# ---- design 1 ----
Figure 1. Where the registers sit (design 1).
Other sequential cells in the stronger grey, the rest of the logic in the fainter grey.
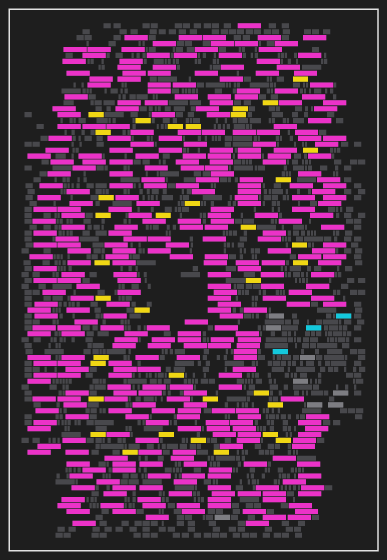

===== config.mk =====
export PLATFORM = sky130hd
export DESIGN_NAME = mac_result_drain
export DESIGN_NICKNAME = d
export VERILOG_FILES = /design/src/rtl/mac_result_drain.sv
export SDC_FILE = /design/constraint.sdc
export NUM_CORES = 1
export LEC_CHECK = 0
export CAP_MARGIN = 20
export CORE_ASPECT_RATIO = 1.5
export CORE_MARGIN = 5
export CORE_UTILIZATION = 47
export DETAILED_ROUTE_END_ITERATION = 16
export GPL_TIMING_DRIVEN = 1
export PLACE_DENSITY_LB_ADDON = 0.2
export RECOVER_POWER = 25
export SKIP_CTS_REPAIR_TIMING = 1
export SYNTH_ARGS = -nofsm -noshare
export SYNTH_HDL_FRONTEND = slang
export SYNTH_SLANG_ARGS = --single-unit
export TNS_END_PERCENT = 5

===== constraint.sdc =====
create_clock -name clk -period 20.1 [get_ports clk]
set_input_delay 6.03 -clock clk [delete_from_list [all_inputs] [get_ports clk]]
set_output_delay 6.03 -clock clk [all_outputs]
set_load 0.005 [all_outputs]

===== src/rtl/mac_result_drain.sv =====
// mac_result_drain: ping-pong capture of MAC lane results and
// in-order per-element drain over a ready/valid handshake.
module mac_result_drain #(
  parameter int N       = 5,
  parameter int WIDTH   = 16,
  parameter int M_WIDTH = 2*WIDTH+N-1,
  parameter int IDX_W   = 3
) (
  input  logic                 clk,
  input  logic                 rst_n,
  input  logic [N*M_WIDTH-1:0] C_in,
  input  logic [N-1:0]         valid_in,
  output logic [M_WIDTH-1:0]   out_data,
  output logic [IDX_W-1:0]     out_idx,
  output logic                 out_last,
  output logic                 out_valid,
  input  logic                 out_ready,
  output logic                 busy,
  output logic                 overflow,
  output logic                 mismatch
);

  typedef enum logic {IDLE, SEND} state_t;

  localparam logic [IDX_W-1:0] LAST = IDX_W'(N-1);

  logic [N-1:0][M_WIDTH-1:0] lanes;
  logic [N-1:0][M_WIDTH-1:0] bank [2];

  state_t state, state_n;
  logic [IDX_W-1:0] idx, idx_n;
  logic [1:0] full, full_eff, full_n;
  logic wr_ptr, wr_ptr_n;
  logic rd_ptr, rd_ptr_n;
  logic hs, rel, cap_req, do_cap, drop, part;
  logic out_valid_n, out_last_n;
  logic [M_WIDTH-1:0] sel_data, out_data_n;

  assign lanes = C_in;
  assign busy  = |full;

  // bank bookkeeping: release, capture eligibility, pointer moves
  always_comb begin
    hs       = out_valid & out_ready;
    rel      = hs & (idx == LAST);
    full_eff = full;
    if (rel) full_eff[rd_ptr] = 1'b0;
    cap_req  = &valid_in;
    do_cap   = cap_req & ~full_eff[wr_ptr];
    drop     = cap_req & full_eff[wr_ptr];
    part     = (|valid_in) & ~cap_req;
    full_n   = full_eff;
    if (do_cap) full_n[wr_ptr] = 1'b1;
    wr_ptr_n = wr_ptr ^ do_cap;
    rd_ptr_n = rd_ptr ^ rel;
  end

  // read FSM next state and element index
  always_comb begin
    state_n = state;
    idx_n   = idx;
    unique case (state)
      IDLE: begin
        if (full_n[rd_ptr_n]) begin
          state_n = SEND;
          idx_n   = '0;
        end
      end
      SEND: begin
        if (rel) begin
          idx_n   = '0;
          state_n = full_n[rd_ptr_n] ? SEND : IDLE;
        end else if (hs) begin
          idx_n = idx + 1'b1;
        end
      end
      default: begin
        state_n = IDLE;
        idx_n   = '0;
      end
    endcase
  end

  // next output values; a frame landing this edge bypasses the bank
  always_comb begin
    if (do_cap && (wr_ptr == rd_ptr_n))
      sel_data = lanes[idx_n];
    else
      sel_data = bank[rd_ptr_n][idx_n];
    out_valid_n = (state_n == SEND);
    out_last_n  = out_valid_n && (idx_n == LAST);
    out_data_n  = out_valid_n ? sel_data : out_data;
  end

  // state, pointers, flags and registered outputs
  always_ff @(posedge clk) begin
    if (!rst_n) begin
      state     <= IDLE;
      idx       <= '0;
      full      <= '0;
      wr_ptr    <= 1'b0;
      rd_ptr    <= 1'b0;
      overflow  <= 1'b0;
      mismatch  <= 1'b0;
      out_valid <= 1'b0;
      out_last  <= 1'b0;
      out_data  <= '0;
    end else begin
      state     <= state_n;
      idx       <= idx_n;
      full      <= full_n;
      wr_ptr    <= wr_ptr_n;
      rd_ptr    <= rd_ptr_n;
      overflow  <= overflow | drop;
      mismatch  <= mismatch | part;
      out_valid <= out_valid_n;
      out_last  <= out_last_n;
      out_data  <= out_data_n;
    end
  end

  assign out_idx = idx;

  // bank storage needs no reset; emptiness lives in full
  always_ff @(posedge clk) begin
    if (do_cap) bank[wr_ptr] <= lanes;
  end

endmodule


# ---- design 2 ----
[config.mk]
export PLATFORM = sky130hd
export DESIGN_NAME = reg_file_burst_flat
export DESIGN_NICKNAME = d
export VERILOG_FILES = /design/src/rtl/reg_file_burst_if.sv /design/src/rtl/reg_file_burst.sv /design/src/flat_wrapper.sv
export SDC_FILE = /design/constraint.sdc
export NUM_CORES = 1
export LEC_CHECK = 0
export CAP_MARGIN = 15
export CELL_PAD_IN_SITES_DETAIL_PLACEMENT = 0
export CELL_PAD_IN_SITES_GLOBAL_PLACEMENT = 1
export CORE_MARGIN = 1
export CORE_UTILIZATION = 45
export DETAILED_ROUTE_END_ITERATION = 10
export HOLD_SLACK_MARGIN = 0.12
export PLACE_DENSITY = 0.88
export RECOVER_POWER = 25
export SKIP_CTS_REPAIR_TIMING = 1
export SYNTH_ARGS = -nofsm -noshare
export SYNTH_HDL_FRONTEND = slang
export SYNTH_SLANG_ARGS = --single-unit
[constraint.sdc]
create_clock -name CLK -period 2.94 [get_ports CLK]
set_clock_uncertainty 0.15 [all_clocks]
set_input_delay 0.588 -clock CLK [delete_from_list [all_inputs] [get_ports CLK]]
set_output_delay 0.588 -clock CLK [all_outputs]
set_load 0.005 [all_outputs]
[src/rtl/reg_file_burst_if.sv]
// Bus bundle for reg_file_burst: write/read request, burst read response,
// error strobe and the four exported configuration registers.
interface reg_file_burst_if #(
  parameter int ADDR_WIDTH = 4,
  parameter int DATA_WIDTH = 8,
  parameter int LEN_WIDTH  = 3
);
  logic [DATA_WIDTH-1:0] WrData;
  logic [ADDR_WIDTH-1:0] Address;
  logic                  WrEn;
  logic                  RdEn;
  logic [LEN_WIDTH-1:0]  RdLen;
  logic [DATA_WIDTH-1:0] RdData;
  logic                  RdData_Valid;
  logic                  Busy;
  logic                  Err;
  logic [DATA_WIDTH-1:0] REG0, REG1, REG2, REG3;

  modport master (
    output WrData, Address, WrEn, RdEn, RdLen,
    input  RdData, RdData_Valid, Busy, Err, REG0, REG1, REG2, REG3
  );
  modport slave (
    input  WrData, Address, WrEn, RdEn, RdLen,
    output RdData, RdData_Valid, Busy, Err, REG0, REG1, REG2, REG3
  );
endinterface

[src/rtl/reg_file_burst.sv]
// Parametrised register bank with burst reads (one beat per cycle),
// read-only protection, Err strobe on illegal requests and live REG0..REG3.
module reg_file_burst #(
  parameter int                    ADDR_WIDTH = 4,
  parameter int                    DATA_WIDTH = 8,
  parameter int                    DEPTH      = 16,
  parameter int                    LEN_WIDTH  = 3,
  parameter logic [DEPTH-1:0]      RO_MASK    = '0,
  parameter logic [DATA_WIDTH-1:0] RST_REG2   = 8'h81,
  parameter logic [DATA_WIDTH-1:0] RST_REG3   = 8'd32
) (
  input  logic          CLK,
  input  logic          RST,
  reg_file_burst_if.slave bus
);
  localparam int                  NADDR   = 1 << ADDR_WIDTH;
  localparam logic [ADDR_WIDTH:0] DEPTH_W = (ADDR_WIDTH+1)'(DEPTH);
  localparam logic [ADDR_WIDTH-1:0] LAST  = ADDR_WIDTH'(DEPTH-1);
  // RO mask padded to the full address space so any Address can index it
  localparam logic [NADDR-1:0]    RO_EXT  = NADDR'(RO_MASK);

  typedef enum logic {IDLE, BURST} state_t;

  state_t                state_q;
  logic [ADDR_WIDTH-1:0] ptr_q;
  logic [LEN_WIDTH-1:0]  rem_q;
  logic [DATA_WIDTH-1:0] regs_q [DEPTH];
  logic [DATA_WIDTH-1:0] rd_q;
  logic                  vld_q, err_q;

  logic                  idle, in_rng, wr_req, rd_req, wr_ok, rd_ok, err_d;
  logic [ADDR_WIDTH-1:0] rd_addr;
  logic [DATA_WIDTH-1:0] rd_word;

  function automatic logic [ADDR_WIDTH-1:0] inc(input logic [ADDR_WIDTH-1:0] a);
    return (a == LAST) ? '0 : a + 1'b1;
  endfunction

  assign idle   = (state_q == IDLE);
  assign in_rng = ({1'b0, bus.Address} < DEPTH_W);
  assign wr_req = idle & bus.WrEn & ~bus.RdEn;
  assign rd_req = idle & bus.RdEn & ~bus.WrEn;
  assign wr_ok  = wr_req & in_rng & ~RO_EXT[bus.Address];
  assign rd_ok  = rd_req & in_rng;
  assign err_d  = idle & ((bus.WrEn & bus.RdEn)
                        | ((bus.WrEn ^ bus.RdEn) & ~in_rng)
                        | (wr_req & in_rng & RO_EXT[bus.Address]));
  assign rd_addr = idle ? bus.Address : ptr_q;

  // Explicit mux keeps out-of-range addresses from indexing the array
  always_comb begin
    rd_word = '0;
    for (int i = 0; i < DEPTH; i++)
      if (rd_addr == ADDR_WIDTH'(i)) rd_word = regs_q[i];
  end

  always_ff @(posedge CLK) begin
    if (RST) begin
      state_q <= IDLE;
      ptr_q   <= '0;
      rem_q   <= '0;
      rd_q    <= '0;
      vld_q   <= 1'b0;
      err_q   <= 1'b0;
      for (int i = 0; i < DEPTH; i++)
        regs_q[i] <= (i == 2) ? RST_REG2 : (i == 3) ? RST_REG3 : '0;
    end else begin
      vld_q <= 1'b0;
      err_q <= err_d;
      case (state_q)
        IDLE: begin
          for (int i = 0; i < DEPTH; i++)
            if (wr_ok && bus.Address == ADDR_WIDTH'(i)) regs_q[i] <= bus.WrData;
          if (rd_ok) begin
            rd_q  <= rd_word;
            vld_q <= 1'b1;
            ptr_q <= inc(bus.Address);
            rem_q <= bus.RdLen;
            if (bus.RdLen != '0) state_q <= BURST;
          end
        end
        BURST: begin
          // rem_q counts beats still to issue; leaving on the last one drops
          // Busy in the cycle that presents it
          rd_q  <= rd_word;
          vld_q <= 1'b1;
          ptr_q <= inc(ptr_q);
          rem_q <= rem_q - 1'b1;
          if (rem_q == LEN_WIDTH'(1)) state_q <= IDLE;
        end
        default: state_q <= IDLE;
      endcase
    end
  end

  assign bus.RdData       = rd_q;
  assign bus.RdData_Valid = vld_q;
  assign bus.Busy         = (state_q == BURST);
  assign bus.Err          = err_q;
  assign bus.REG0         = regs_q[0];
  assign bus.REG1         = regs_q[1];
  assign bus.REG2         = regs_q[2];
  assign bus.REG3         = regs_q[3];
endmodule

[src/flat_wrapper.sv]
// flat-port wrapper written by rule: the top's interface ports become plain ports
module reg_file_burst_flat 
#(
  parameter int                    ADDR_WIDTH = 4,
  parameter int                    DATA_WIDTH = 8,
  parameter int                    DEPTH      = 16,
  parameter int                    LEN_WIDTH  = 3,
  parameter logic [DEPTH-1:0]      RO_MASK    = '0,
  parameter logic [DATA_WIDTH-1:0] RST_REG2   = 8'h81,
  parameter logic [DATA_WIDTH-1:0] RST_REG3   = 8'd32
)
  (CLK, RST, bus_WrData, bus_Address, bus_WrEn, bus_RdEn, bus_RdLen, bus_RdData, bus_RdData_Valid, bus_Busy, bus_Err, bus_REG0, bus_REG1, bus_REG2, bus_REG3);
  reg_file_burst_if #(.ADDR_WIDTH(ADDR_WIDTH), .DATA_WIDTH(DATA_WIDTH), .LEN_WIDTH(LEN_WIDTH)) bus_i ();
  input  logic CLK;
  input  logic RST;
  input wire logic [$bits(bus_i.WrData)-1:0] bus_WrData;
  input wire logic [$bits(bus_i.Address)-1:0] bus_Address;
  input wire logic [$bits(bus_i.WrEn)-1:0] bus_WrEn;
  input wire logic [$bits(bus_i.RdEn)-1:0] bus_RdEn;
  input wire logic [$bits(bus_i.RdLen)-1:0] bus_RdLen;
  output wire logic [$bits(bus_i.RdData)-1:0] bus_RdData;
  output wire logic [$bits(bus_i.RdData_Valid)-1:0] bus_RdData_Valid;
  output wire logic [$bits(bus_i.Busy)-1:0] bus_Busy;
  output wire logic [$bits(bus_i.Err)-1:0] bus_Err;
  output wire logic [$bits(bus_i.REG0)-1:0] bus_REG0;
  output wire logic [$bits(bus_i.REG1)-1:0] bus_REG1;
  output wire logic [$bits(bus_i.REG2)-1:0] bus_REG2;
  output wire logic [$bits(bus_i.REG3)-1:0] bus_REG3;
  assign bus_i.WrData = bus_WrData;
  assign bus_i.Address = bus_Address;
  assign bus_i.WrEn = bus_WrEn;
  assign bus_i.RdEn = bus_RdEn;
  assign bus_i.RdLen = bus_RdLen;
  assign bus_RdData = bus_i.RdData;
  assign bus_RdData_Valid = bus_i.RdData_Valid;
  assign bus_Busy = bus_i.Busy;
  assign bus_Err = bus_i.Err;
  assign bus_REG0 = bus_i.REG0;
  assign bus_REG1 = bus_i.REG1;
  assign bus_REG2 = bus_i.REG2;
  assign bus_REG3 = bus_i.REG3;
  reg_file_burst #(.ADDR_WIDTH(ADDR_WIDTH), .DATA_WIDTH(DATA_WIDTH), .DEPTH(DEPTH), .LEN_WIDTH(LEN_WIDTH), .RO_MASK(RO_MASK), .RST_REG2(RST_REG2), .RST_REG3(RST_REG3)) u_core (.CLK(CLK), .RST(RST), .bus(bus_i));
endmodule
# ---- design 3 ----
**config.mk**
```make
export PLATFORM = sky130hd
export DESIGN_NAME = axi2ahb_wdata
export DESIGN_NICKNAME = d
export VERILOG_FILES = /design/src/rtl/axi2ahb_wdata.sv
export SDC_FILE = /design/constraint.sdc
export NUM_CORES = 1
export LEC_CHECK = 0
export CORE_ASPECT_RATIO = 1.5
export CORE_MARGIN = 2
export CORE_UTILIZATION = 45
export DETAILED_ROUTE_END_ITERATION = 12
export PLACE_DENSITY = 0.71
export SLEW_MARGIN = 5
export SYNTH_ARGS = -nofsm -noshare
export SYNTH_HDL_FRONTEND = slang
export SYNTH_SLANG_ARGS = --single-unit
```
**constraint.sdc**
```tcl
create_clock -name ACLK -period 6.8 [get_ports ACLK]
set_clock_uncertainty 0.1 [all_clocks]
set_input_delay 1.36 -clock ACLK [delete_from_list [all_inputs] [get_ports ACLK]]
set_output_delay 1.36 -clock ACLK [all_outputs]
set_load 0.1 [all_outputs]
```
**src/rtl/axi2ahb_wdata.sv**
```systemverilog
// -----------------------------------------------------------------------------
// axi2ahb_wdata
//
// Write-data path of the AXI-to-AHB bridge. AXI W beats are buffered in a
// small FIFO. The head beat drives HWDATA during each AHB write data phase
// that the bridge controller signals. Errors seen during a burst are collected
// in a sticky flag, and one AXI B response is queued when the burst's last
// beat completes.
//
// Handshakes: a transfer happens on a rising ACLK edge where both valid and
// ready are high. WREADY and BVALID never depend on the other side's valid or
// ready. ctrl_wdata_ready_o is sampled by the controller at the start of a
// data phase. ctrl_wdata_valid_i is then held until HREADY=1, and that
// cycle completes the beat.
//
// Ports:
//   ACLK, ARESET                 clock, synchronous active-high reset
//   WDATA/WSTRB/WLAST/WVALID     AXI W channel in
//   WREADY                       AXI W channel ready out
//   BID/BRESP/BVALID             AXI B channel out
//   BREADY                       AXI B channel ready in
//   HWDATA                       AHB write data (head of W FIFO)
//   HREADY, HRESP                AHB transfer done / error
//   cmd_id_i, cmd_error_i        ID and controller error for the current burst
//   ctrl_wdata_valid_i           AHB write data phase active
//   ctrl_wdata_last_i            current data phase is the burst's last beat
//   ctrl_wdata_ready_o           head beat present and a B slot is free
// -----------------------------------------------------------------------------
module axi2ahb_wdata #(
    parameter int AXI_ID_WIDTH   = 1,
    parameter int AXI_DATA_WIDTH = 32,
    parameter int WDATA_DEPTH    = 4,
    parameter int BRESP_DEPTH    = 2
) (
    input  logic                        ACLK,
    input  logic                        ARESET,
    input  logic [AXI_DATA_WIDTH-1:0]   WDATA,
    input  logic [AXI_DATA_WIDTH/8-1:0] WSTRB,
    input  logic                        WLAST,
    input  logic                        WVALID,
    output logic                        WREADY,
    output logic [AXI_ID_WIDTH-1:0]     BID,
    output logic [1:0]                  BRESP,
    output logic                        BVALID,
    input  logic                        BREADY,
    output logic [AXI_DATA_WIDTH-1:0]   HWDATA,
    input  logic                        HREADY,
    input  logic                        HRESP,
    input  logic [AXI_ID_WIDTH-1:0]     cmd_id_i,
    input  logic                        cmd_error_i,
    input  logic                        ctrl_wdata_valid_i,
    input  logic                        ctrl_wdata_last_i,
    output logic                        ctrl_wdata_ready_o
);

    localparam int STRB_W = AXI_DATA_WIDTH / 8;
    localparam int WA     = $clog2(WDATA_DEPTH);
    localparam int BA     = $clog2(BRESP_DEPTH);

    localparam logic [WA:0] W_FULL_CNT = (WA+1)'(WDATA_DEPTH);
    localparam logic [BA:0] B_FULL_CNT = (BA+1)'(BRESP_DEPTH);

    // W FIFO storage
    logic [AXI_DATA_WIDTH-1:0] wdata_mem [WDATA_DEPTH];
    logic [STRB_W-1:0]         wstrb_mem [WDATA_DEPTH];
    logic [WDATA_DEPTH-1:0]    wlast_mem;
    logic [WA-1:0]             w_wr_ptr;
    logic [WA-1:0]             w_rd_ptr;
    logic [WA:0]               w_count;

    // B queue storage
    logic [AXI_ID_WIDTH-1:0]   bid_mem   [BRESP_DEPTH];
    logic [1:0]                bresp_mem [BRESP_DEPTH];
    logic [BA-1:0]             b_wr_ptr;
    logic [BA-1:0]             b_rd_ptr;
    logic [BA:0]               b_count;

    logic                      err_acc;

    logic w_full, w_empty, b_full, b_empty;
    logic w_push, w_pop, b_push, b_pop;
    logic beat_done, burst_done, beat_err;
    logic head_strb_bad, head_last_bad;
    logic [1:0] new_bresp;

    assign w_full  = (w_count == W_FULL_CNT);
    assign w_empty = (w_count == '0);
    assign b_full  = (b_count == B_FULL_CNT);
    assign b_empty = (b_count == '0);

    assign WREADY             = !w_full && !ARESET;
    assign ctrl_wdata_ready_o = !w_empty && !b_full;
    assign HWDATA             = wdata_mem[w_rd_ptr];

    assign BVALID = !b_empty;
    assign BID    = bid_mem[b_rd_ptr];
    assign BRESP  = bresp_mem[b_rd_ptr];

    assign w_push     = WVALID && WREADY;
    assign beat_done  = ctrl_wdata_valid_i && HREADY;
    assign burst_done = beat_done && ctrl_wdata_last_i;
    // A data phase against an empty FIFO is a controller bug: no pop, no B entry.
    assign w_pop      = beat_done && !w_empty;
    assign b_push     = burst_done && !w_empty;
    assign b_pop      = BVALID && BREADY;

    // A beat is only acceptable on AHB if all byte lanes are written and the
    // AXI burst framing agrees with the controller's view of the burst.
    assign head_strb_bad = (wstrb_mem[w_rd_ptr] != '1);
    assign head_last_bad = (wlast_mem[w_rd_ptr] != ctrl_wdata_last_i);

    // HRESP counts from its first (HREADY=0) cycle, not only at completion.
    assign beat_err = (ctrl_wdata_valid_i && HRESP) || cmd_error_i ||
                      (beat_done && (head_strb_bad || head_last_bad));

    assign new_bresp = (err_acc || beat_err) ? 2'b10 : 2'b00;

    always_ff @(posedge ACLK) begin
        if (ARESET) begin
            w_wr_ptr  <= '0;
            w_rd_ptr  <= '0;
            w_count   <= '0;
            wlast_mem <= '0;
            for (int i = 0; i < WDATA_DEPTH; i++) begin
                wdata_mem[i] <= '0;
                wstrb_mem[i] <= '0;
            end
            b_wr_ptr <= '0;
            b_rd_ptr <= '0;
            b_count  <= '0;
            for (int i = 0; i < BRESP_DEPTH; i++) begin
                bid_mem[i]   <= '0;
                bresp_mem[i] <= '0;
            end
            err_acc <= 1'b0;
        end else begin
            // W FIFO
            if (w_push) begin
                wdata_mem[w_wr_ptr] <= WDATA;
                wstrb_mem[w_wr_ptr] <= WSTRB;
                wlast_mem[w_wr_ptr] <= WLAST;
                w_wr_ptr            <= w_wr_ptr + 1'b1;
            end
            if (w_pop) begin
                w_rd_ptr <= w_rd_ptr + 1'b1;
            end
            case ({w_push, w_pop})
                2'b10:   w_count <= w_count + 1'b1;
                2'b01:   w_count <= w_count - 1'b1;
                default: w_count <= w_count;
            endcase

            // Sticky burst error; the last beat's own error is folded into
            // new_bresp directly, so the flag can clear on that same edge.
            if (burst_done) begin
                err_acc <= 1'b0;
            end else begin
                err_acc <= err_acc || beat_err;
            end

            // B queue
            if (b_push) begin
                bid_mem[b_wr_ptr]   <= cmd_id_i;
                bresp_mem[b_wr_ptr] <= new_bresp;
                b_wr_ptr            <= b_wr_ptr + 1'b1;
            end
            if (b_pop) begin
                b_rd_ptr <= b_rd_ptr + 1'b1;
            end
            case ({b_push, b_pop})
                2'b10:   b_count <= b_count + 1'b1;
                2'b01:   b_count <= b_count - 1'b1;
                default: b_count <= b_count;
            endcase
        end
    end

endmodule

```
# ---- design 4 ----
**config.mk**
```make
export PLATFORM = sky130hd
export DESIGN_NAME = spi_responder
export DESIGN_NICKNAME = d
export VERILOG_FILES = /design/src/rtl/spi_pkg.sv /design/src/rtl/spi_sync_edge.sv /design/src/rtl/spi_responder.sv
export SDC_FILE = /design/constraint.sdc
export NUM_CORES = 1
export LEC_CHECK = 0
export CAP_MARGIN = 20
export CORE_UTILIZATION = 35
export DETAILED_ROUTE_END_ITERATION = 16
export SYNTH_ARGS = -nofsm -noshare
export SYNTH_HDL_FRONTEND = slang
export SYNTH_SLANG_ARGS = --single-unit
```
**constraint.sdc**
```tcl
create_clock -name clk -period 1.4 [get_ports clk]
set_input_delay 0.14 -clock clk [delete_from_list [all_inputs] [get_ports clk]]
set_output_delay 0.14 -clock clk [all_outputs]
set_load 0.02 [all_outputs]
```
**src/rtl/spi_pkg.sv**
```systemverilog
// spi_pkg: shared word width, idle byte and state type for the SPI responder
package spi_pkg;
  localparam int SPI_DATA_W = 8;
  localparam logic [SPI_DATA_W-1:0] SPI_IDLE_BYTE = 8'hFF;
  typedef enum logic {IDLE, SHIFT} spi_resp_state_t;
endpackage

```
**src/rtl/spi_sync_edge.sv**
```systemverilog
// spi_sync_edge: 2-flop synchronizer with registered previous value for edge events
module spi_sync_edge #(
  parameter logic RST_VAL = 1'b0
) (
  input  logic clk,
  input  logic rst,
  input  logic din,
  output logic sync,
  output logic rise,
  output logic fall
);
  logic meta_q, sync_q, prev_q;
  logic meta_d, sync_d, prev_d;
  always_comb begin
    meta_d = din;
    sync_d = meta_q;
    prev_d = sync_q;
  end
  always_ff @(posedge clk) begin
    if (rst) begin
      meta_q <= RST_VAL;
      sync_q <= RST_VAL;
      prev_q <= RST_VAL;
    end else begin
      meta_q <= meta_d;
      sync_q <= sync_d;
      prev_q <= prev_d;
    end
  end
  assign sync = sync_q;
  assign rise = sync_q & ~prev_q;
  assign fall = ~sync_q & prev_q;
endmodule

```
**src/rtl/spi_responder.sv**
```systemverilog
// spi_responder: mode-0 SPI slave with oversampled pins, byte rx output and one-entry tx buffer
module spi_responder
  import spi_pkg::*;
#(
  parameter int               DATA_W    = SPI_DATA_W,
  parameter logic [DATA_W-1:0] IDLE_BYTE = SPI_IDLE_BYTE
) (
  input  logic              clk,
  input  logic              rst,
  input  logic              sck,
  input  logic              cs,
  input  logic              mosi,
  output logic              miso,
  input  logic [DATA_W-1:0] tx_data,
  input  logic              tx_load,
  output logic              tx_ready,
  output logic [DATA_W-1:0] rx_data,
  output logic              rx_valid,
  output logic              busy
);
  localparam int CW = $clog2(DATA_W);
  logic sck_sync, sck_rise, sck_fall;
  logic cs_sync, cs_rise, cs_fall;
  logic mosi_sync, mosi_rise, mosi_fall;
  logic unused;
  spi_sync_edge #(.RST_VAL(1'b0)) u_sck (
    .clk(clk), .rst(rst), .din(sck), .sync(sck_sync), .rise(sck_rise), .fall(sck_fall));
  spi_sync_edge #(.RST_VAL(1'b1)) u_cs (
    .clk(clk), .rst(rst), .din(cs), .sync(cs_sync), .rise(cs_rise), .fall(cs_fall));
  spi_sync_edge #(.RST_VAL(1'b0)) u_mosi (
    .clk(clk), .rst(rst), .din(mosi), .sync(mosi_sync), .rise(mosi_rise), .fall(mosi_fall));
  assign unused = ^{sck_sync, cs_sync, mosi_rise, mosi_fall};
  spi_resp_state_t   state_q, state_d;
  logic [CW-1:0]     bit_cnt_q, bit_cnt_d;
  logic [DATA_W-1:0] tx_shift_q, tx_shift_d;
  logic [DATA_W-2:0] rx_shift_q, rx_shift_d;
  logic [DATA_W-1:0] rx_data_q, rx_data_d;
  logic              rx_valid_q, rx_valid_d;
  logic [DATA_W-1:0] buf_q, buf_d;
  logic              tx_ready_q, tx_ready_d;
  logic              reload, last_bit;
  always_comb begin
    state_d    = state_q;
    bit_cnt_d  = bit_cnt_q;
    tx_shift_d = tx_shift_q;
    rx_shift_d = rx_shift_q;
    rx_data_d  = rx_data_q;
    rx_valid_d = 1'b0;
    buf_d      = buf_q;
    tx_ready_d = tx_ready_q;
    reload     = 1'b0;
    last_bit   = bit_cnt_q == CW'(DATA_W - 1);
    if (tx_load && tx_ready_q) begin
      buf_d      = tx_data;
      tx_ready_d = 1'b0;
    end
    if (state_q == IDLE) begin
      if (cs_fall) begin
        state_d   = SHIFT;
        bit_cnt_d = '0;
        reload    = 1'b1;
      end
    end else if (cs_rise) begin
      state_d   = IDLE;
      bit_cnt_d = '0;
    end else begin
      if (sck_rise) begin
        rx_shift_d = {rx_shift_q[DATA_W-3:0], mosi_sync};
        bit_cnt_d  = last_bit ? '0 : bit_cnt_q + 1'b1;
        rx_data_d  = last_bit ? {rx_shift_q, mosi_sync} : rx_data_q;
        rx_valid_d = last_bit;
      end
      if (sck_fall) begin
        reload     = bit_cnt_q == '0;
        tx_shift_d = {tx_shift_q[DATA_W-2:0], 1'b0};
      end
    end
    // a load arriving with a consume on an empty buffer stays buffered for the next byte
    if (reload) begin
      tx_shift_d = tx_ready_q ? IDLE_BYTE : buf_q;
      tx_ready_d = tx_ready_q ? tx_ready_d : 1'b1;
    end
  end
  always_ff @(posedge clk) begin
    if (rst) begin
      state_q    <= IDLE;
      bit_cnt_q  <= '0;
      tx_shift_q <= IDLE_BYTE;
      rx_shift_q <= '0;
      rx_data_q  <= '0;
      rx_valid_q <= 1'b0;
      buf_q      <= '0;
      tx_ready_q <= 1'b1;
    end else begin
      state_q    <= state_d;
      bit_cnt_q  <= bit_cnt_d;
      tx_shift_q <= tx_shift_d;
      rx_shift_q <= rx_shift_d;
      rx_data_q  <= rx_data_d;
      rx_valid_q <= rx_valid_d;
      buf_q      <= buf_d;
      tx_ready_q <= tx_ready_d;
    end
  end
  assign miso     = (state_q == SHIFT) ? tx_shift_q[DATA_W-1] : 1'b1;
  assign busy     = state_q == SHIFT;
  assign tx_ready = tx_ready_q;
  assign rx_data  = rx_data_q;
  assign rx_valid = rx_valid_q;
endmodule
```

==> layout pictures side by side <==
Where the registers sit.
Other sequential cells in the stronger grey, the rest of the logic in the fainter grey.
(a)
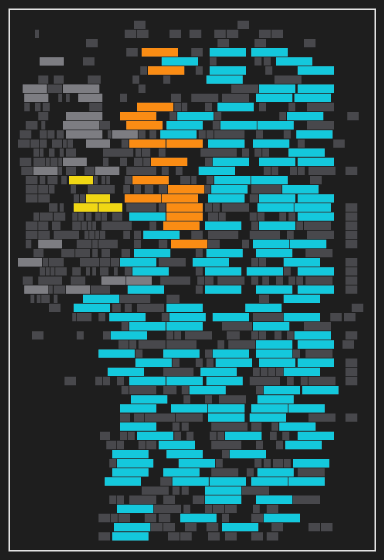
(b)
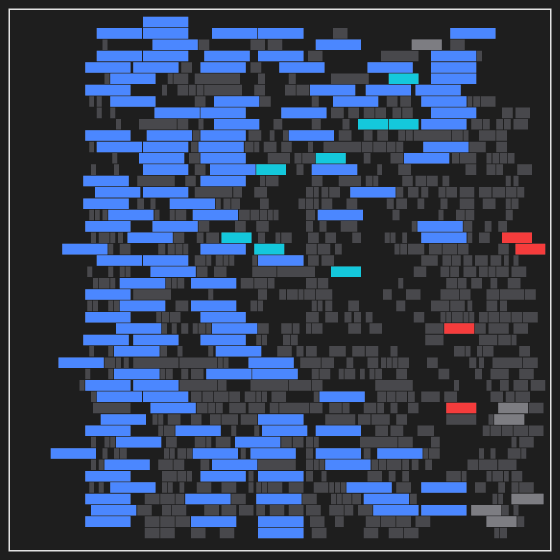
(c)
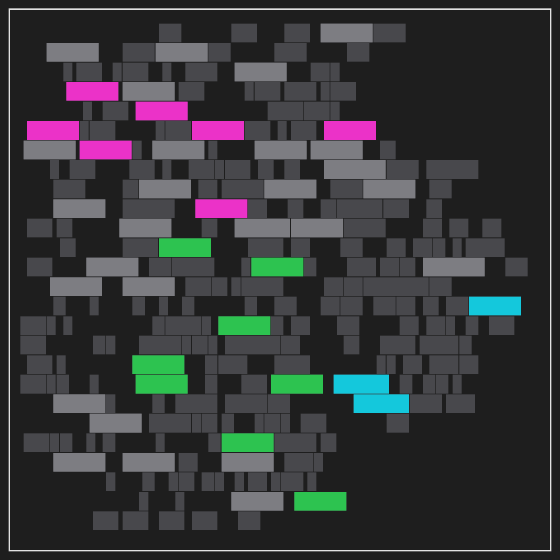
Design 2 is (b).
Design 4 is (c).
Design 3 is (a).
The one with the fewest sequential cells is (c).
The one with the fewest cells is (c).

Figure 2. Clock wiring as the flow saved it (design 1).
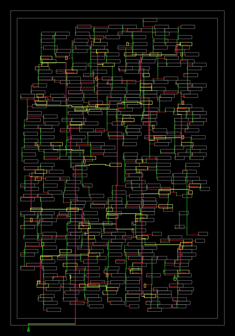
Layout Skew: 0.0143 ns
Seq cells: 407

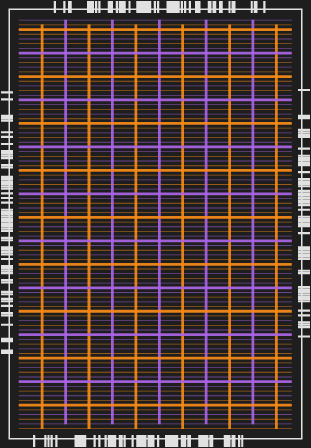
Figure 3: design 1, supply network.
Pins as bars on the die edge.
purple -> VDD
orange -> VSS
signal pins = 232
met1 rails = 88
maximum vdd drop: 0.0000661 V
Core Region: 37,400 sq um
DIE WIDTH: 169 um

## Picture notes: Figure 1
cyan -> out_idx  # placed flops 3
magenta -> bank  # placed flops 360, where widely spread
yellow -> out_data  # placed flops 36
not coloured = 8

==> deck_impl_summary.md, design 1 <==
Run Summary

Place
  – DP Worst Slack: 10.07 ns

Finish
  – Multi-In Gates: 946
  – Clock buffers: 62
  – Inverters: 7
  – Dominant kind of cell: sequential cells

Critical path
  – Crit-path cells: clkdlybuf4s50_1 -> and4_1 -> xnor2_4 -> buf_4 -> nor2_1 -> or3_1 -> nor2_4 -> buf_4 -> a32o_1 -> a2bb2oi_1

Outcome
  – Status: finished, final reports clean

Routing
  – Post-route DRC: 0
  – Via count: 12,601

Die
  – IO Pins: 232

STA
  – Final period util: 47.6%
  – Final setup margin: 10.54 ns
  – FMAX: 105 MHz

GRT
  – Most congested layer reported by global routing: met2

Yosys
  – Post-synthesis cell area: 17,700 sq um
design 1: kinds of logic after synthesis:
group | Yosys count
adders and majority gates | 4
and+or+nand+nor | 543
buffers and inverters | 112
DFF | 407
muxes | 74
xor gates and xnor gates | 2
AOI/OAI and AO/OA | 323
design 1: report_power, final:
part	switching, mW	internal, mW
sequential	0.00668	0.928
combinational	0.0619	0.0581
clock	0.305	0.434
total	0.373	1.42
design 1: state kept, by name, indices dropped and copies added, names as in the netlist:
register / flops
bank: 360
full: 2
mismatch: 1
out_data: 36
out_idx: 3
out_last: 1
overflow: 1
rd_ptr: 1
state: 1
wr_ptr: 1
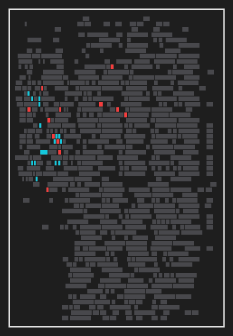
Figure 4: design 3, gate families picked out.
cyan -> inverters  # cells 15, most used inv_1, where west
red -> NAND gates  # cells 12, most used nand3_1

==> deck_impl_summary.md, design 3 <==
Run Summary

Critical path
  – Reg-to-Reg Start: w_count[0]
  – Critical path buffers and inverters: 4

Yosys
  – Post-Synthesis Cells: 475
  – Largest type area fraction: 60.2%
  – Simple share: 16.3%
  – Biggest area cells: edfxtp_1, and2_1, mux4_2
  – Syn Nets: 529
  – Flops & latches, synth: 167
  – Synthesized area per cell: 15.5 sq um
  – Top cells by count, synth: edfxtp_1, and2_1, mux4_2
  – Synth Area in Adders: 1.29%

STA
  – Period minus WS final: 4.91 ns
  – Final Hold Viols: 0

Clock network
  – Post_cts resized: 0
  – H-tree Lvls: 4
  – CTS Hold Bufs: 0
  – CTS tree: done
  – CTS buffer count: 17

Pwr
  – Maximum vdd drop: 0.000175 V

Hold path
  – Hold Path Depth: 2
  – Hold Crit Start: wlast_mem[3]

Finish
  – Number of nets in the layout: 611
  – Final Core Density: 55.4%
  – Comb gate area: 2320 sq um
  – Top cells excl fill/tap: edfxtp_1, and2_1, clkdlybuf4s50_1
  – Largest registers: wdata_mem (128), wstrb_mem (16), wlast_mem (4)
  – Diode count: 0

Routing
  – DR WL met2: 8170 um
  – DR WL/cell: 18.1 um
  – Via count: 4,016
  – Top Layer Used: met4

GRT
  – Largest net degree at the start of global routing: 45

Place
  – Gpl congestion: 0.778

Outcome
  – Status: finished, final reports clean

Run
  – Max-Cap Viols: 0

Die
  – IO Pins: 85
-- design 3: final cells by class --
class                           instances  share of cell area, %
Clock buffer                           17                   4.76
Clock inverter                         14                   1.82
Inverter                               15                  0.714
Multi-Input combinational cell        267                   26.0
Sequential cell                       167                   54.0
Tap cell                              206                   2.89
Timing Repair Buffer                   89                   9.80
-- design 3: report_power, final --
part	internal, mW	leakage [nW]	switching [mW]
registers	1.19	1.69	0.0278
clock network	0.550	0.286	0.406
logic	0.141	1.22	0.320
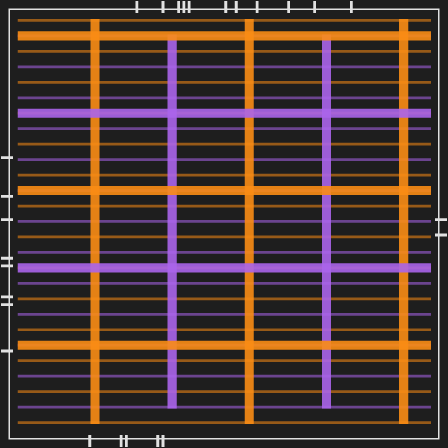
Figure 5: design 4, supply network.
Pins as bars on the die edge.
orange -> VSS
purple -> VDD
met1 rails = 27
met5 straps = 5
met4 straps = 5
signal pins = 26
rows = 26
Die Y: 75.3 um
DIE WIDTH: 75.3 um
Core Region: 5140 sq um

==> deck_impl_summary.md, design 4 <==
Run Summary

Outcome
  – Status: finished, final reports clean

Finish
  – Top cells excl fill/tap: dfxtp_1, nand2_1, buf_4
  – Number of nets in the layout: 262
  – Final Core Density: 50.6%
  – Layout cell share with drive strength beyond 1: 30.5%

Die
  – IO Pins: 26

Pwr
  – Internal Power: 1.80 mW
  – P_clk: 0.829 mW

Clock network
  – CTS clock-pin slew for the worst setup and hold paths: 0.09 ns
  – Post_cts resized: 19

GRT
  – Total grt overflow: 0

Yosys
  – Syn Nets: 217
  – Synth Area in Compound Gates: 16.6%

Routing
  – Detail Route Antenna Nets: 0
  – M1 WL: 1910 um

Critical path
  – CP max stage delay: 0.36 ns

Hold path
  – Hold endpoint: buf_q[0]

STA
  – Worst Tran Pin Value: 0.350 ns
-- design 4: flip-flops by register name (all words and copies together) (netlist names), 3 cells and up --
signal,cells
rx_data,8
buf_q,8
rx_shift_q,7
tx_shift_q,8
bit_cnt_q,3
-- design 4: final cells by class --
| type | count | area [sq um] |
|---|---|---|
| Timing Repair Buffer | 50 | 490 |
| Tap cell | 70 | 87.6 |
| Clock buffer | 5 | 68.8 |
| Sequential cell | 45 | 912 |
| Multi-Input combinational cell | 137 | 992 |
| Inverter | 6 | 27.5 |
| Fill cell | 516 | 2540 |
| Clock inverter | 3 | 23.8 |
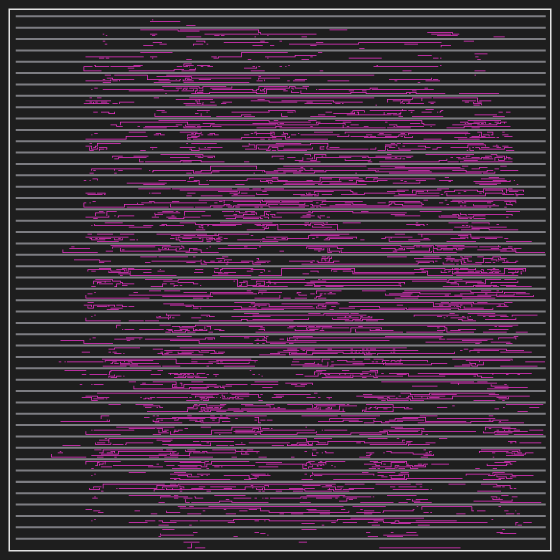
Figure 6: design 2, signal wires on met1.
Supply wires on this layer in grey.
nets with wire on the layer = 722
longest straight run = 77.3 um
main direction = horizontal
wire length on this layer = 8,950 um
Total Routed Length: 22,300 um
met1 Use GR: 36.5%
via count: 5,835

==> deck_impl_summary.md, design 2 <==
Run Summary

Outcome
  – Status: finished, final reports clean

Finish
  – Dominant kind of cell: sequential cells
  – Signal buffers: 126
  – Most common logic cell in the routed design: edfxtp_1
  – Layout cell share with drive strength beyond 1: 16.1%
  – Buffering overhead: 12.8%
  – Biggest register: u_core.regs_q
  – Area growth from synthesis to layout: 21.4%

Clock network
  – CTS clock-pin slew for the worst setup and hold paths: 0.06 ns
  – H-tree Lvls: 4

Critical path
  – Arrival time worst endpoint: 2.91 ns
  – Critical path buffers and inverters: 4

Pwr
  – Maximum vdd drop: 0.000424 V
  – Leakage Power: 3.24 nW
  – Internal Power: 3.92 mW

STA
  – Final Hold Viols: 0

Die
  – Die Y: 129 um
  – Die Area: 16,700 sq um

Hold path
  – Hold Crit Class: reg2reg

Yosys
  – Flops & latches, synth: 146
  – Yosys warns: 0
  – Post-Synthesis Cells: 664

Routing
  – Post-route DRC: 0
-- design 2: power groups by stage --
stage / clock [mW] / combinational (mW) / sequential [mW]
floorplan: 0 / 0.412 / 2.44
global placement: 0 / 0.685 / 2.48
detailed placement: 0 / 0.695 / 2.49
CTS: 2.21 / 0.699 / 2.44
global route: 2.28 / 0.745 / 2.45
finish: 2.19 / 0.695 / 2.44
-- design 2: routing by layer --
metal / GRT usage [%] / vias to the layer above / routed length [um]
met1: 36.5 / 2866 / 8950
met4: 11.0 / 0 / 602
met5: 0 / - / 0
met3: 5.82 / 43 / 2150
met2: 46.1 / 314 / 10600
li1: - / 2612 / -

# ---- design 5 ----
Figure 7. Signal wires on met1 (design 5).
Supply wires on this layer in grey.
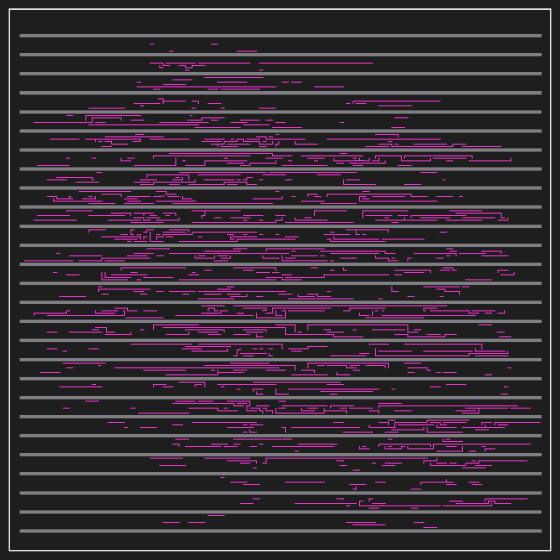

[src/rtl/haar_idwt.sv]
// Single-level inverse Haar synthesis: each (a,d) pair becomes two saturated samples a+d, a-d.
// Define HAAR_IDWT_THRESH_EN to soft-threshold d by THRESH before reconstruction.
module haar_idwt #(
    parameter int DATA_WIDTH    = 8,
    parameter int SIGNAL_LENGTH = 8,
    parameter int THRESH        = 0
) (
    input  logic                  clk,
    input  logic                  rst,
    input  logic                  start,
    input  logic [DATA_WIDTH-1:0] din_a,
    input  logic [DATA_WIDTH-1:0] din_d,
    input  logic                  din_valid,
    output logic                  din_ready,
    output logic [DATA_WIDTH-1:0] dout,
    output logic                  dout_valid,
    input  logic                  dout_ready,
    output logic                  done
);
    localparam int PAIRS = SIGNAL_LENGTH / 2;
    localparam int CNT_W = (PAIRS > 1) ? $clog2(PAIRS) : 1;
    localparam logic [CNT_W-1:0] LAST_PAIR = CNT_W'(PAIRS - 1);
    localparam logic signed [DATA_WIDTH:0] SMAX = {2'b00, {(DATA_WIDTH-1){1'b1}}};
    localparam logic signed [DATA_WIDTH:0] SMIN = {2'b11, {(DATA_WIDTH-1){1'b0}}};

    typedef enum logic [2:0] {IDLE, ACCEPT, EMIT0, EMIT1, FIN} state_t;

    state_t                  state, state_nxt;
    logic [CNT_W-1:0]        pair_cnt;
    logic [DATA_WIDTH-1:0]   x0, x1;
    logic                    capture, cnt_clr, cnt_inc;
    logic signed [DATA_WIDTH:0] a_ext, d_ext, d_thr, sum, dif;

    function automatic logic [DATA_WIDTH-1:0] sat(input logic signed [DATA_WIDTH:0] v);
        if (v > SMAX)      return SMAX[DATA_WIDTH-1:0];
        else if (v < SMIN) return SMIN[DATA_WIDTH-1:0];
        else               return v[DATA_WIDTH-1:0];
    endfunction

    assign a_ext = {din_a[DATA_WIDTH-1], din_a};
    assign d_ext = {din_d[DATA_WIDTH-1], din_d};

`ifdef HAAR_IDWT_THRESH_EN
    localparam logic signed [DATA_WIDTH:0] TH = (DATA_WIDTH+1)'(THRESH);
    // Shrinking towards zero never grows |d|, so DATA_WIDTH+1 bits still suffice.
    always_comb begin
        d_thr = '0;
        if (d_ext > TH)       d_thr = d_ext - TH;
        else if (d_ext < -TH) d_thr = d_ext + TH;
    end
`else
    logic unused_thresh;
    assign unused_thresh = (THRESH != 0);
    assign d_thr = d_ext;
`endif

    assign sum = a_ext + d_thr;
    assign dif = a_ext - d_thr;

    always_comb begin
        state_nxt = state;
        capture   = 1'b0;
        cnt_clr   = 1'b0;
        cnt_inc   = 1'b0;
        case (state)
            IDLE:   if (start) begin
                        state_nxt = ACCEPT;
                        cnt_clr   = 1'b1;
                    end
            ACCEPT: if (din_valid) begin
                        state_nxt = EMIT0;
                        capture   = 1'b1;
                    end
            EMIT0:  if (dout_ready) state_nxt = EMIT1;
            EMIT1:  if (dout_ready) begin
                        if (pair_cnt == LAST_PAIR) begin
                            state_nxt = FIN;
                        end else begin
                            state_nxt = ACCEPT;
                            cnt_inc   = 1'b1;
                        end
                    end
            FIN:    state_nxt = IDLE;
            default: state_nxt = IDLE;
        endcase
    end

    always_ff @(posedge clk or negedge rst) begin
        if (!rst) begin
            state    <= IDLE;
            pair_cnt <= '0;
            x0       <= '0;
            x1       <= '0;
        end else begin
            state <= state_nxt;
            if (cnt_clr)      pair_cnt <= '0;
            else if (cnt_inc) pair_cnt <= pair_cnt + 1'b1;
            if (capture) begin
                x0 <= sat(sum);
                x1 <= sat(dif);
            end
        end
    end

    // Outputs decode from state and the held sample registers only, so they hold under backpressure.
    assign din_ready  = (state == ACCEPT);
    assign dout_valid = (state == EMIT0) || (state == EMIT1);
    assign done       = (state == FIN);
    assign dout       = (state == EMIT0) ? x0 : (state == EMIT1) ? x1 : '0;
endmodule

[config.mk]
export PLATFORM = sky130hd
export DESIGN_NAME = haar_idwt
export DESIGN_NICKNAME = d
export VERILOG_FILES = /design/src/rtl/haar_idwt.sv
export SDC_FILE = /design/constraint.sdc
export NUM_CORES = 1
export LEC_CHECK = 0
export CAP_MARGIN = 20
export CORE_UTILIZATION = 33
export DETAILED_ROUTE_END_ITERATION = 10
export SYNTH_ARGS = -nofsm -noshare
export SYNTH_HDL_FRONTEND = slang
export SYNTH_SLANG_ARGS = --single-unit
[constraint.sdc]
create_clock -name clk -period 1.7 [get_ports clk]
set_input_delay 0.34 -clock clk [delete_from_list [all_inputs] [get_ports clk]]
set_output_delay 0.34 -clock clk [all_outputs]
set_load 0.01 [all_outputs]
# ---- design 6 ----
===== src/rtl/decode_uimm_pipe.sv =====
// Registered U-type / J-type decoder with a DEPTH-entry valid/ready output buffer.
// Optional feature: define DECODE_PC_TARGET_EN to add out_target (in_pc + imm, stored per entry).

`ifndef ALU_NOP
`define ALU_NOP 5'b00000
`endif
`ifndef LUI
`define LUI 5'b01011
`endif
`ifndef AUIPC
`define AUIPC 5'b01100
`endif

module decode_uimm_pipe #(
  parameter int unsigned XLEN  = 32,
  parameter int unsigned ALU_W = 5,
  parameter int unsigned DEPTH = 2
) (
  input  logic             clk,
  input  logic             reset,
  input  logic             flush,
  input  logic             in_valid,
  output logic             in_ready,
  input  logic [31:0]      in_instr,
  input  logic [XLEN-1:0]  in_pc,
  output logic             out_valid,
  input  logic             out_ready,
  output logic [4:0]       out_rd,
  output logic [XLEN-1:0]  out_imm,
  output logic [ALU_W-1:0] out_alu_control,
  output logic [XLEN-1:0]  out_pc,
  output logic             out_is_jal,
  output logic             out_unsupported
`ifdef DECODE_PC_TARGET_EN
  ,
  output logic [XLEN-1:0]  out_target
`endif
);

  localparam int unsigned PtrW = (DEPTH > 1) ? $clog2(DEPTH) : 1;
  localparam int unsigned CntW = $clog2(DEPTH + 1);

  localparam logic [6:0] OpLui   = 7'b0110111;
  localparam logic [6:0] OpAuipc = 7'b0010111;
  localparam logic [6:0] OpJal   = 7'b1101111;

  // ---------------------------------------------------------------------------
  // Combinational decode of the offered instruction
  // ---------------------------------------------------------------------------
  logic [6:0]       opcode;
  logic [31:0]      imm_u;
  logic [31:0]      imm_j;
  logic [31:0]      dec_imm32;
  logic [XLEN-1:0]  dec_imm;
  logic [ALU_W-1:0] dec_alu;
  logic             dec_jal;
  logic             dec_unsup;
  logic             dec_use_pc;

  assign opcode = in_instr[6:0];
  assign imm_u  = {in_instr[31:12], 12'b0};
  assign imm_j  = {{11{in_instr[31]}}, in_instr[31], in_instr[19:12], in_instr[20],
                   in_instr[30:21], 1'b0};

  always_comb begin
    dec_imm32  = '0;
    dec_alu    = ALU_W'(`ALU_NOP);
    dec_jal    = 1'b0;
    dec_unsup  = 1'b0;
    dec_use_pc = 1'b0;
    case (opcode)
      OpLui: begin
        dec_imm32 = imm_u;
        dec_alu   = ALU_W'(`LUI);
      end
      OpAuipc: begin
        dec_imm32  = imm_u;
        dec_alu    = ALU_W'(`AUIPC);
        dec_use_pc = 1'b1;
      end
      OpJal: begin
        dec_imm32  = imm_j;
        dec_jal    = 1'b1;
        dec_use_pc = 1'b1;
      end
      default: dec_unsup = 1'b1;
    endcase
  end

  // Bit 31 of the 32-bit immediate is replicated up to XLEN.
  assign dec_imm = XLEN'($signed(dec_imm32));

`ifdef DECODE_PC_TARGET_EN
  logic [XLEN-1:0] dec_target;
  assign dec_target = dec_use_pc ? (in_pc + dec_imm) : '0;
`else
  logic unused_use_pc;
  assign unused_use_pc = dec_use_pc;
`endif

  // ---------------------------------------------------------------------------
  // Buffer control
  // ---------------------------------------------------------------------------
  logic [PtrW-1:0] wptr_q, wptr_d;
  logic [PtrW-1:0] rptr_q, rptr_d;
  logic [CntW-1:0] count_q, count_d;
  logic            ready_q;
  logic            push;
  logic            pop;

  function automatic logic [PtrW-1:0] ptr_inc(input logic [PtrW-1:0] p);
    ptr_inc = (p == PtrW'(DEPTH - 1)) ? '0 : p + PtrW'(1);
  endfunction

  // ready_q holds in_ready low during reset and releases it on the first edge after.
  assign in_ready  = ready_q && (count_q < CntW'(DEPTH)) && !flush;
  assign out_valid = (count_q != '0);
  assign push      = in_valid && in_ready;
  assign pop       = out_valid && out_ready;

  always_comb begin
    wptr_d  = wptr_q;
    rptr_d  = rptr_q;
    count_d = count_q;
    if (flush) begin
      wptr_d  = '0;
      rptr_d  = '0;
      count_d = '0;
    end else begin
      if (push) wptr_d = ptr_inc(wptr_q);
      if (pop)  rptr_d = ptr_inc(rptr_q);
      case ({push, pop})
        2'b10:   count_d = count_q + CntW'(1);
        2'b01:   count_d = count_q - CntW'(1);
        default: count_d = count_q;
      endcase
    end
  end

  always_ff @(posedge clk or posedge reset) begin
    if (reset) begin
      wptr_q  <= '0;
      rptr_q  <= '0;
      count_q <= '0;
      ready_q <= 1'b0;
    end else begin
      wptr_q  <= wptr_d;
      rptr_q  <= rptr_d;
      count_q <= count_d;
      ready_q <= 1'b1;
    end
  end

  // ---------------------------------------------------------------------------
  // Entry storage
  // ---------------------------------------------------------------------------
  logic [4:0]       rd_q    [DEPTH];
  logic [XLEN-1:0]  imm_q   [DEPTH];
  logic [ALU_W-1:0] alu_q   [DEPTH];
  logic [XLEN-1:0]  pc_q    [DEPTH];
  logic             jal_q   [DEPTH];
  logic             unsup_q [DEPTH];
`ifdef DECODE_PC_TARGET_EN
  logic [XLEN-1:0]  target_q [DEPTH];
`endif

  always_ff @(posedge clk or posedge reset) begin
    if (reset) begin
      for (int unsigned i = 0; i < DEPTH; i++) begin
        rd_q[i]     <= '0;
        imm_q[i]    <= '0;
        alu_q[i]    <= '0;
        pc_q[i]     <= '0;
        jal_q[i]    <= 1'b0;
        unsup_q[i]  <= 1'b0;
`ifdef DECODE_PC_TARGET_EN
        target_q[i] <= '0;
`endif
      end
    end else if (push) begin
      rd_q[wptr_q]     <= in_instr[11:7];
      imm_q[wptr_q]    <= dec_imm;
      alu_q[wptr_q]    <= dec_alu;
      pc_q[wptr_q]     <= in_pc;
      jal_q[wptr_q]    <= dec_jal;
      unsup_q[wptr_q]  <= dec_unsup;
`ifdef DECODE_PC_TARGET_EN
      target_q[wptr_q] <= dec_target;
`endif
    end
  end

  // Head entry drives the outputs; everything reads zero while the buffer is empty.
  always_comb begin
    out_rd          = '0;
    out_imm         = '0;
    out_alu_control = '0;
    out_pc          = '0;
    out_is_jal      = 1'b0;
    out_unsupported = 1'b0;
`ifdef DECODE_PC_TARGET_EN
    out_target      = '0;
`endif
    if (out_valid) begin
      out_rd          = rd_q[rptr_q];
      out_imm         = imm_q[rptr_q];
      out_alu_control = alu_q[rptr_q];
      out_pc          = pc_q[rptr_q];
      out_is_jal      = jal_q[rptr_q];
      out_unsupported = unsup_q[rptr_q];
`ifdef DECODE_PC_TARGET_EN
      out_target      = target_q[rptr_q];
`endif
    end
  end

endmodule


===== config.mk =====
export PLATFORM = sky130hd
export DESIGN_NAME = decode_uimm_pipe
export DESIGN_NICKNAME = d
export VERILOG_FILES = /design/src/rtl/decode_uimm_pipe.sv
export SDC_FILE = /design/constraint.sdc
export NUM_CORES = 1
export LEC_CHECK = 0
export CORE_UTILIZATION = 56
export CTS_CLUSTER_SIZE = 30
export DETAILED_ROUTE_END_ITERATION = 8
export PLACE_DENSITY = 0.94
export SYNTH_ARGS = -nofsm -noshare
export SYNTH_HDL_FRONTEND = slang
export SYNTH_SLANG_ARGS = --single-unit

===== constraint.sdc =====
create_clock -name clk -period 8.1 [get_ports clk]
set_input_delay 2.025 -clock clk [delete_from_list [all_inputs] [get_ports clk]]
set_output_delay 2.025 -clock clk [all_outputs]
set_load 0.02 [all_outputs]

# ---- design 7 ----
===== src/rtl/pong_pkg.sv =====
// Shared types and default timing constants for the pong timebase.
// Periods are in system clock cycles (50 MHz reference).
package pong_pkg;

  typedef enum logic [1:0] {
    ST_IDLE   = 2'b00,
    ST_SERVE  = 2'b01,
    ST_RUN    = 2'b10,
    ST_PAUSED = 2'b11
  } game_state_e;

  localparam logic [31:0] DEF_BALL_PERIOD_INIT = 32'd833_333;
  localparam logic [31:0] DEF_BALL_PERIOD_MIN  = 32'd208_333;
  localparam logic [31:0] DEF_SPEEDUP_STEP     = 32'd41_667;
  localparam logic [31:0] DEF_PADDLE_PERIOD    = 32'd416_667;
  localparam logic [7:0]  DEF_SERVE_TICKS      = 8'd240;

  // Decrement that never underflows and never drops below the floor.
  function automatic logic [31:0] sat_dec(
    input logic [31:0] v,
    input logic [31:0] step,
    input logic [31:0] floor_v
  );
    logic [31:0] d;
    if (v < step) begin
      return floor_v;
    end
    d = v - step;
    if (d < floor_v) begin
      return floor_v;
    end
    return d;
  endfunction

endpackage


===== src/rtl/game_tick_scheduler_tick_gen.sv =====
// Programmable single-cycle enable generator.
// Counter freezes while disabled; tick is registered.
module tick_gen (
  input  logic        clk_in,
  input  logic        rst,
  input  logic        en,
  input  logic        clr,
  input  logic [31:0] period,
  output logic        tick
);

  logic [31:0] r_cnt;
  logic        r_tick;
  logic        w_wrap;

  // Wrap when count reached period-1, or the period shrank under it.
  assign w_wrap = ({1'b0, r_cnt} + 33'd1) >= {1'b0, period};

  // Count enabled cycles and pulse on wrap.
  always_ff @(posedge clk_in or posedge rst) begin
    if (rst) begin
      r_cnt  <= '0;
      r_tick <= 1'b0;
    end else if (clr) begin
      r_cnt  <= '0;
      r_tick <= 1'b0;
    end else if (en) begin
      if (w_wrap) begin
        r_cnt  <= '0;
        r_tick <= 1'b1;
      end else begin
        r_cnt  <= r_cnt + 32'd1;
        r_tick <= 1'b0;
      end
    end else begin
      r_tick <= 1'b0;
    end
  end

  assign tick = r_tick;

endmodule


===== src/rtl/game_tick_scheduler.sv =====
// Pong game phase sequencer and tick scheduler.
// Gates ball/paddle ticks and speeds the ball up per hit.
module game_tick_scheduler
  import pong_pkg::*;
#(
  parameter logic [31:0] BALL_PERIOD_INIT = DEF_BALL_PERIOD_INIT,
  parameter logic [31:0] BALL_PERIOD_MIN  = DEF_BALL_PERIOD_MIN,
  parameter logic [31:0] SPEEDUP_STEP     = DEF_SPEEDUP_STEP,
  parameter logic [31:0] PADDLE_PERIOD    = DEF_PADDLE_PERIOD,
  parameter logic [7:0]  SERVE_TICKS      = DEF_SERVE_TICKS
) (
  input  logic        clk_in,
  input  logic        rst,
  input  logic        start,
  input  logic        pause,
  input  logic        hit,
  input  logic        point_scored,
  output logic        ball_tick,
  output logic        paddle_tick,
  output logic [1:0]  state,
  output logic [31:0] ball_period
);

  game_state_e r_state;
  game_state_e r_resume;
  logic [7:0]  r_serve_cnt;
  logic [31:0] r_ball_period;

  game_state_e w_state_nxt;
  logic        w_point;
  logic        w_save;
  logic        w_serve_clr;
  logic        w_serve_inc;
  logic        w_ball_clr;
  logic        w_hit_dec;
  logic        w_ball_en;
  logic        w_paddle_en;

  // Phase, resume phase, serve count and ball period registers.
  always_ff @(posedge clk_in or posedge rst) begin
    if (rst) begin
      r_state       <= ST_IDLE;
      r_resume      <= ST_SERVE;
      r_serve_cnt   <= '0;
      r_ball_period <= BALL_PERIOD_INIT;
    end else begin
      r_state <= w_state_nxt;
      if (w_save) begin
        r_resume <= r_state;
      end
      if (w_serve_clr) begin
        r_serve_cnt <= '0;
      end else if (w_serve_inc) begin
        r_serve_cnt <= r_serve_cnt + 8'd1;
      end
      if (w_point) begin
        r_ball_period <= BALL_PERIOD_INIT;
      end else if (w_hit_dec) begin
        r_ball_period <= sat_dec(r_ball_period, SPEEDUP_STEP,
                                 BALL_PERIOD_MIN);
      end
    end
  end

  // Next phase and side effects, point > pause > per-state rules.
  always_comb begin
    w_state_nxt = r_state;
    w_point     = 1'b0;
    w_save      = 1'b0;
    w_serve_clr = 1'b0;
    w_serve_inc = 1'b0;
    w_ball_clr  = 1'b0;
    w_hit_dec   = 1'b0;
    if (point_scored && (r_state != ST_IDLE)) begin
      w_state_nxt = ST_SERVE;
      w_point     = 1'b1;
      w_ball_clr  = 1'b1;
      w_serve_clr = 1'b1;
    end else if (pause && ((r_state == ST_SERVE) ||
                           (r_state == ST_RUN))) begin
      w_state_nxt = ST_PAUSED;
      w_save      = 1'b1;
    end else begin
      unique case (r_state)
        ST_IDLE: begin
          if (start) begin
            w_state_nxt = ST_SERVE;
            w_serve_clr = 1'b1;
          end
        end
        ST_PAUSED: begin
          if (!pause) begin
            w_state_nxt = r_resume;
          end
        end
        ST_SERVE: begin
          if (paddle_tick) begin
            w_serve_inc = 1'b1;
            if (r_serve_cnt == (SERVE_TICKS - 8'd1)) begin
              w_state_nxt = ST_RUN;
              w_ball_clr  = 1'b1;
            end
          end
        end
        ST_RUN: begin
          w_hit_dec = hit;
        end
      endcase
    end
  end

  // Counter enables and visible outputs from the current phase.
  always_comb begin
    w_ball_en   = (r_state == ST_RUN);
    w_paddle_en = (r_state == ST_SERVE) || (r_state == ST_RUN);
    state       = r_state;
    ball_period = r_ball_period;
  end

  tick_gen u_ball (
    .clk_in (clk_in),
    .rst    (rst),
    .en     (w_ball_en),
    .clr    (w_ball_clr),
    .period (r_ball_period),
    .tick   (ball_tick)
  );

  tick_gen u_paddle (
    .clk_in (clk_in),
    .rst    (rst),
    .en     (w_paddle_en),
    .clr    (1'b0),
    .period (PADDLE_PERIOD),
    .tick   (paddle_tick)
  );

endmodule

===== config.mk =====
export PLATFORM = sky130hd
export DESIGN_NAME = game_tick_scheduler
export DESIGN_NICKNAME = d
export VERILOG_FILES = /design/src/rtl/pong_pkg.sv /design/src/rtl/game_tick_scheduler_tick_gen.sv /design/src/rtl/game_tick_scheduler.sv
export SDC_FILE = /design/constraint.sdc
export NUM_CORES = 1
export LEC_CHECK = 0
export CORE_MARGIN = 2
export CORE_UTILIZATION = 26
export CTS_CLUSTER_DIAMETER = 200
export DETAILED_ROUTE_END_ITERATION = 16
export PLACE_DENSITY = 0.52
export SLEW_MARGIN = 25
export SYNTH_ARGS = -nofsm -noshare
export SYNTH_HDL_FRONTEND = slang
export SYNTH_SLANG_ARGS = --single-unit
export TNS_END_PERCENT = 30

===== constraint.sdc =====
create_clock -name clk_in -period 4.4 [get_ports clk_in]
set_input_delay 0.88 -clock clk_in [delete_from_list [all_inputs] [get_ports clk_in]]
set_output_delay 0.88 -clock clk_in [all_outputs]
set_load 0.01 [all_outputs]

# ---- design 8 ----
--- config.mk ---
export PLATFORM = sky130hd
export DESIGN_NAME = loop_sequencer
export DESIGN_NICKNAME = d
export VERILOG_FILES = /design/src/rtl/loop_ctrl_pkg.sv /design/src/rtl/sat_counter.sv /design/src/rtl/loop_sequencer.sv
export SDC_FILE = /design/constraint.sdc
export NUM_CORES = 1
export LEC_CHECK = 0
export CORE_ASPECT_RATIO = 0.8
export CORE_MARGIN = 4
export CORE_UTILIZATION = 28
export CTS_BUF_LIST = sky130_fd_sc_hd__clkbuf_2 sky130_fd_sc_hd__clkbuf_4 sky130_fd_sc_hd__clkbuf_8
export DETAILED_ROUTE_END_ITERATION = 8
export PLACE_DENSITY_LB_ADDON = 0.3
export SYNTH_ARGS = -nofsm -noshare
export SYNTH_HDL_FRONTEND = slang
export SYNTH_SLANG_ARGS = --single-unit
--- constraint.sdc ---
create_clock -name clk -period 3.8 [get_ports clk]
set_input_delay 0.76 -clock clk [delete_from_list [all_inputs] [get_ports clk]]
set_output_delay 0.76 -clock clk [all_outputs]
set_load 0.02 [all_outputs]
--- src/rtl/loop_ctrl_pkg.sv ---
// Shared definitions for the loop sequencer: FSM state encoding, registered
// status bundle and the reset-state constants.
package loop_ctrl_pkg;

    typedef enum logic [2:0] {
        ST_IDLE   = 3'd0,
        ST_LAUNCH = 3'd1,
        ST_RUN    = 3'd2,
        ST_DONE   = 3'd3,
        ST_ERR    = 3'd4
    } state_t;

    typedef struct packed {
        logic fsm_start;
        logic busy;
        logic done;
        logic err;
    } status_t;

    localparam state_t  RESET_STATE  = ST_IDLE;
    localparam status_t RESET_STATUS = '0;

    // Status flags are a pure function of the state being entered, so they can be
    // registered alongside the state itself.
    function automatic status_t decode_status(input state_t s);
        status_t st;
        st           = RESET_STATUS;
        st.fsm_start = (s == ST_LAUNCH);
        st.busy      = (s == ST_LAUNCH) || (s == ST_RUN);
        st.done      = (s == ST_DONE);
        st.err       = (s == ST_ERR);
        return st;
    endfunction

endpackage

--- src/rtl/sat_counter.sv ---
// Up-counter with synchronous clear that sticks at all-ones instead of wrapping.
module sat_counter #(
    parameter int W = 16
) (
    input  logic         clk,
    input  logic         reset,
    input  logic         clear,
    input  logic         inc,
    output logic [W-1:0] count
);

    always_ff @(posedge clk or posedge reset) begin
        if (reset) begin
            count <= '0;
        end else if (clear) begin
            count <= '0;
        end else if (inc && (count != '1)) begin
            count <= count + 1'b1;
        end
    end

endmodule

--- src/rtl/loop_sequencer.sv ---
// Sequences a controlled FSM through trip_count loop-body passes, counting its
// branch evaluations and run cycles, with abort and a RUN-state timeout.
module loop_sequencer
    import loop_ctrl_pkg::*;
#(
    parameter int TRIP_W  = 8,
    parameter int CYC_W   = 16,
    parameter int TIMEOUT = 1000
) (
    input  logic              clk,
    input  logic              reset,
    input  logic              go,
    input  logic              abort,
    input  logic [TRIP_W-1:0] trip_count,
    output logic              fsm_start,
    output logic              fsm_branch,
    input  logic              fsm_eval,
    input  logic              fsm_finish,
    output logic              busy,
    output logic              done,
    output logic              err,
    output logic [TRIP_W-1:0] iter_count,
    output logic [CYC_W-1:0]  cycle_count
);

    // The RUN cycle whose closing edge brings cycle_count up to TIMEOUT.
    localparam logic [CYC_W-1:0] TIMEOUT_LAST = CYC_W'(TIMEOUT - 1);

    state_t            state;
    state_t            next_state;
    status_t           status_q;
    status_t           status_next;
    logic [TRIP_W-1:0] rem;
    logic              go_accept;
    logic              run_active;
    logic              timeout_hit;

    assign go_accept   = (state == ST_IDLE) && go && !abort;
    assign run_active  = (state == ST_RUN) && !abort;
    assign timeout_hit = (cycle_count >= TIMEOUT_LAST);

    // State register; the status flags are registered here too so no output
    // is a decode of live logic.
    always_ff @(posedge clk or posedge reset) begin
        if (reset) begin
            state    <= RESET_STATE;
            status_q <= RESET_STATUS;
        end else begin
            // NOTE: non-blocking so every register samples pre-edge values.
            state    <= next_state;
            status_q <= status_next;
        end
    end

    always_comb begin
        // NOTE: default first so no path through the case leaves next_state unassigned (latch).
        next_state = state;
        if (abort) begin
            next_state = ST_IDLE;
        end else begin
            unique case (state)
                ST_IDLE: begin
                    if (go) next_state = (trip_count != '0) ? ST_LAUNCH : ST_DONE;
                end
                ST_LAUNCH: next_state = ST_RUN;
                ST_RUN: begin
                    if (fsm_finish)       next_state = ST_DONE;
                    else if (timeout_hit) next_state = ST_ERR;
                end
                ST_DONE: next_state = ST_IDLE;
                ST_ERR:  next_state = ST_ERR;
                default: next_state = ST_IDLE;
            endcase
        end
    end

    always_comb begin
        status_next = decode_status(next_state);
    end

    assign fsm_start = status_q.fsm_start;
    assign busy      = status_q.busy;
    assign done      = status_q.done;
    assign err       = status_q.err;

    // Loop bookkeeping: remaining passes, evaluation count and the branch flag.
    always_ff @(posedge clk or posedge reset) begin
        if (reset) begin
            rem        <= '0;
            iter_count <= '0;
            fsm_branch <= 1'b0;
        end else begin
            fsm_branch <= (rem > TRIP_W'(1));
            if (abort) begin
                rem <= '0;
            end else if (go_accept) begin
                rem        <= trip_count;
                iter_count <= '0;
            end else if (run_active && fsm_eval) begin
                if (rem != '0)         rem        <= rem - 1'b1;
                if (iter_count != '1)  iter_count <= iter_count + 1'b1;
            end
        end
    end

    sat_counter #(
        .W(CYC_W)
    ) u_cycle_counter (
        .clk   (clk),
        .reset (reset),
        .clear (go_accept),
        .inc   (run_active),
        .count (cycle_count)
    );

endmodule

# ---- design 9 ----
===== src/rtl/muldiv_unit.sv =====
// rtl/muldiv_unit.sv - iterative 32x32 multiply/divide sequencer owning HI/LO
// Signed MULT/DIV (op 2/3) only when MULDIV_SIGNED_EN is defined.
module muldiv_unit (
  input  logic        clk,
  input  logic        rst,
  input  logic        start,
  input  logic [1:0]  op,
  input  logic [31:0] X,
  input  logic [31:0] Y,
  input  logic        mthi,
  input  logic        mtlo,
  input  logic [31:0] wdata,
  output logic        busy,
  output logic        done,
  output logic        div_zero,
  output logic [31:0] hi,
  output logic [31:0] lo
);

  typedef enum logic [1:0] {S_IDLE, S_RUN, S_FIXUP} state_t;

  state_t      state, state_nxt;
  logic [4:0]  cnt;
  logic        is_div;
  logic [31:0] opb;
  logic [63:0] acc;
  logic [31:0] rem;

  logic [31:0] x_mag, y_mag;
  logic [32:0] mul_sum;
  logic [32:0] div_shift, div_diff;
  logic        div_ge;
  logic [31:0] res_hi, res_lo;
  logic        res_dz;
  logic        unused_bits;

`ifdef MULDIV_SIGNED_EN
  logic neg_res, neg_rem;

  assign x_mag = (op[1] && X[31]) ? (~X + 32'd1) : X;
  assign y_mag = (op[1] && Y[31]) ? (~Y + 32'd1) : Y;
  assign unused_bits = div_diff[32];
`else
  assign x_mag = X;
  assign y_mag = Y;
  assign unused_bits = div_diff[32] ^ op[1];
`endif

  assign busy = (state != S_IDLE);

  always_comb begin
    state_nxt = state;
    case (state)
      S_IDLE:  if (start) state_nxt = S_RUN;
      S_RUN:   if (cnt == 5'd31) state_nxt = S_FIXUP;
      S_FIXUP: state_nxt = S_IDLE;
      default: state_nxt = S_IDLE;
    endcase
  end

  always_ff @(posedge clk) begin
    if (rst) state <= S_IDLE;
    else     state <= state_nxt;
  end

  // acc[31:0] holds the multiplier (mul) or the dividend/quotient shift register (div)
  assign mul_sum   = {1'b0, acc[63:32]} + (acc[0] ? {1'b0, opb} : 33'd0);
  assign div_shift = {rem, acc[31]};
  assign div_diff  = div_shift - {1'b0, opb};
  assign div_ge    = (div_shift >= {1'b0, opb});

  always_comb begin
    res_hi = acc[63:32];
    res_lo = acc[31:0];
    res_dz = 1'b0;
    if (is_div) begin
      res_hi = rem;
      if (opb == 32'd0) begin
        res_lo = 32'hFFFF_FFFF;
        res_dz = 1'b1;
      end
`ifdef MULDIV_SIGNED_EN
      else begin
        if (neg_res) res_lo = ~acc[31:0] + 32'd1;
        if (neg_rem) res_hi = ~rem + 32'd1;
      end
    end else if (neg_res) begin
      {res_hi, res_lo} = ~acc + 64'd1;
`endif
    end
  end

  always_ff @(posedge clk) begin
    if (rst) begin
      cnt      <= 5'd0;
      is_div   <= 1'b0;
      opb      <= 32'd0;
      acc      <= 64'd0;
      rem      <= 32'd0;
      hi       <= 32'd0;
      lo       <= 32'd0;
      done     <= 1'b0;
      div_zero <= 1'b0;
`ifdef MULDIV_SIGNED_EN
      neg_res  <= 1'b0;
      neg_rem  <= 1'b0;
`endif
    end else begin
      done     <= 1'b0;
      div_zero <= 1'b0;
      case (state)
        S_IDLE: begin
          if (start) begin
            cnt    <= 5'd0;
            is_div <= op[0];
            opb    <= y_mag;
            acc    <= {32'd0, x_mag};
            rem    <= 32'd0;
`ifdef MULDIV_SIGNED_EN
            neg_res <= op[1] & (X[31] ^ Y[31]);
            neg_rem <= op[1] & X[31];
`endif
          end else begin
            if (mthi) hi <= wdata;
            if (mtlo) lo <= wdata;
          end
        end
        S_RUN: begin
          cnt <= cnt + 5'd1;
          if (is_div) begin
            rem       <= div_ge ? div_diff[31:0] : div_shift[31:0];
            acc[31:0] <= {acc[30:0], div_ge};
          end else begin
            acc <= {mul_sum, acc[31:1]};
          end
        end
        S_FIXUP: begin
          hi       <= res_hi;
          lo       <= res_lo;
          done     <= 1'b1;
          div_zero <= res_dz;
        end
        default: ;
      endcase
    end
  end

endmodule


===== config.mk =====
export PLATFORM = sky130hd
export DESIGN_NAME = muldiv_unit
export DESIGN_NICKNAME = d
export VERILOG_FILES = /design/src/rtl/muldiv_unit.sv
export SDC_FILE = /design/constraint.sdc
export NUM_CORES = 1
export LEC_CHECK = 0
export ABC_AREA = 1
export CORE_MARGIN = 1.5
export CORE_UTILIZATION = 30
export CTS_CLUSTER_SIZE = 40
export DETAILED_ROUTE_END_ITERATION = 6
export SYNTH_ARGS = -nofsm -noshare
export SYNTH_HDL_FRONTEND = slang
export SYNTH_SLANG_ARGS = --single-unit
export TNS_END_PERCENT = 50

===== constraint.sdc =====
create_clock -name clk -period 7 [get_ports clk]
set_input_delay 1.4 -clock clk [delete_from_list [all_inputs] [get_ports clk]]
set_output_delay 1.4 -clock clk [all_outputs]
set_load 0.02 [all_outputs]


## Gallery

Supply network.
Pins as bars on the die edge.
shot_01.png
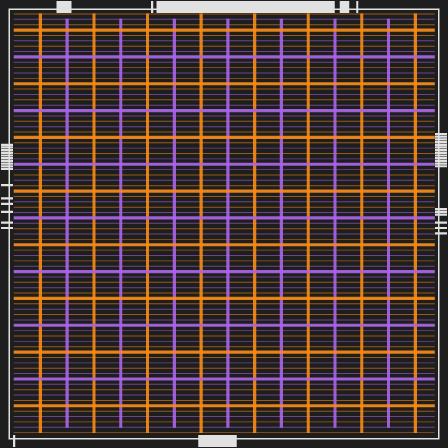
shot_02.png
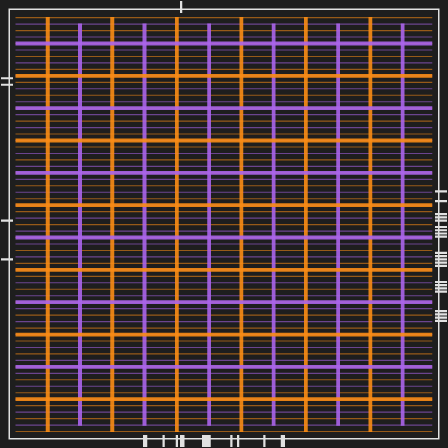
shot_03.png
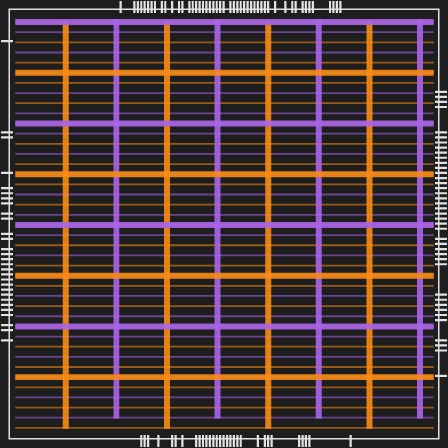
shot_04.png
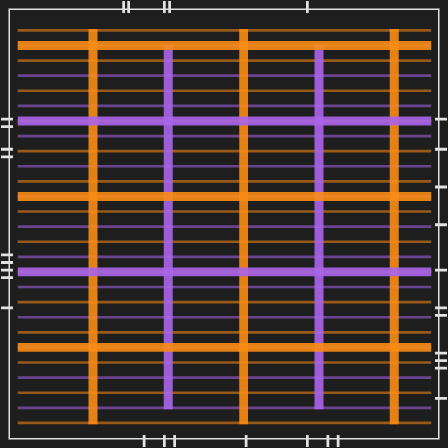
shot_05.png
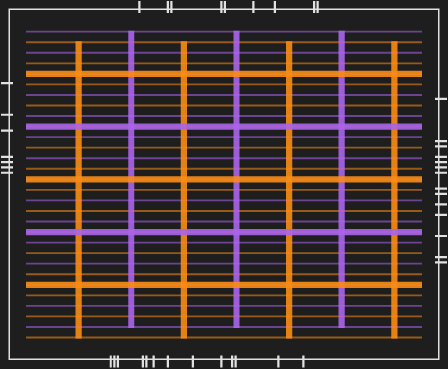
design 7: shot_02.png
design 5: shot_04.png
design 9: shot_01.png
design 8: shot_05.png
design 6: shot_03.png

Key to shot_02.png:
purple -> VDD
orange -> VSS
met4 straps = 12
met1 rails = 65
met5 straps = 12

Figure 8. Where the registers sit (design 9).
Other sequential cells in the stronger grey, the rest of the logic in the fainter grey.
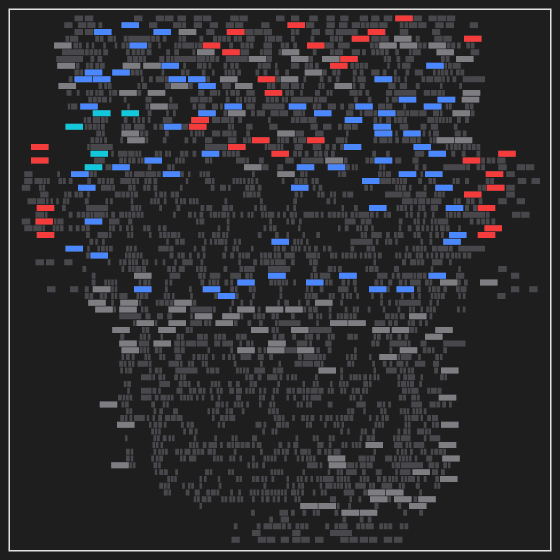
cyan -> cnt  # placed flops 5, where north-west
red -> hi  # placed flops 32
blue -> acc  # placed flops 64

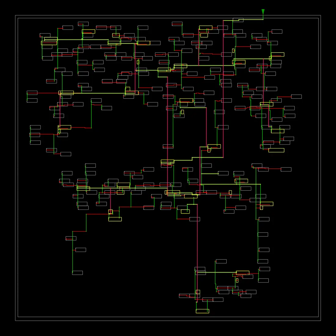
Figure 9: design 9, clock wiring as the flow saved it.
CTS buffer count: 26
clock buffers: 35

==> deck_impl_summary.md, design 9 <==
Run Summary

STA
  – Max Slew Vio Count: 0
  – FMAX: 270 MHz

Yosys
  – Synth Seq Share: 29.5%
  – Top cells by count, synth: nand2_1, a21oi_1, inv_1
  – Biggest area cells: dfxtp_1, nand2_1, a21oi_1
  – Syn Nets: 2,384
  – Yosys Chip Area: 13,700 sq um
  – Synth Area in Compound Gates: 21.5%
  – Most used flip-flop cell: dfxtp_1

Finish
  – Comb gate area: 8180 sq um
  – Final Instance Area: 16,700 sq um

Pwr
  – Sequential share of power: 38.8%
  – Post-route total power: 3.25 mW
  – Largest power group: clock

GRT
  – Most congested layer reported by global routing: met2
  – Largest net degree at the start of global routing: 119

Clock network
  – Clock Sinks: 202
  – Root Buffer: clkbuf_16

Critical path
  – CP Capture Point: rem[30]
  – CP max stage delay: 0.63 ns
  – R2R depth: 16

Routing
  – DR WL met2: 25,200 um
  – DR WL/cell: 18.6 um
  – M1 WL: 24,700 um

Run
  – Max-Cap Viols: 0

Place
  – DP Worst Slack: 2.82 ns

Outcome
  – Status: finished, final reports clean
-- design 9: worst min-delay path by stage --
stage	start	endpoint	slack, ns	cells past startpoint
floorplan	cnt[3]	cnt[3]	0.44	2
global placement	cnt[3]	cnt[3]	0.45	2
detailed placement	cnt[4]	cnt[4]	0.46	2
CTS	cnt[4]	cnt[4]	0.47	2
global route	acc[36]	acc[36]	0.50	2
finish	cnt[3]	cnt[3]	0.47	2
-- design 9: final cells by class --
type	instances	share of cell area, %
inverter	286	6.43
clock buffer	35	4.28
tap	600	4.50
multi-input combinational	1623	49.0
sequential	202	24.2
clock inverter	11	0.750
timing repair buffer	185	10.8
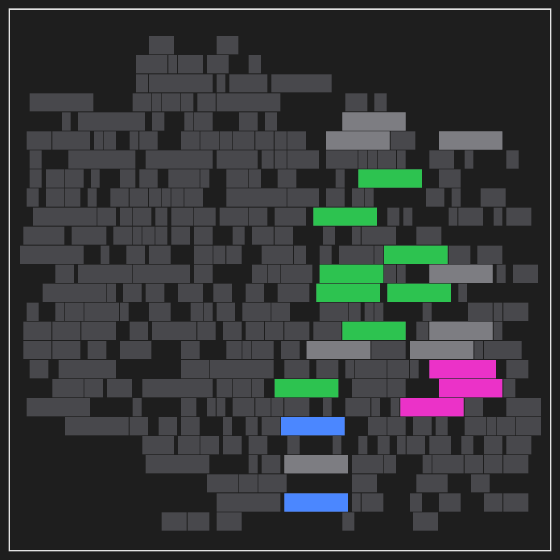
Figure 10: design 5, where the registers sit.
Other sequential cells in the stronger grey, the rest of the logic in the fainter grey.
blue -> pair_cnt  # placed flops 2
green -> x1  # placed flops 8
magenta -> state  # placed flops 3
not coloured = 8
Final Core Density: 59.4%
P_seq: 0.859 mW
sequential cell area: 527 sq um
sequential cell area share: 16.8%

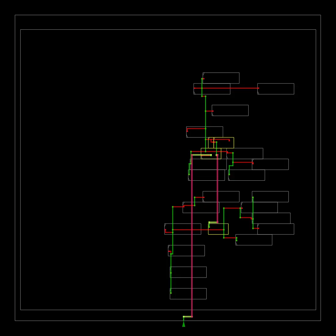
Figure 11: design 5, clock wiring as the flow saved it.
CTS buffer count: 3
Seq cells: 21
P_clk: 0.313 mW
clock buffers: 4

About Figure 7:
longest straight run = 30.4 um
share of all routed wire = 43%
nets with wire on the layer = 308
main direction = horizontal
wire length on this layer = 2,350 um
via count: 1,951
met1 Use GR: 23.2%
Total Routed Length: 5480 um

==> deck_impl_summary.md, design 5 <==
Run Summary

Clock network
  – Clock Sinks: 21
  – Post_cts resized: 117
  – Clock buffer depth: 2
  – Clk latency late pin: 0.25 ns

Critical path
  – Type of origin of the critical path: input pin
  – Reg-to-reg endpoint: x0[4]
  – CP max stage delay: 0.36 ns
  – CP Data Required Time: 1.84 ns

STA
  – Period minus WS final: 2.01 ns
  – Setup violators final: 17
  – Slew headroom: 71.3%
  – Final setup margin: -0.310 ns
  – Unrepaired setup endpoints after global routing: yes
  – Max Slew Vio Count: 0
  – Final period util: 118%

Routing
  – Met3 routed WL: 163 um
  – DR pass1 iterations: 4

Die
  – Die Area: 5950 sq um
  – Core Region: 5270 sq um

Finish
  – Number of nets in the layout: 353
  – Multi-In Gates: 170
  – Most common logic cell in the routed design: buf_4
  – Top cells excl fill/tap: buf_4, dfrtp_1, nand2_1
  – Dominant kind of cell: combinational gates

GRT
  – Vias in the first global route: 1,909
  – GR Util All Layers: 18.7%

Yosys
  – Top cells by count, synth: dfrtp_1, o21ai_0, inv_1, nand2_1, nor2_1
  – Yosys stat cell total: 220
  – Yosys Chip Area: 1860 sq um
  – Post-Synthesis Cells: 220
  – Count of library flops with an enable pin: 0

Pwr
  – Post-route total power: 3.12 mW
  – Comb. pwr: 1.94 mW
  – Sequential share of power: 27.6%
  – Switching Fraction: 39.1%
  – Maximum vdd drop: 0.000636 V

Outcome
  – Status: complete, but fails checks
  – Failing checks: setup timing
-- design 5: flip-flops by register name, summed over array words and instances, names as in the netlist --
| register | flops |
|---|---|
| state | 3 |
| x0 | 8 |
| pair_cnt | 2 |
| x1 | 8 |
-- design 5: metrics by stage --
step | hold WS [ns] | setup TNS, ns | setup slack [ns] | utilization, %
finish | 0.436 | -4.31 | -0.310 | 59.4
detailed placement | 0.469 | -16.60 | -1.11 | 50.9
floorplan | 0.0444 | -4.29 | -0.322 | -
global route | 0.480 | -5.71 | -0.407 | 59.4
CTS | 0.445 | -4.30 | -0.355 | 57.5
global placement | 0.464 | -16.41 | -1.10 | 50.9
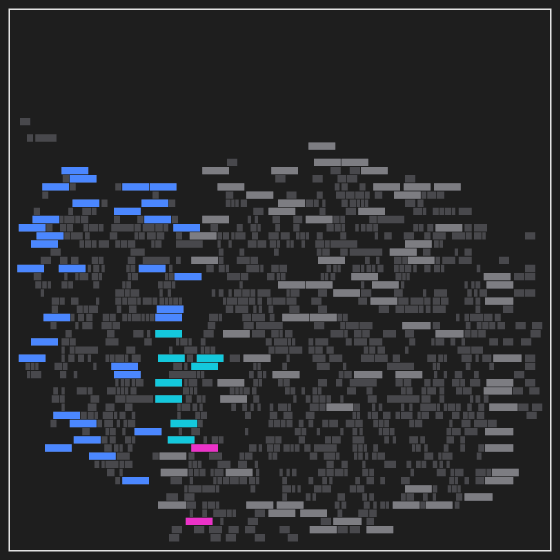
Figure 12: design 7, where the registers sit.
Other sequential cells in the stronger grey, the rest of the logic in the fainter grey.
cyan -> r_serve_cnt  # placed flops 8
magenta -> state  # placed flops 2
blue -> u_paddle.r_cnt  # placed flops 32
not coloured = 68

==> deck_impl_summary.md, design 7 <==
Run Summary

Outcome
  – Status: finished, final reports clean

GRT
  – Met1 Use GR: 19.3%
  – Most congested layer reported by global routing: met2
  – Initial antenna violation count: 1

Hold path
  – Hold Path Depth: 1

Die
  – Site Rows: 64

Clock network
  – Clock Sinks: 110

Yosys
  – Simple share: 25.3%
  – Count of library flops with an enable pin: 0
  – Top cells by count, synth: nand2_1, dfrtp_1, a21oi_1
  – Dominant cell type by area after synthesis: dfrtp_1
  – Post-synthesis cell area: 8060 sq um
  – Yosys Chip Area: 8060 sq um

Critical path
  – Max Fanout on Critical Path: 14
  – CP max stage cell: or4_1
  – Type of origin of the critical path: flop
  – Reg-to-Reg Start: u_ball.r_cnt[6]
  – Endpoint type of the worst setup path: flop
  – CP Class: reg2reg
  – Critical path buffers and inverters: 0
  – R2R depth: 16
  – CP Data Required Time: 4.69 ns

Place
  – Dpl cells: 1,374

STA
  – Slew headroom: 42.1%
  – FMAX: 249 MHz
  – Setup TNS: 0 ns

Finish
  – Top cells excl fill/tap: nand2_1, dfrtp_1, a21oi_1
design 7: final cells by class:
class,instances,area (sq um)
fillers,3244,21200
multi-input cells,751,4890
flip-flops and latches,110,2770
repair buffers,62,581
well taps,396,495
clock buffers,11,243
inverters,55,209
clock inverters,5,81.3
diodes,1,2.50
design 7: stage by stage:
step | hold slack, ns | cell area (sq um)
detailed placement | 0.498 | 8930
finish | 0.514 | 9270
global route | 0.521 | 9270
floorplan | 0.472 | 8060
CTS | 0.516 | 9260
global placement | 0.498 | 8930
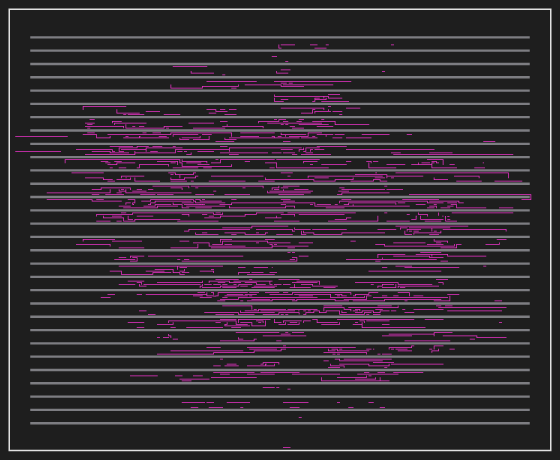
Figure 13: design 8, signal wires on met1.
Supply wires on this layer in grey.
main direction = horizontal
nets with wire on the layer = 272
longest straight run = 24.8 um
Total Routed Length: 6120 um
via count: 2,153

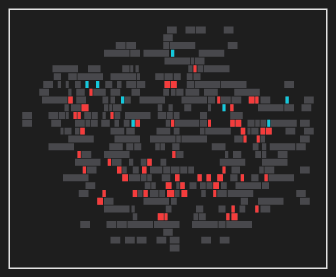
Figure 14: design 8, gate families picked out.
red -> NAND gates  # cells 55, most used nand2_1
cyan -> inverters  # cells 8, most used inv_1
most common logic cell in the routed design: clkdlybuf4s50_1
non-filler instance count after layout: 404
Comb area share: 42.7%

==> deck_impl_summary.md, design 8 <==
Run Summary

Yosys
  – Yosys warns: 0
  – Largest type area fraction: 42.6%
  – Dominant cell type by area after synthesis: dfrtp_1
  – Xor+xnor area frac: 1.12%
  – Post-synthesis async set-or-reset flop share: 100%
  – Distinct lib cells: 45
  – Most used flip-flop cell: dfrtp_1
  – Yosys Chip Area: 2350 sq um

GRT
  – Global routing usage on met2: 18.5%
  – Largest net degree at the start of global routing: 27
  – Initial antenna violation count: 0
  – Total grt overflow: 0

Finish
  – Seq cells: 40
  – Layout cell share with drive strength beyond 1: 6.08%

Die
  – Fp_density: 29.2%
  – Die Area: 9930 sq um
  – Site Rows: 29
  – DIE WIDTH: 110 um

Routing
  – Detail Route Antenna Nets: 0
  – Met3 routed WL: 343 um

Pwr
  – Leakage Power: 1.15 nW
  – Comb. pwr: 0.166 mW

Place
  – Gpl congestion: 0.851

Critical path
  – CP Capture Point: rem[5]
  – CP max stage cell: or4b_4
  – Endpoint type of the worst setup path: flop
  – Reg-to-reg endpoint: rem[5]

Hold path
  – Hold endpoint: u_cycle_counter.count[8]
  – Hold Crit Class: reg2reg

Outcome
  – Status: finished, final reports clean

STA
  – FMAX: 365 MHz
  – Period minus WS final: 2.74 ns

Clock network
  – Clock buffer depth: 2
  – Root Buffer: clkbuf_8
design 8: Yosys cell counts, types with 4 or more instances:
master	n
a21oi_1	14
nand4_1	7
o21ai_0	9
clkbuf_1	8
inv_1	8
dfrtp_1	40
a211oi_1	6
or3_1	5
nand2_1	25
o211ai_1	4
nor2_1	16
and2_1	7
nor3_1	6
ha_1	4
nor4_1	10
nand3_1	15
mux2i_1	12
o31ai_1	6
or4_1	9
nand2b_1	6
design 8: registers in the layout (all words and copies together), names as in the netlist:
name	count
state	3
busy	1
u_cycle_counter.count	16
iter_count	8
done	1
fsm_start	1
err	1
rem	8
fsm_branch	1
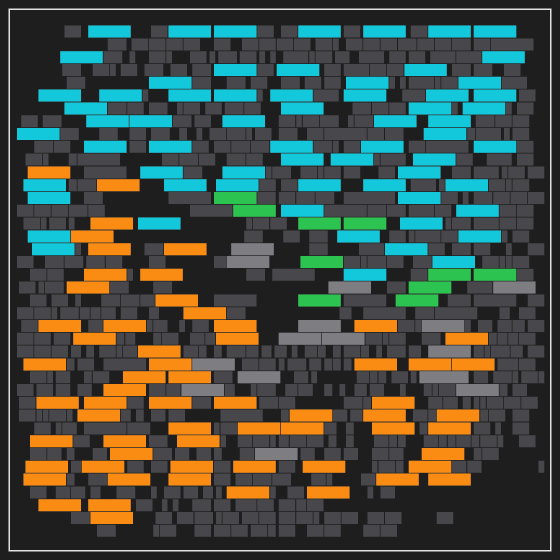
Figure 15: design 6, where the registers sit.
Other sequential cells in the stronger grey, the rest of the logic in the fainter grey.
cyan -> pc_q  # placed flops 64
green -> rd_q  # placed flops 10
orange -> imm_q  # placed flops 62
not coloured = 15
Final Core Density: 74.7%
P_seq: 0.965 mW
sequential cell area share: 41.4%

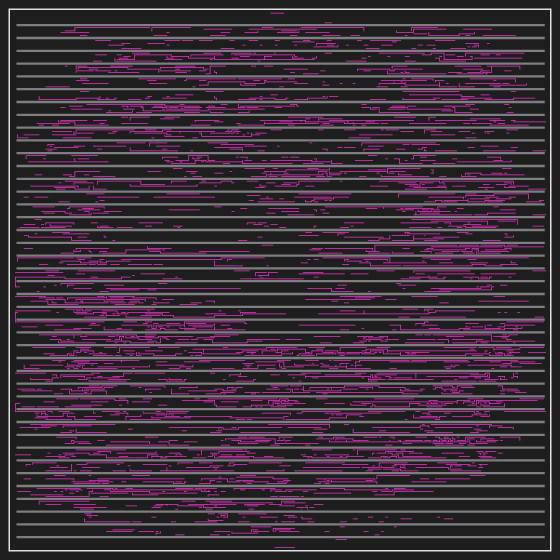
Figure 16: design 6, signal wires on met1.
Supply wires on this layer in grey.
share of all routed wire = 41%
wire length on this layer = 6,930 um
main direction = horizontal
nets with wire on the layer = 701
longest straight run = 29.4 um
met1 Use GR: 33.8%
via count: 5,056
Total Routed Length: 17,000 um

==> deck_impl_summary.md, design 6 <==
Run Summary

Outcome
  – Status: finished, final reports clean

Finish
  – Clock buffers: 22
  – Fill count: 788

Place
  – Post-DP HPWL: 10,600 um
  – Dpl cells: 843
  – PortBufs: 144

Critical path
  – Max Fanout on Critical Path: 7
  – CP max stage cell: clkdlybuf4s50_1
  – Arrival time worst endpoint: 3.40 ns
  – Worst Setup SP: flush

Yosys
  – Xor+xnor area frac: 0.246%
  – Top cells by count, synth: dfrtp_1, nor2_1, mux2i_1
  – Post-synthesis cell area: 7120 sq um

Hold path
  – Hold endpoint: pc_q[26]

Pwr
  – Internal Power: 1.53 mW
  – Comb. pwr: 0.350 mW
  – Switching Fraction: 25.6%

Clock network
  – H-tree Lvls: 4
  – CTS tree: done

Die
  – Site Rows: 40

STA
  – FMAX: 184 MHz

Routing
  – DR WL/cell: 19.4 um

GRT
  – First-pass GRT wire length: 27,700 um
-- design 6: cell usage in the layout (no fill, tap or decap), types with 2 or more instances in the layout --
cell and n:
a2bb2oi_1 22, a311oi_1 2, and3_1 13, buf_4 7, clkbuf_1 2, clkbuf_16 17
clkbuf_8 3, clkdlybuf4s50_1 144, clkinv_2 6, conb_1 3, dfrtp_1 150, inv_1 2
mux2_1 21, mux2_2 63, mux2_4 18, mux2i_1 73, nand2_1 4, nand3_1 27
nor2_1 75, nor2_4 3, o21ai_0 9, o2bb2ai_1 16, o31ai_1 4, or3_1 2
xor2_1 2

# ---- design 10 ----
Figure 17. Where the registers sit (design 10).
Other sequential cells in the stronger grey, the rest of the logic in the fainter grey.
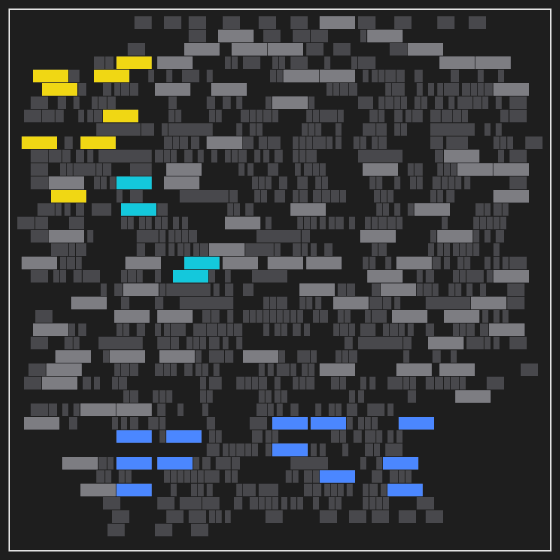

--- src/rtl/video_pos_tracker.sv ---
// video_pos_tracker: recovers pixel and line position from raw hs/vs/de video timing.
// It measures the active width and height on the fly and counts frames.
// It asserts locked once the frame geometry has stayed unchanged for STABLE_FRAMES frames.
//
// Ports:
//   clk        pixel clock
//   rst        synchronous, active-high reset
//   hs         horizontal sync; registered for debug only, lines are delimited by de
//   vs         vertical sync, active level set by VS_POL
//   de         data enable
//   pix_valid  registered de; qualifies hcnt/vcnt
//   hcnt       pixel index in the current active line (saturating)
//   vcnt       active-line index in the current frame (saturating)
//   sof        one-cycle pulse on the first pix_valid of a frame
//   eol        one-cycle pulse one cycle after the last pixel of a line
//   hact       pixel count of the last completed line
//   vact       active-line count of the last completed frame
//   fcnt       frame counter, wraps
//   locked     frame timing stable
module video_pos_tracker #(
  parameter int unsigned CW            = 12,
  parameter int unsigned FCW           = 8,
  parameter bit          VS_POL        = 1'b1,
  parameter int unsigned STABLE_FRAMES = 2
) (
  input  logic           clk,
  input  logic           rst,
  input  logic           hs,
  input  logic           vs,
  input  logic           de,
  output logic           pix_valid,
  output logic [CW-1:0]  hcnt,
  output logic [CW-1:0]  vcnt,
  output logic           sof,
  output logic           eol,
  output logic [CW-1:0]  hact,
  output logic [CW-1:0]  vact,
  output logic [FCW-1:0] fcnt,
  output logic           locked
);

  localparam logic [CW-1:0] CMAX = '1;
  localparam logic [3:0]    SF   = 4'(STABLE_FRAMES);

  typedef enum logic [1:0] {StUnref, StTrack, StLock} state_t;

  state_t        state;
  logic          de_q, vsa_q, hs_q, sof_pend, line_err;
  logic [CW-1:0] ref_h, ref_v;
  logic [3:0]    stab;

  logic          vsa, vs_rise, de_rise, de_fall;
  logic [CW:0]   hcnt_inc, vcnt_inc;
  logic [CW-1:0] line_w, vcnt_sat, hact_new, vact_new;
  logic [3:0]    stab_inc;
  logic          h_mis, frame_ok;

  always_comb begin
    vsa      = VS_POL ? vs : ~vs;
    vs_rise  = vsa & ~vsa_q;
    de_rise  = de & ~de_q;
    de_fall  = de_q & ~de;
    // Increments are formed one bit wider so the carry marks saturation.
    hcnt_inc = {1'b0, hcnt} + (CW+1)'(1);
    vcnt_inc = {1'b0, vcnt} + (CW+1)'(1);
    line_w   = hcnt_inc[CW] ? CMAX : hcnt_inc[CW-1:0];
    vcnt_sat = vcnt_inc[CW] ? CMAX : vcnt_inc[CW-1:0];
    // Values hact/vact take at this edge, so a line ending together with vs still counts.
    hact_new = de_fall ? line_w : hact;
    vact_new = de_fall ? vcnt_sat : vcnt;
    h_mis    = de_fall & (line_w != ref_h);
    frame_ok = ~(line_err | h_mis) & (vact_new == ref_v) & (vact_new != '0);
    stab_inc = (stab >= SF) ? SF : stab + 4'd1;
  end

  always_ff @(posedge clk) begin
    if (rst) begin
      de_q      <= 1'b0;
      vsa_q     <= 1'b0;
      hs_q      <= 1'b0;
      pix_valid <= 1'b0;
      hcnt      <= '0;
      vcnt      <= '0;
      sof       <= 1'b0;
      eol       <= 1'b0;
      hact      <= '0;
      vact      <= '0;
      fcnt      <= '0;
      locked    <= 1'b0;
      sof_pend  <= 1'b0;
      line_err  <= 1'b0;
      ref_h     <= '0;
      ref_v     <= '0;
      stab      <= '0;
      state     <= StUnref;
    end else begin
      de_q      <= de;
      vsa_q     <= vsa;
      hs_q      <= hs;
      pix_valid <= de;
      // The saturated increment of hcnt equals line_w.
      hcnt      <= (de & de_q) ? line_w : '0;
      eol       <= de_fall;
      sof       <= de_rise & sof_pend;
      if (de_fall) hact <= line_w;

      if (vs_rise) begin
        vact     <= vact_new;
        vcnt     <= '0;
        fcnt     <= fcnt + FCW'(1);
        // Setting wins over clearing when vs rises on a first pixel.
        sof_pend <= 1'b1;
        line_err <= 1'b0;
      end else begin
        if (de_fall) vcnt <= vcnt_sat;
        if (de_rise) sof_pend <= 1'b0;
        if (h_mis) line_err <= 1'b1;
      end

      if (vs_rise) begin
        case (state)
          StUnref: begin
            ref_h  <= hact_new;
            ref_v  <= vact_new;
            stab   <= '0;
            state  <= StTrack;
            locked <= 1'b0;
          end
          default: begin
            if (frame_ok) begin
              stab <= stab_inc;
              if (stab_inc == SF) begin
                state  <= StLock;
                locked <= 1'b1;
              end
            end else begin
              ref_h  <= hact_new;
              ref_v  <= vact_new;
              stab   <= '0;
              state  <= StTrack;
              locked <= 1'b0;
            end
          end
        endcase
      end
    end
  end

  // hs is kept only as a registered debug tap.
  logic unused_hs_q;
  assign unused_hs_q = hs_q;

endmodule

--- config.mk ---
export PLATFORM = sky130hd
export DESIGN_NAME = video_pos_tracker
export DESIGN_NICKNAME = d
export VERILOG_FILES = /design/src/rtl/video_pos_tracker.sv
export SDC_FILE = /design/constraint.sdc
export NUM_CORES = 1
export LEC_CHECK = 0
export ABC_AREA = 1
export CAP_MARGIN = 40
export CORE_UTILIZATION = 40
export CTS_CLUSTER_DIAMETER = 50
export DETAILED_ROUTE_END_ITERATION = 10
export SETUP_SLACK_MARGIN = 0.15
export SYNTH_ARGS = -nofsm -noshare
export SYNTH_HDL_FRONTEND = slang
export SYNTH_SLANG_ARGS = --single-unit
--- constraint.sdc ---
create_clock -name clk -period 5.48 [get_ports clk]
set_input_delay 1.096 -clock clk [delete_from_list [all_inputs] [get_ports clk]]
set_output_delay 1.096 -clock clk [all_outputs]
set_load 0.05 [all_outputs]
# ---- design 11 ----
File: src/rtl/if_stage_if.sv
// rtl/if_stage_if.sv - fetch-stage bus: control inputs, instruction-memory port and IF/ID register outputs
interface if_stage_if;
    logic [1:0]  stall;
    logic        branch_flag;
    logic [31:0] branch_target_addr;
    logic        flush;
    logic [31:0] new_pc;
    logic [31:0] inst;
    logic        ce;
    logic [31:0] pc;
    logic [31:0] id_pc;
    logic [31:0] id_inst;
    logic        id_adel;

    modport master (
        input  stall, branch_flag, branch_target_addr, flush, new_pc, inst,
        output ce, pc, id_pc, id_inst, id_adel
    );

    modport slave (
        output stall, branch_flag, branch_target_addr, flush, new_pc, inst,
        input  ce, pc, id_pc, id_inst, id_adel
    );
endinterface

File: src/rtl/if_stage.sv
// rtl/if_stage.sv - instruction fetch stage: PC sequencing, redirects and IF/ID register
// BRANCH_DELAY_SLOT_EN defined: delay-slot instruction enters IF/ID on a taken branch; undefined: bubble.
module if_stage #(
    parameter logic [31:0] RESET_PC = 32'h0000_0000
) (
    input  logic          clk,
    input  logic          rst,
    if_stage_if.master    bus
);

`ifdef BRANCH_DELAY_SLOT_EN
    localparam bit DELAY_SLOT = 1'b1;
`else
    localparam bit DELAY_SLOT = 1'b0;
`endif

    typedef enum logic [1:0] {
        IDLE  = 2'd0,
        FETCH = 2'd1,
        HOLD  = 2'd2
    } state_e;

    state_e      state_q, state_d;
    logic [31:0] pc_q, pc_d;
    logic [31:0] id_pc_q, id_pc_d;
    logic [31:0] id_inst_q, id_inst_d;
    logic        id_adel_q, id_adel_d;
    logic        branch_taken;

    always_ff @(posedge clk) begin
        if (rst) begin
            state_q   <= IDLE;
            pc_q      <= RESET_PC;
            id_pc_q   <= 32'h0;
            id_inst_q <= 32'h0;
            id_adel_q <= 1'b0;
        end else begin
            state_q   <= state_d;
            pc_q      <= pc_d;
            id_pc_q   <= id_pc_d;
            id_inst_q <= id_inst_d;
            id_adel_q <= id_adel_d;
        end
    end

    always_comb begin
        state_d      = state_q;
        pc_d         = pc_q;
        id_pc_d      = id_pc_q;
        id_inst_d    = id_inst_q;
        id_adel_d    = id_adel_q;
        branch_taken = 1'b0;

        case (state_q)
            IDLE: begin
                // Memory is disabled here, so nothing real can be captured.
                state_d   = FETCH;
                pc_d      = RESET_PC;
                id_pc_d   = 32'h0;
                id_inst_d = 32'h0;
                id_adel_d = 1'b0;
            end

            FETCH, HOLD: begin
                state_d      = bus.stall[0] ? HOLD : FETCH;
                branch_taken = bus.branch_flag && !bus.stall[0] && !bus.flush;

                if (bus.flush) begin
                    id_pc_d   = 32'h0;
                    id_inst_d = 32'h0;
                    id_adel_d = 1'b0;
                end else if (bus.stall[1]) begin
                    id_pc_d   = id_pc_q;
                    id_inst_d = id_inst_q;
                    id_adel_d = id_adel_q;
                end else if (bus.stall[0] || (branch_taken && !DELAY_SLOT)) begin
                    id_pc_d   = 32'h0;
                    id_inst_d = 32'h0;
                    id_adel_d = 1'b0;
                end else if (pc_q[1:0] != 2'b00) begin
                    // Misaligned fetch: report the faulting PC, never the fetched word.
                    id_pc_d   = pc_q;
                    id_inst_d = 32'h0;
                    id_adel_d = 1'b1;
                end else begin
                    id_pc_d   = pc_q;
                    id_inst_d = bus.inst;
                    id_adel_d = 1'b0;
                end

                if (bus.flush) begin
                    pc_d = bus.new_pc;
                end else if (bus.stall[0]) begin
                    pc_d = pc_q;
                end else if (bus.branch_flag) begin
                    pc_d = bus.branch_target_addr;
                end else begin
                    pc_d = pc_q + 32'd4;
                end
            end

            default: begin
                state_d = IDLE;
            end
        endcase
    end

    assign bus.ce      = (state_q != IDLE);
    assign bus.pc      = pc_q;
    assign bus.id_pc   = id_pc_q;
    assign bus.id_inst = id_inst_q;
    assign bus.id_adel = id_adel_q;

endmodule

File: src/flat_wrapper.sv
// flat-port wrapper written by rule: the top's interface ports become plain ports
module if_stage_flat 
#(
    parameter logic [31:0] RESET_PC = 32'h0000_0000
)
  (clk, rst, bus_stall, bus_branch_flag, bus_branch_target_addr, bus_flush, bus_new_pc, bus_inst, bus_ce, bus_pc, bus_id_pc, bus_id_inst, bus_id_adel);
  if_stage_if bus_i ();
  input  logic clk;
  input  logic rst;
  input wire logic [$bits(bus_i.stall)-1:0] bus_stall;
  input wire logic [$bits(bus_i.branch_flag)-1:0] bus_branch_flag;
  input wire logic [$bits(bus_i.branch_target_addr)-1:0] bus_branch_target_addr;
  input wire logic [$bits(bus_i.flush)-1:0] bus_flush;
  input wire logic [$bits(bus_i.new_pc)-1:0] bus_new_pc;
  input wire logic [$bits(bus_i.inst)-1:0] bus_inst;
  output wire logic [$bits(bus_i.ce)-1:0] bus_ce;
  output wire logic [$bits(bus_i.pc)-1:0] bus_pc;
  output wire logic [$bits(bus_i.id_pc)-1:0] bus_id_pc;
  output wire logic [$bits(bus_i.id_inst)-1:0] bus_id_inst;
  output wire logic [$bits(bus_i.id_adel)-1:0] bus_id_adel;
  assign bus_i.stall = bus_stall;
  assign bus_i.branch_flag = bus_branch_flag;
  assign bus_i.branch_target_addr = bus_branch_target_addr;
  assign bus_i.flush = bus_flush;
  assign bus_i.new_pc = bus_new_pc;
  assign bus_i.inst = bus_inst;
  assign bus_ce = bus_i.ce;
  assign bus_pc = bus_i.pc;
  assign bus_id_pc = bus_i.id_pc;
  assign bus_id_inst = bus_i.id_inst;
  assign bus_id_adel = bus_i.id_adel;
  if_stage #(.RESET_PC(RESET_PC)) u_core (.clk(clk), .rst(rst), .bus(bus_i));
endmodule
File: config.mk
export PLATFORM = sky130hd
export DESIGN_NAME = if_stage_flat
export DESIGN_NICKNAME = d
export VERILOG_FILES = /design/src/rtl/if_stage_if.sv /design/src/rtl/if_stage.sv /design/src/flat_wrapper.sv
export SDC_FILE = /design/constraint.sdc
export NUM_CORES = 1
export LEC_CHECK = 0
export CAP_MARGIN = 20
export CORE_ASPECT_RATIO = 0.5
export CORE_MARGIN = 4
export CORE_UTILIZATION = 35
export DETAILED_ROUTE_END_ITERATION = 16
export GPL_TIMING_DRIVEN = 1
export PLACE_DENSITY = 0.65
export SYNTH_ARGS = -nofsm -noshare
export SYNTH_HDL_FRONTEND = slang
export SYNTH_SLANG_ARGS = --single-unit
File: constraint.sdc
create_clock -name clk -period 3.2 [get_ports clk]
set_input_delay 0.96 -clock clk [delete_from_list [all_inputs] [get_ports clk]]
set_output_delay 0.96 -clock clk [all_outputs]
set_load 0.01 [all_outputs]
Figure 18. Gate families picked out (design 10).
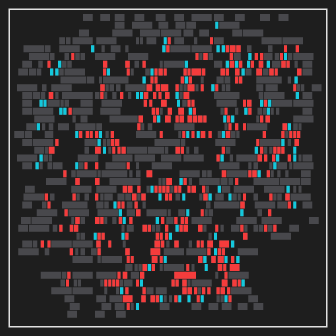
cyan -> inverters  # cells 97, most used inv_1, where widely spread
red -> NAND gates  # cells 279, most used nand2_1
non-filler instance count after layout: 915
most common logic cell in the routed design: nand2_1
Comb area share: 40.7%

## Picture notes: Figure 17
cyan -> stab  # placed flops 4
blue -> vcnt  # placed flops 12
yellow -> fcnt  # placed flops 8, where north-west
not coloured = 68

==> deck_impl_summary.md, design 10 <==
Run Summary

Clock network
  – Root Buffer: clkbuf_16
  – H-tree Lvls: 3

STA
  – Worst hold slack: 0.448 ns
  – Slew headroom: 46.0%

Finish
  – Buffering overhead: 12.3%
  – Seq cells: 92
  – Number of nets in the layout: 777
  – Final Core Density: 50.6%
  – Multi-In Gates: 498

Place
  – DP Worst Slack: 1.27 ns

GRT
  – Most congested layer reported by global routing: met2
  – M3 GR Usage: 4.17%

Pwr
  – Clock share of power: 43.3%
  – Leakage Power: 2.62 nW
  – Power Dens Cells: 265 nW/um^2

Yosys
  – Synth Seq Share: 39.5%
  – Biggest area cells: dfxtp_1, nand2_1, nor2_1

Critical path
  – Reg-to-reg endpoint: ref_v[11]
  – Arrival time worst endpoint: 4.10 ns
  – CP max stage delay: 0.63 ns
  – Reg-to-Reg Start: hcnt[0]
  – R2R depth: 17

Outcome
  – Status: finished, final reports clean

Hold path
  – Hold endpoint: stab[3]
  – Hold Crit Class: reg2reg
  – Hold Path Depth: 2

Routing
  – DR WL/cell: 12.6 um
design 10: worst register-to-register path: cells and delay by family, from the launching register on:
family          cells  cell delay [ns]
flops               1             0.42
fa+ha+maj           1             0.26
compound gates      2             0.35
simple gates       12             1.78
buf+inv             2             0.35
design 10: cell usage in the layout (no fill, tap or decap), types with 4 or more instances in the layout:
cell and n:
nand2_1 186, dfxtp_1 92, and3_1 4, xor2_1 6, o21ai_0 20, clkbuf_16 9, o21bai_1 5, a21oi_1 37
nand3_1 69, nand3_2 5, inv_1 95, clkdlybuf4s50_1 63, ha_1 5, nor2_1 112, buf_4 4, nand4_1 13
nor3_1 8
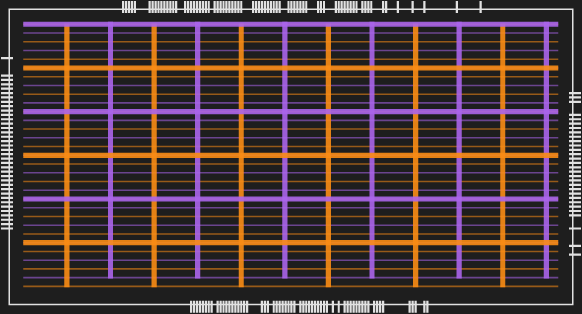
Figure 19: design 11, supply network.
Pins as bars on the die edge.
purple -> VDD
orange -> VSS
rows = 30
met5 straps = 6
met4 straps = 12
signal pins = 200
met1 rails = 31
Die Y: 91.5 um
Core Region: 13,600 sq um
DIE WIDTH: 175 um
maximum vdd drop: 0.000224 V

==> deck_impl_summary.md, design 11 <==
Run Summary

Yosys
  – Dominant cell type by area after synthesis: dfxtp_1
  – Yosys stat cell total: 604
  – Biggest area cells: dfxtp_1, a21oi_1, a22oi_1
  – Synthesized area per cell: 8.08 sq um
  – Yosys warns: 0

Finish
  – Top cells excl fill/tap: clkdlybuf4s50_1, dfxtp_1, nor2_1
  – Most common logic cell in the routed design: clkdlybuf4s50_1

STA
  – Final period util: 81.6%
  – Final setup margin: 0.589 ns

GRT
  – M3 GR Usage: 5.66%

Outcome
  – Status: finished, final reports clean

Routing
  – Detail Route Antenna Nets: 0
  – Met3 routed WL: 1310 um
  – Post-route DRC: 0

Hold path
  – Hold Crit Start: u_core.bus.id_pc[11]

Die
  – Site Rows: 30
  – Fp_density: 35.9%

Critical path
  – CP Data Required Time: 3.47 ns

Pwr
  – Sequential share of power: 42.8%
  – Internal Power: 2.15 mW

Clock network
  – CTS clock-pin slew for the worst setup and hold paths: 0.07 ns
design 11: worst max-delay path, stage by stage:
cell and delay [ns]:
clkdlybuf4s50_1 0.49, buf_4 0.23, inv_1 0.42, o22ai_1 0.19, or4_1 0.41, a31oi_1 0.17
design 11: synthesized netlist by cell type, drive strengths merged (4+ instances only):
master and count:
xnor2 4, nor3 10, buf 14, o21ai 19, a31oi 4, inv 17, dfxtp 99, and2 5
mux2i 5, a21oi 61, nor4 7, nand3 42, nor2 70, or4 4, nor2b 6, a22o 8
a211oi 7, nand4 9, nand2b 12, a22oi 40, o22ai 14, clkbuf 32, nand2 58

# ---- design 12 ----
==> src/rtl/rgb_frame_sequencer.sv <==
// rgb_frame_sequencer: frames an unframed pixel stream into an AXI4-Stream
// video stream (tuser = start of frame, tlast = end of line).
// Optional feature macro: RGB_SEQ_FRAME_CNT_EN adds a 32-bit frame_count output.
//
// Handshakes: a beat moves when valid and ready are both high at a rising
// clock edge. A source holding valid may not drop it or change data until
// ready is seen; ready may be given or withdrawn freely.
module rgb_frame_sequencer #(
  parameter int C_rgb_m_axis_TDATA_WIDTH = 16,
  parameter int C_rgb_m_axis_START_COUNT = 32,
  parameter int conf_data_width          = 32,
  parameter int conf_addr_width          = 8,
  parameter int img_width                = 200,
  parameter int img_height               = 200,
  parameter int GAP_CYCLES               = 4
) (
  input  logic                                rgb_m_axis_aclk,
  input  logic                                rgb_m_axis_aresetn,
  input  logic                                cfg_wr_en,
  input  logic [conf_addr_width-1:0]          cfg_addr,
  input  logic [conf_data_width-1:0]          cfg_wdata,
  input  logic                                s_pix_valid,
  input  logic [C_rgb_m_axis_TDATA_WIDTH-1:0] s_pix_data,
  output logic                                s_pix_ready,
  output logic                                rgb_m_axis_tvalid,
  output logic [C_rgb_m_axis_TDATA_WIDTH-1:0] rgb_m_axis_tdata,
  output logic                                rgb_m_axis_tuser,
  output logic                                rgb_m_axis_tlast,
  input  logic                                rgb_m_axis_tready,
  output logic                                busy,
  output logic                                frame_done,
`ifdef RGB_SEQ_FRAME_CNT_EN
  output logic [31:0]                         frame_count,
`endif
  output logic [1:0]                          dbg_state
);

  typedef enum logic [1:0] {
    S_IDLE       = 2'd0,
    S_WAIT_START = 2'd1,
    S_ACTIVE     = 2'd2,
    S_GAP        = 2'd3
  } state_t;

  localparam logic [31:0] START_LAST = 32'(C_rgb_m_axis_START_COUNT - 1);
  localparam logic [31:0] GAP_LAST   = 32'(GAP_CYCLES - 1);
  localparam logic [conf_addr_width-1:0] ADDR_CTRL   = conf_addr_width'(8'h00);
  localparam logic [conf_addr_width-1:0] ADDR_WIDTH  = conf_addr_width'(8'h04);
  localparam logic [conf_addr_width-1:0] ADDR_HEIGHT = conf_addr_width'(8'h08);

  state_t      state_q;
  logic [31:0] cnt_q;
  logic [15:0] col_q, row_q;
  logic [15:0] w_sh_q, h_sh_q;
  logic        ctrl_en_q, ctrl_ss_q;
  logic [15:0] width_q, height_q;
  logic        tvalid_q, tuser_q, tlast_q, eof_q;
  logic [C_rgb_m_axis_TDATA_WIDTH-1:0] tdata_q;

  logic        pix_acc;
  logic        col_last, row_last, frame_last;
  logic [15:0] w_eff, h_eff;
  logic        unused_wdata;

  // Upper write-data bits only matter for the optional counter clear.
  assign unused_wdata = ^cfg_wdata[conf_data_width-1:16];

  // A zero-sized geometry register behaves as size 1.
  assign w_eff = (width_q  == 16'd0) ? 16'd1 : width_q;
  assign h_eff = (height_q == 16'd0) ? 16'd1 : height_q;

  assign col_last   = (col_q == w_sh_q - 16'd1);
  assign row_last   = (row_q == h_sh_q - 16'd1);
  assign frame_last = col_last & row_last;

  // Upstream is accepted only in ACTIVE and only when the slice can take a beat.
  assign s_pix_ready = (state_q == S_ACTIVE) & (~tvalid_q | rgb_m_axis_tready);
  assign pix_acc     = s_pix_ready & s_pix_valid;

  assign rgb_m_axis_tvalid = tvalid_q;
  assign rgb_m_axis_tdata  = tdata_q;
  assign rgb_m_axis_tuser  = tuser_q;
  assign rgb_m_axis_tlast  = tlast_q;
  assign frame_done        = tvalid_q & rgb_m_axis_tready & eof_q;
  assign busy              = (state_q != S_IDLE);
  assign dbg_state         = state_q;

  // Configuration registers; single-shot drops enable once its frame is fully taken in.
  always_ff @(posedge rgb_m_axis_aclk) begin
    if (!rgb_m_axis_aresetn) begin
      ctrl_en_q <= 1'b0;
      ctrl_ss_q <= 1'b0;
      width_q   <= 16'(img_width);
      height_q  <= 16'(img_height);
    end else begin
      if (pix_acc && frame_last && ctrl_ss_q) begin
        ctrl_en_q <= 1'b0;
      end
      if (cfg_wr_en) begin
        if (cfg_addr == ADDR_CTRL) begin
          ctrl_en_q <= cfg_wdata[0];
          ctrl_ss_q <= cfg_wdata[1];
        end else if (cfg_addr == ADDR_WIDTH) begin
          width_q <= cfg_wdata[15:0];
        end else if (cfg_addr == ADDR_HEIGHT) begin
          height_q <= cfg_wdata[15:0];
        end
      end
    end
  end

  // Frame sequencing FSM: start delay, pixel/line counting, inter-frame gap.
  always_ff @(posedge rgb_m_axis_aclk) begin
    if (!rgb_m_axis_aresetn) begin
      state_q <= S_IDLE;
      cnt_q   <= 32'd0;
      col_q   <= 16'd0;
      row_q   <= 16'd0;
      w_sh_q  <= 16'd1;
      h_sh_q  <= 16'd1;
    end else begin
      case (state_q)
        S_IDLE: begin
          cnt_q <= 32'd0;
          if (ctrl_en_q) state_q <= S_WAIT_START;
        end
        S_WAIT_START: begin
          if (!ctrl_en_q) begin
            state_q <= S_IDLE;
            cnt_q   <= 32'd0;
          end else if (cnt_q == START_LAST) begin
            state_q <= S_ACTIVE;
            cnt_q   <= 32'd0;
            col_q   <= 16'd0;
            row_q   <= 16'd0;
            w_sh_q  <= w_eff;
            h_sh_q  <= h_eff;
          end else begin
            cnt_q <= cnt_q + 32'd1;
          end
        end
        S_ACTIVE: begin
          if (pix_acc) begin
            if (col_last) begin
              col_q <= 16'd0;
              if (row_last) begin
                state_q <= S_GAP;
                cnt_q   <= 32'd0;
              end else begin
                row_q <= row_q + 16'd1;
              end
            end else begin
              col_q <= col_q + 16'd1;
            end
          end
        end
        S_GAP: begin
          if (cnt_q == GAP_LAST) begin
            cnt_q <= 32'd0;
            if (ctrl_en_q && !ctrl_ss_q) begin
              state_q <= S_ACTIVE;
              col_q   <= 16'd0;
              row_q   <= 16'd0;
              w_sh_q  <= w_eff;
              h_sh_q  <= h_eff;
            end else begin
              state_q <= S_IDLE;
            end
          end else begin
            cnt_q <= cnt_q + 32'd1;
          end
        end
        default: state_q <= S_IDLE;
      endcase
    end
  end

  // Output register slice: load on upstream accept, hold while stalled, clear when drained.
  always_ff @(posedge rgb_m_axis_aclk) begin
    if (!rgb_m_axis_aresetn) begin
      tvalid_q <= 1'b0;
      tdata_q  <= '0;
      tuser_q  <= 1'b0;
      tlast_q  <= 1'b0;
      eof_q    <= 1'b0;
    end else if (pix_acc) begin
      tvalid_q <= 1'b1;
      tdata_q  <= s_pix_data;
      tuser_q  <= (col_q == 16'd0) && (row_q == 16'd0);
      tlast_q  <= col_last;
      eof_q    <= frame_last;
    end else if (rgb_m_axis_tready) begin
      tvalid_q <= 1'b0;
    end
  end

`ifdef RGB_SEQ_FRAME_CNT_EN
  // Completed-frame counter; a CTRL write with bit 31 set clears it.
  always_ff @(posedge rgb_m_axis_aclk) begin
    if (!rgb_m_axis_aresetn) begin
      frame_count <= 32'd0;
    end else if (cfg_wr_en && (cfg_addr == ADDR_CTRL) && cfg_wdata[31]) begin
      frame_count <= 32'd0;
    end else if (frame_done) begin
      frame_count <= frame_count + 32'd1;
    end
  end
`endif

endmodule

==> config.mk <==
export PLATFORM = sky130hd
export DESIGN_NAME = rgb_frame_sequencer
export DESIGN_NICKNAME = d
export VERILOG_FILES = /design/src/rtl/rgb_frame_sequencer.sv
export SDC_FILE = /design/constraint.sdc
export NUM_CORES = 1
export LEC_CHECK = 0
export CORE_ASPECT_RATIO = 0.75
export CORE_MARGIN = 3
export CORE_UTILIZATION = 42
export CTS_CLUSTER_DIAMETER = 200
export DETAILED_ROUTE_END_ITERATION = 12
export DONT_BUFFER_PORTS = 1
export PLACE_DENSITY_LB_ADDON = 0.08
export SYNTH_ARGS = -nofsm -noshare
export SYNTH_HDL_FRONTEND = slang
export SYNTH_SLANG_ARGS = --single-unit
==> constraint.sdc <==
create_clock -name rgb_m_axis_aclk -period 3.9 [get_ports rgb_m_axis_aclk]
set_clock_uncertainty 0.2 [all_clocks]
set_input_delay 0.78 -clock rgb_m_axis_aclk [delete_from_list [all_inputs] [get_ports rgb_m_axis_aclk]]
set_output_delay 0.78 -clock rgb_m_axis_aclk [all_outputs]
set_load 0.03 [all_outputs]
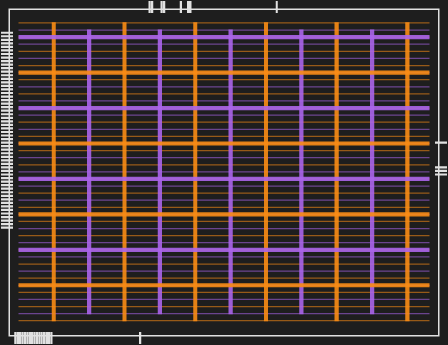
Figure 20: design 12, supply network.
Pins as bars on the die edge.
purple -> VDD
orange -> VSS
rows = 42
met1 rails = 43
Die Y: 125 um
DIE WIDTH: 164 um

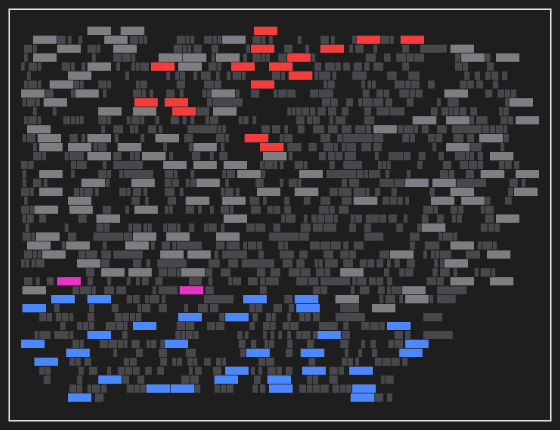
Figure 21: design 12, where the registers sit.
Other sequential cells in the stronger grey, the rest of the logic in the fainter grey.
blue -> cnt_q  # placed flops 32
magenta -> dbg_state  # placed flops 2
red -> h_sh_q  # placed flops 16, where north
not coloured = 102
sequential cell area: 3040 sq um
Final Core Density: 48.5%
P_seq: 1.55 mW
sequential cell area share: 34.8%

==> deck_impl_summary.md <==
Run Summary

Finish
  – Clock buffers: 17
  – Inverters: 21
  – Diode count: 0
  – Clk tree area frac: 6.93%
  – Biggest register: cnt_q
  – Buffering overhead: 1.80%

Clock network
  – Clk latency late pin: 0.44 ns
  – H-tree Lvls: 4
  – Post-CTS setup buffer count: 0
  – CTS Hold Bufs: 0

Run
  – Count of tool warnings: 46

Place
  – Gpl congestion: 0.856
  – Post-DP HPWL: 14,700 um
  – Cell Area, Placed: 8140 sq um

STA
  – Period minus WS final: 3.55 ns
  – Final Hold Viols: 0
  – Worst Tran Pin Value: 0.937 ns
  – Setup TNS: 0 ns

Critical path
  – Type of origin of the critical path: flop
  – CP Class: reg2reg
  – CP delay by family, top: AND-OR/OR-AND gates

Routing
  – Top Layer Used: met4
  – DR WL met2: 7630 um
  – Number of DRC markers in iteration 0: 529

GRT
  – Most congested layer reported by global routing: met1
  – Initial antenna violation count: 0
  – GR Util All Layers: 20.2%

Die
  – Fp_density: 43.7%
  – Core Region: 18,000 sq um

Outcome
  – Status: finished, final reports clean

Yosys
  – Synth Area in Adders: 1.11%
  – Yosys warns: 0
  – Flops & latches, synth: 152
  – Dominant cell type by area after synthesis: dfxtp_1
  – Count of library flops with an enable pin: 0

Hold path
  – Hold Crit Class: in2reg
## where the power goes
group	leakage, nW	total [mW]	switching [mW]	internal [mW]
registers	1.22	1.55	0.000473	1.55
clock network	0.289	1.64	0.777	0.863
logic	1.34	0.0207	0.00730	0.0134
## metrics by stage
step                util, %  std cells  worst slack [ns]  power (mW)  hold slack, ns
CTS                    48.5       1233             0.339        3.26           0.219
detailed placement     45.1       1201             0.347        1.61           0.272
floorplan                 -        993             0.636        1.62           0.240
global route           48.5       1233             0.123        3.33           0.220
global placement       45.1       1201             0.349        1.61           0.267
finish                 48.5       1233             0.350        3.21           0.254


## Gallery

Gate families picked out.
image #1
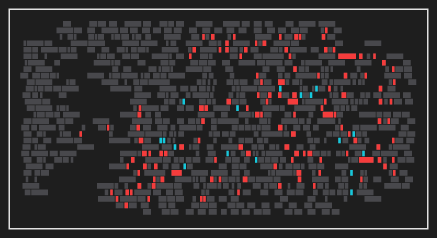
image #2
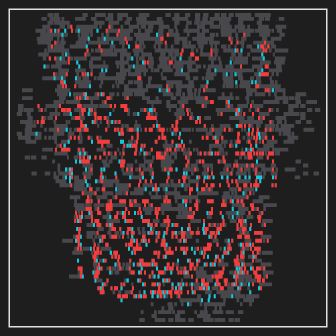
image #3
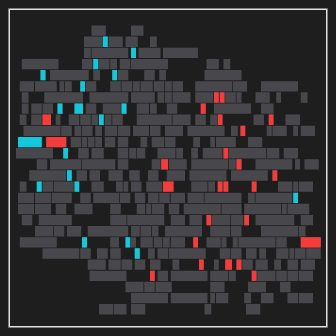
image #4
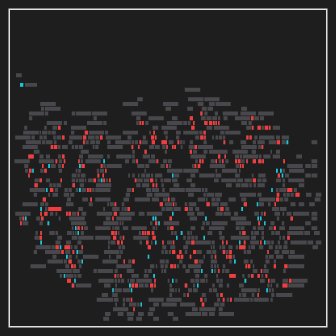
image #5
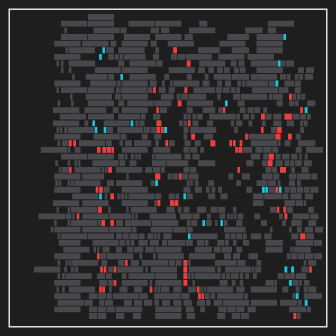
image #6
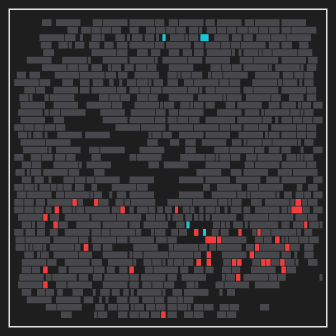
image #2: design 9
image #5: design 2
image #3: design 5
image #6: design 6
image #1: design 11
image #4: design 7
The one with the fewest cells is image #3.
The one with the most cells is image #2.

Key to image #6:
red -> NAND gates  # cells 34, most used nand3_1, where a horizontal strip, bottom
cyan -> inverters  # cells 4, most used inv_1


==> notes/layouts.md <==
Pictures saved along the way, in no particular order.

Clock wiring as the flow saved it.
panel A
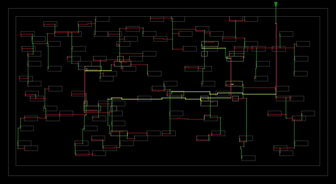
panel B
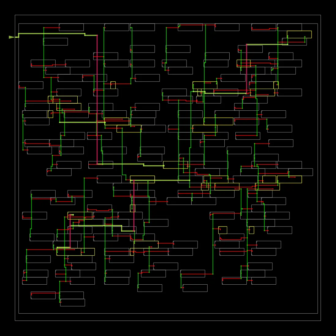
panel C
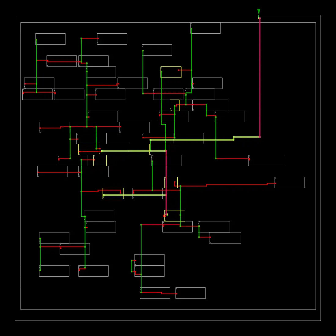
panel D
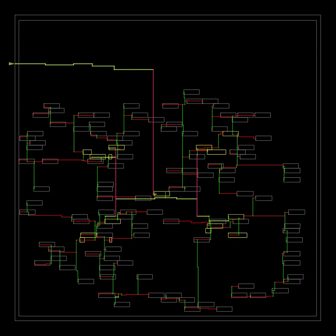
panel E
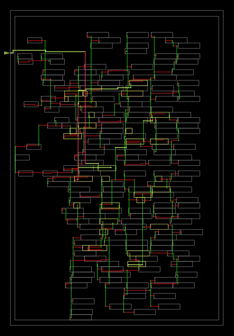
panel F
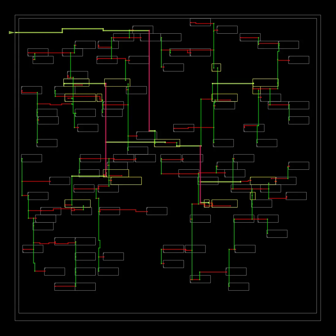
panel C -> design 4
panel E -> design 3
panel B -> design 6
panel F -> design 10
panel A -> design 11
panel D -> design 7

No activity file was given, so power comes from the tool's default toggle rates.
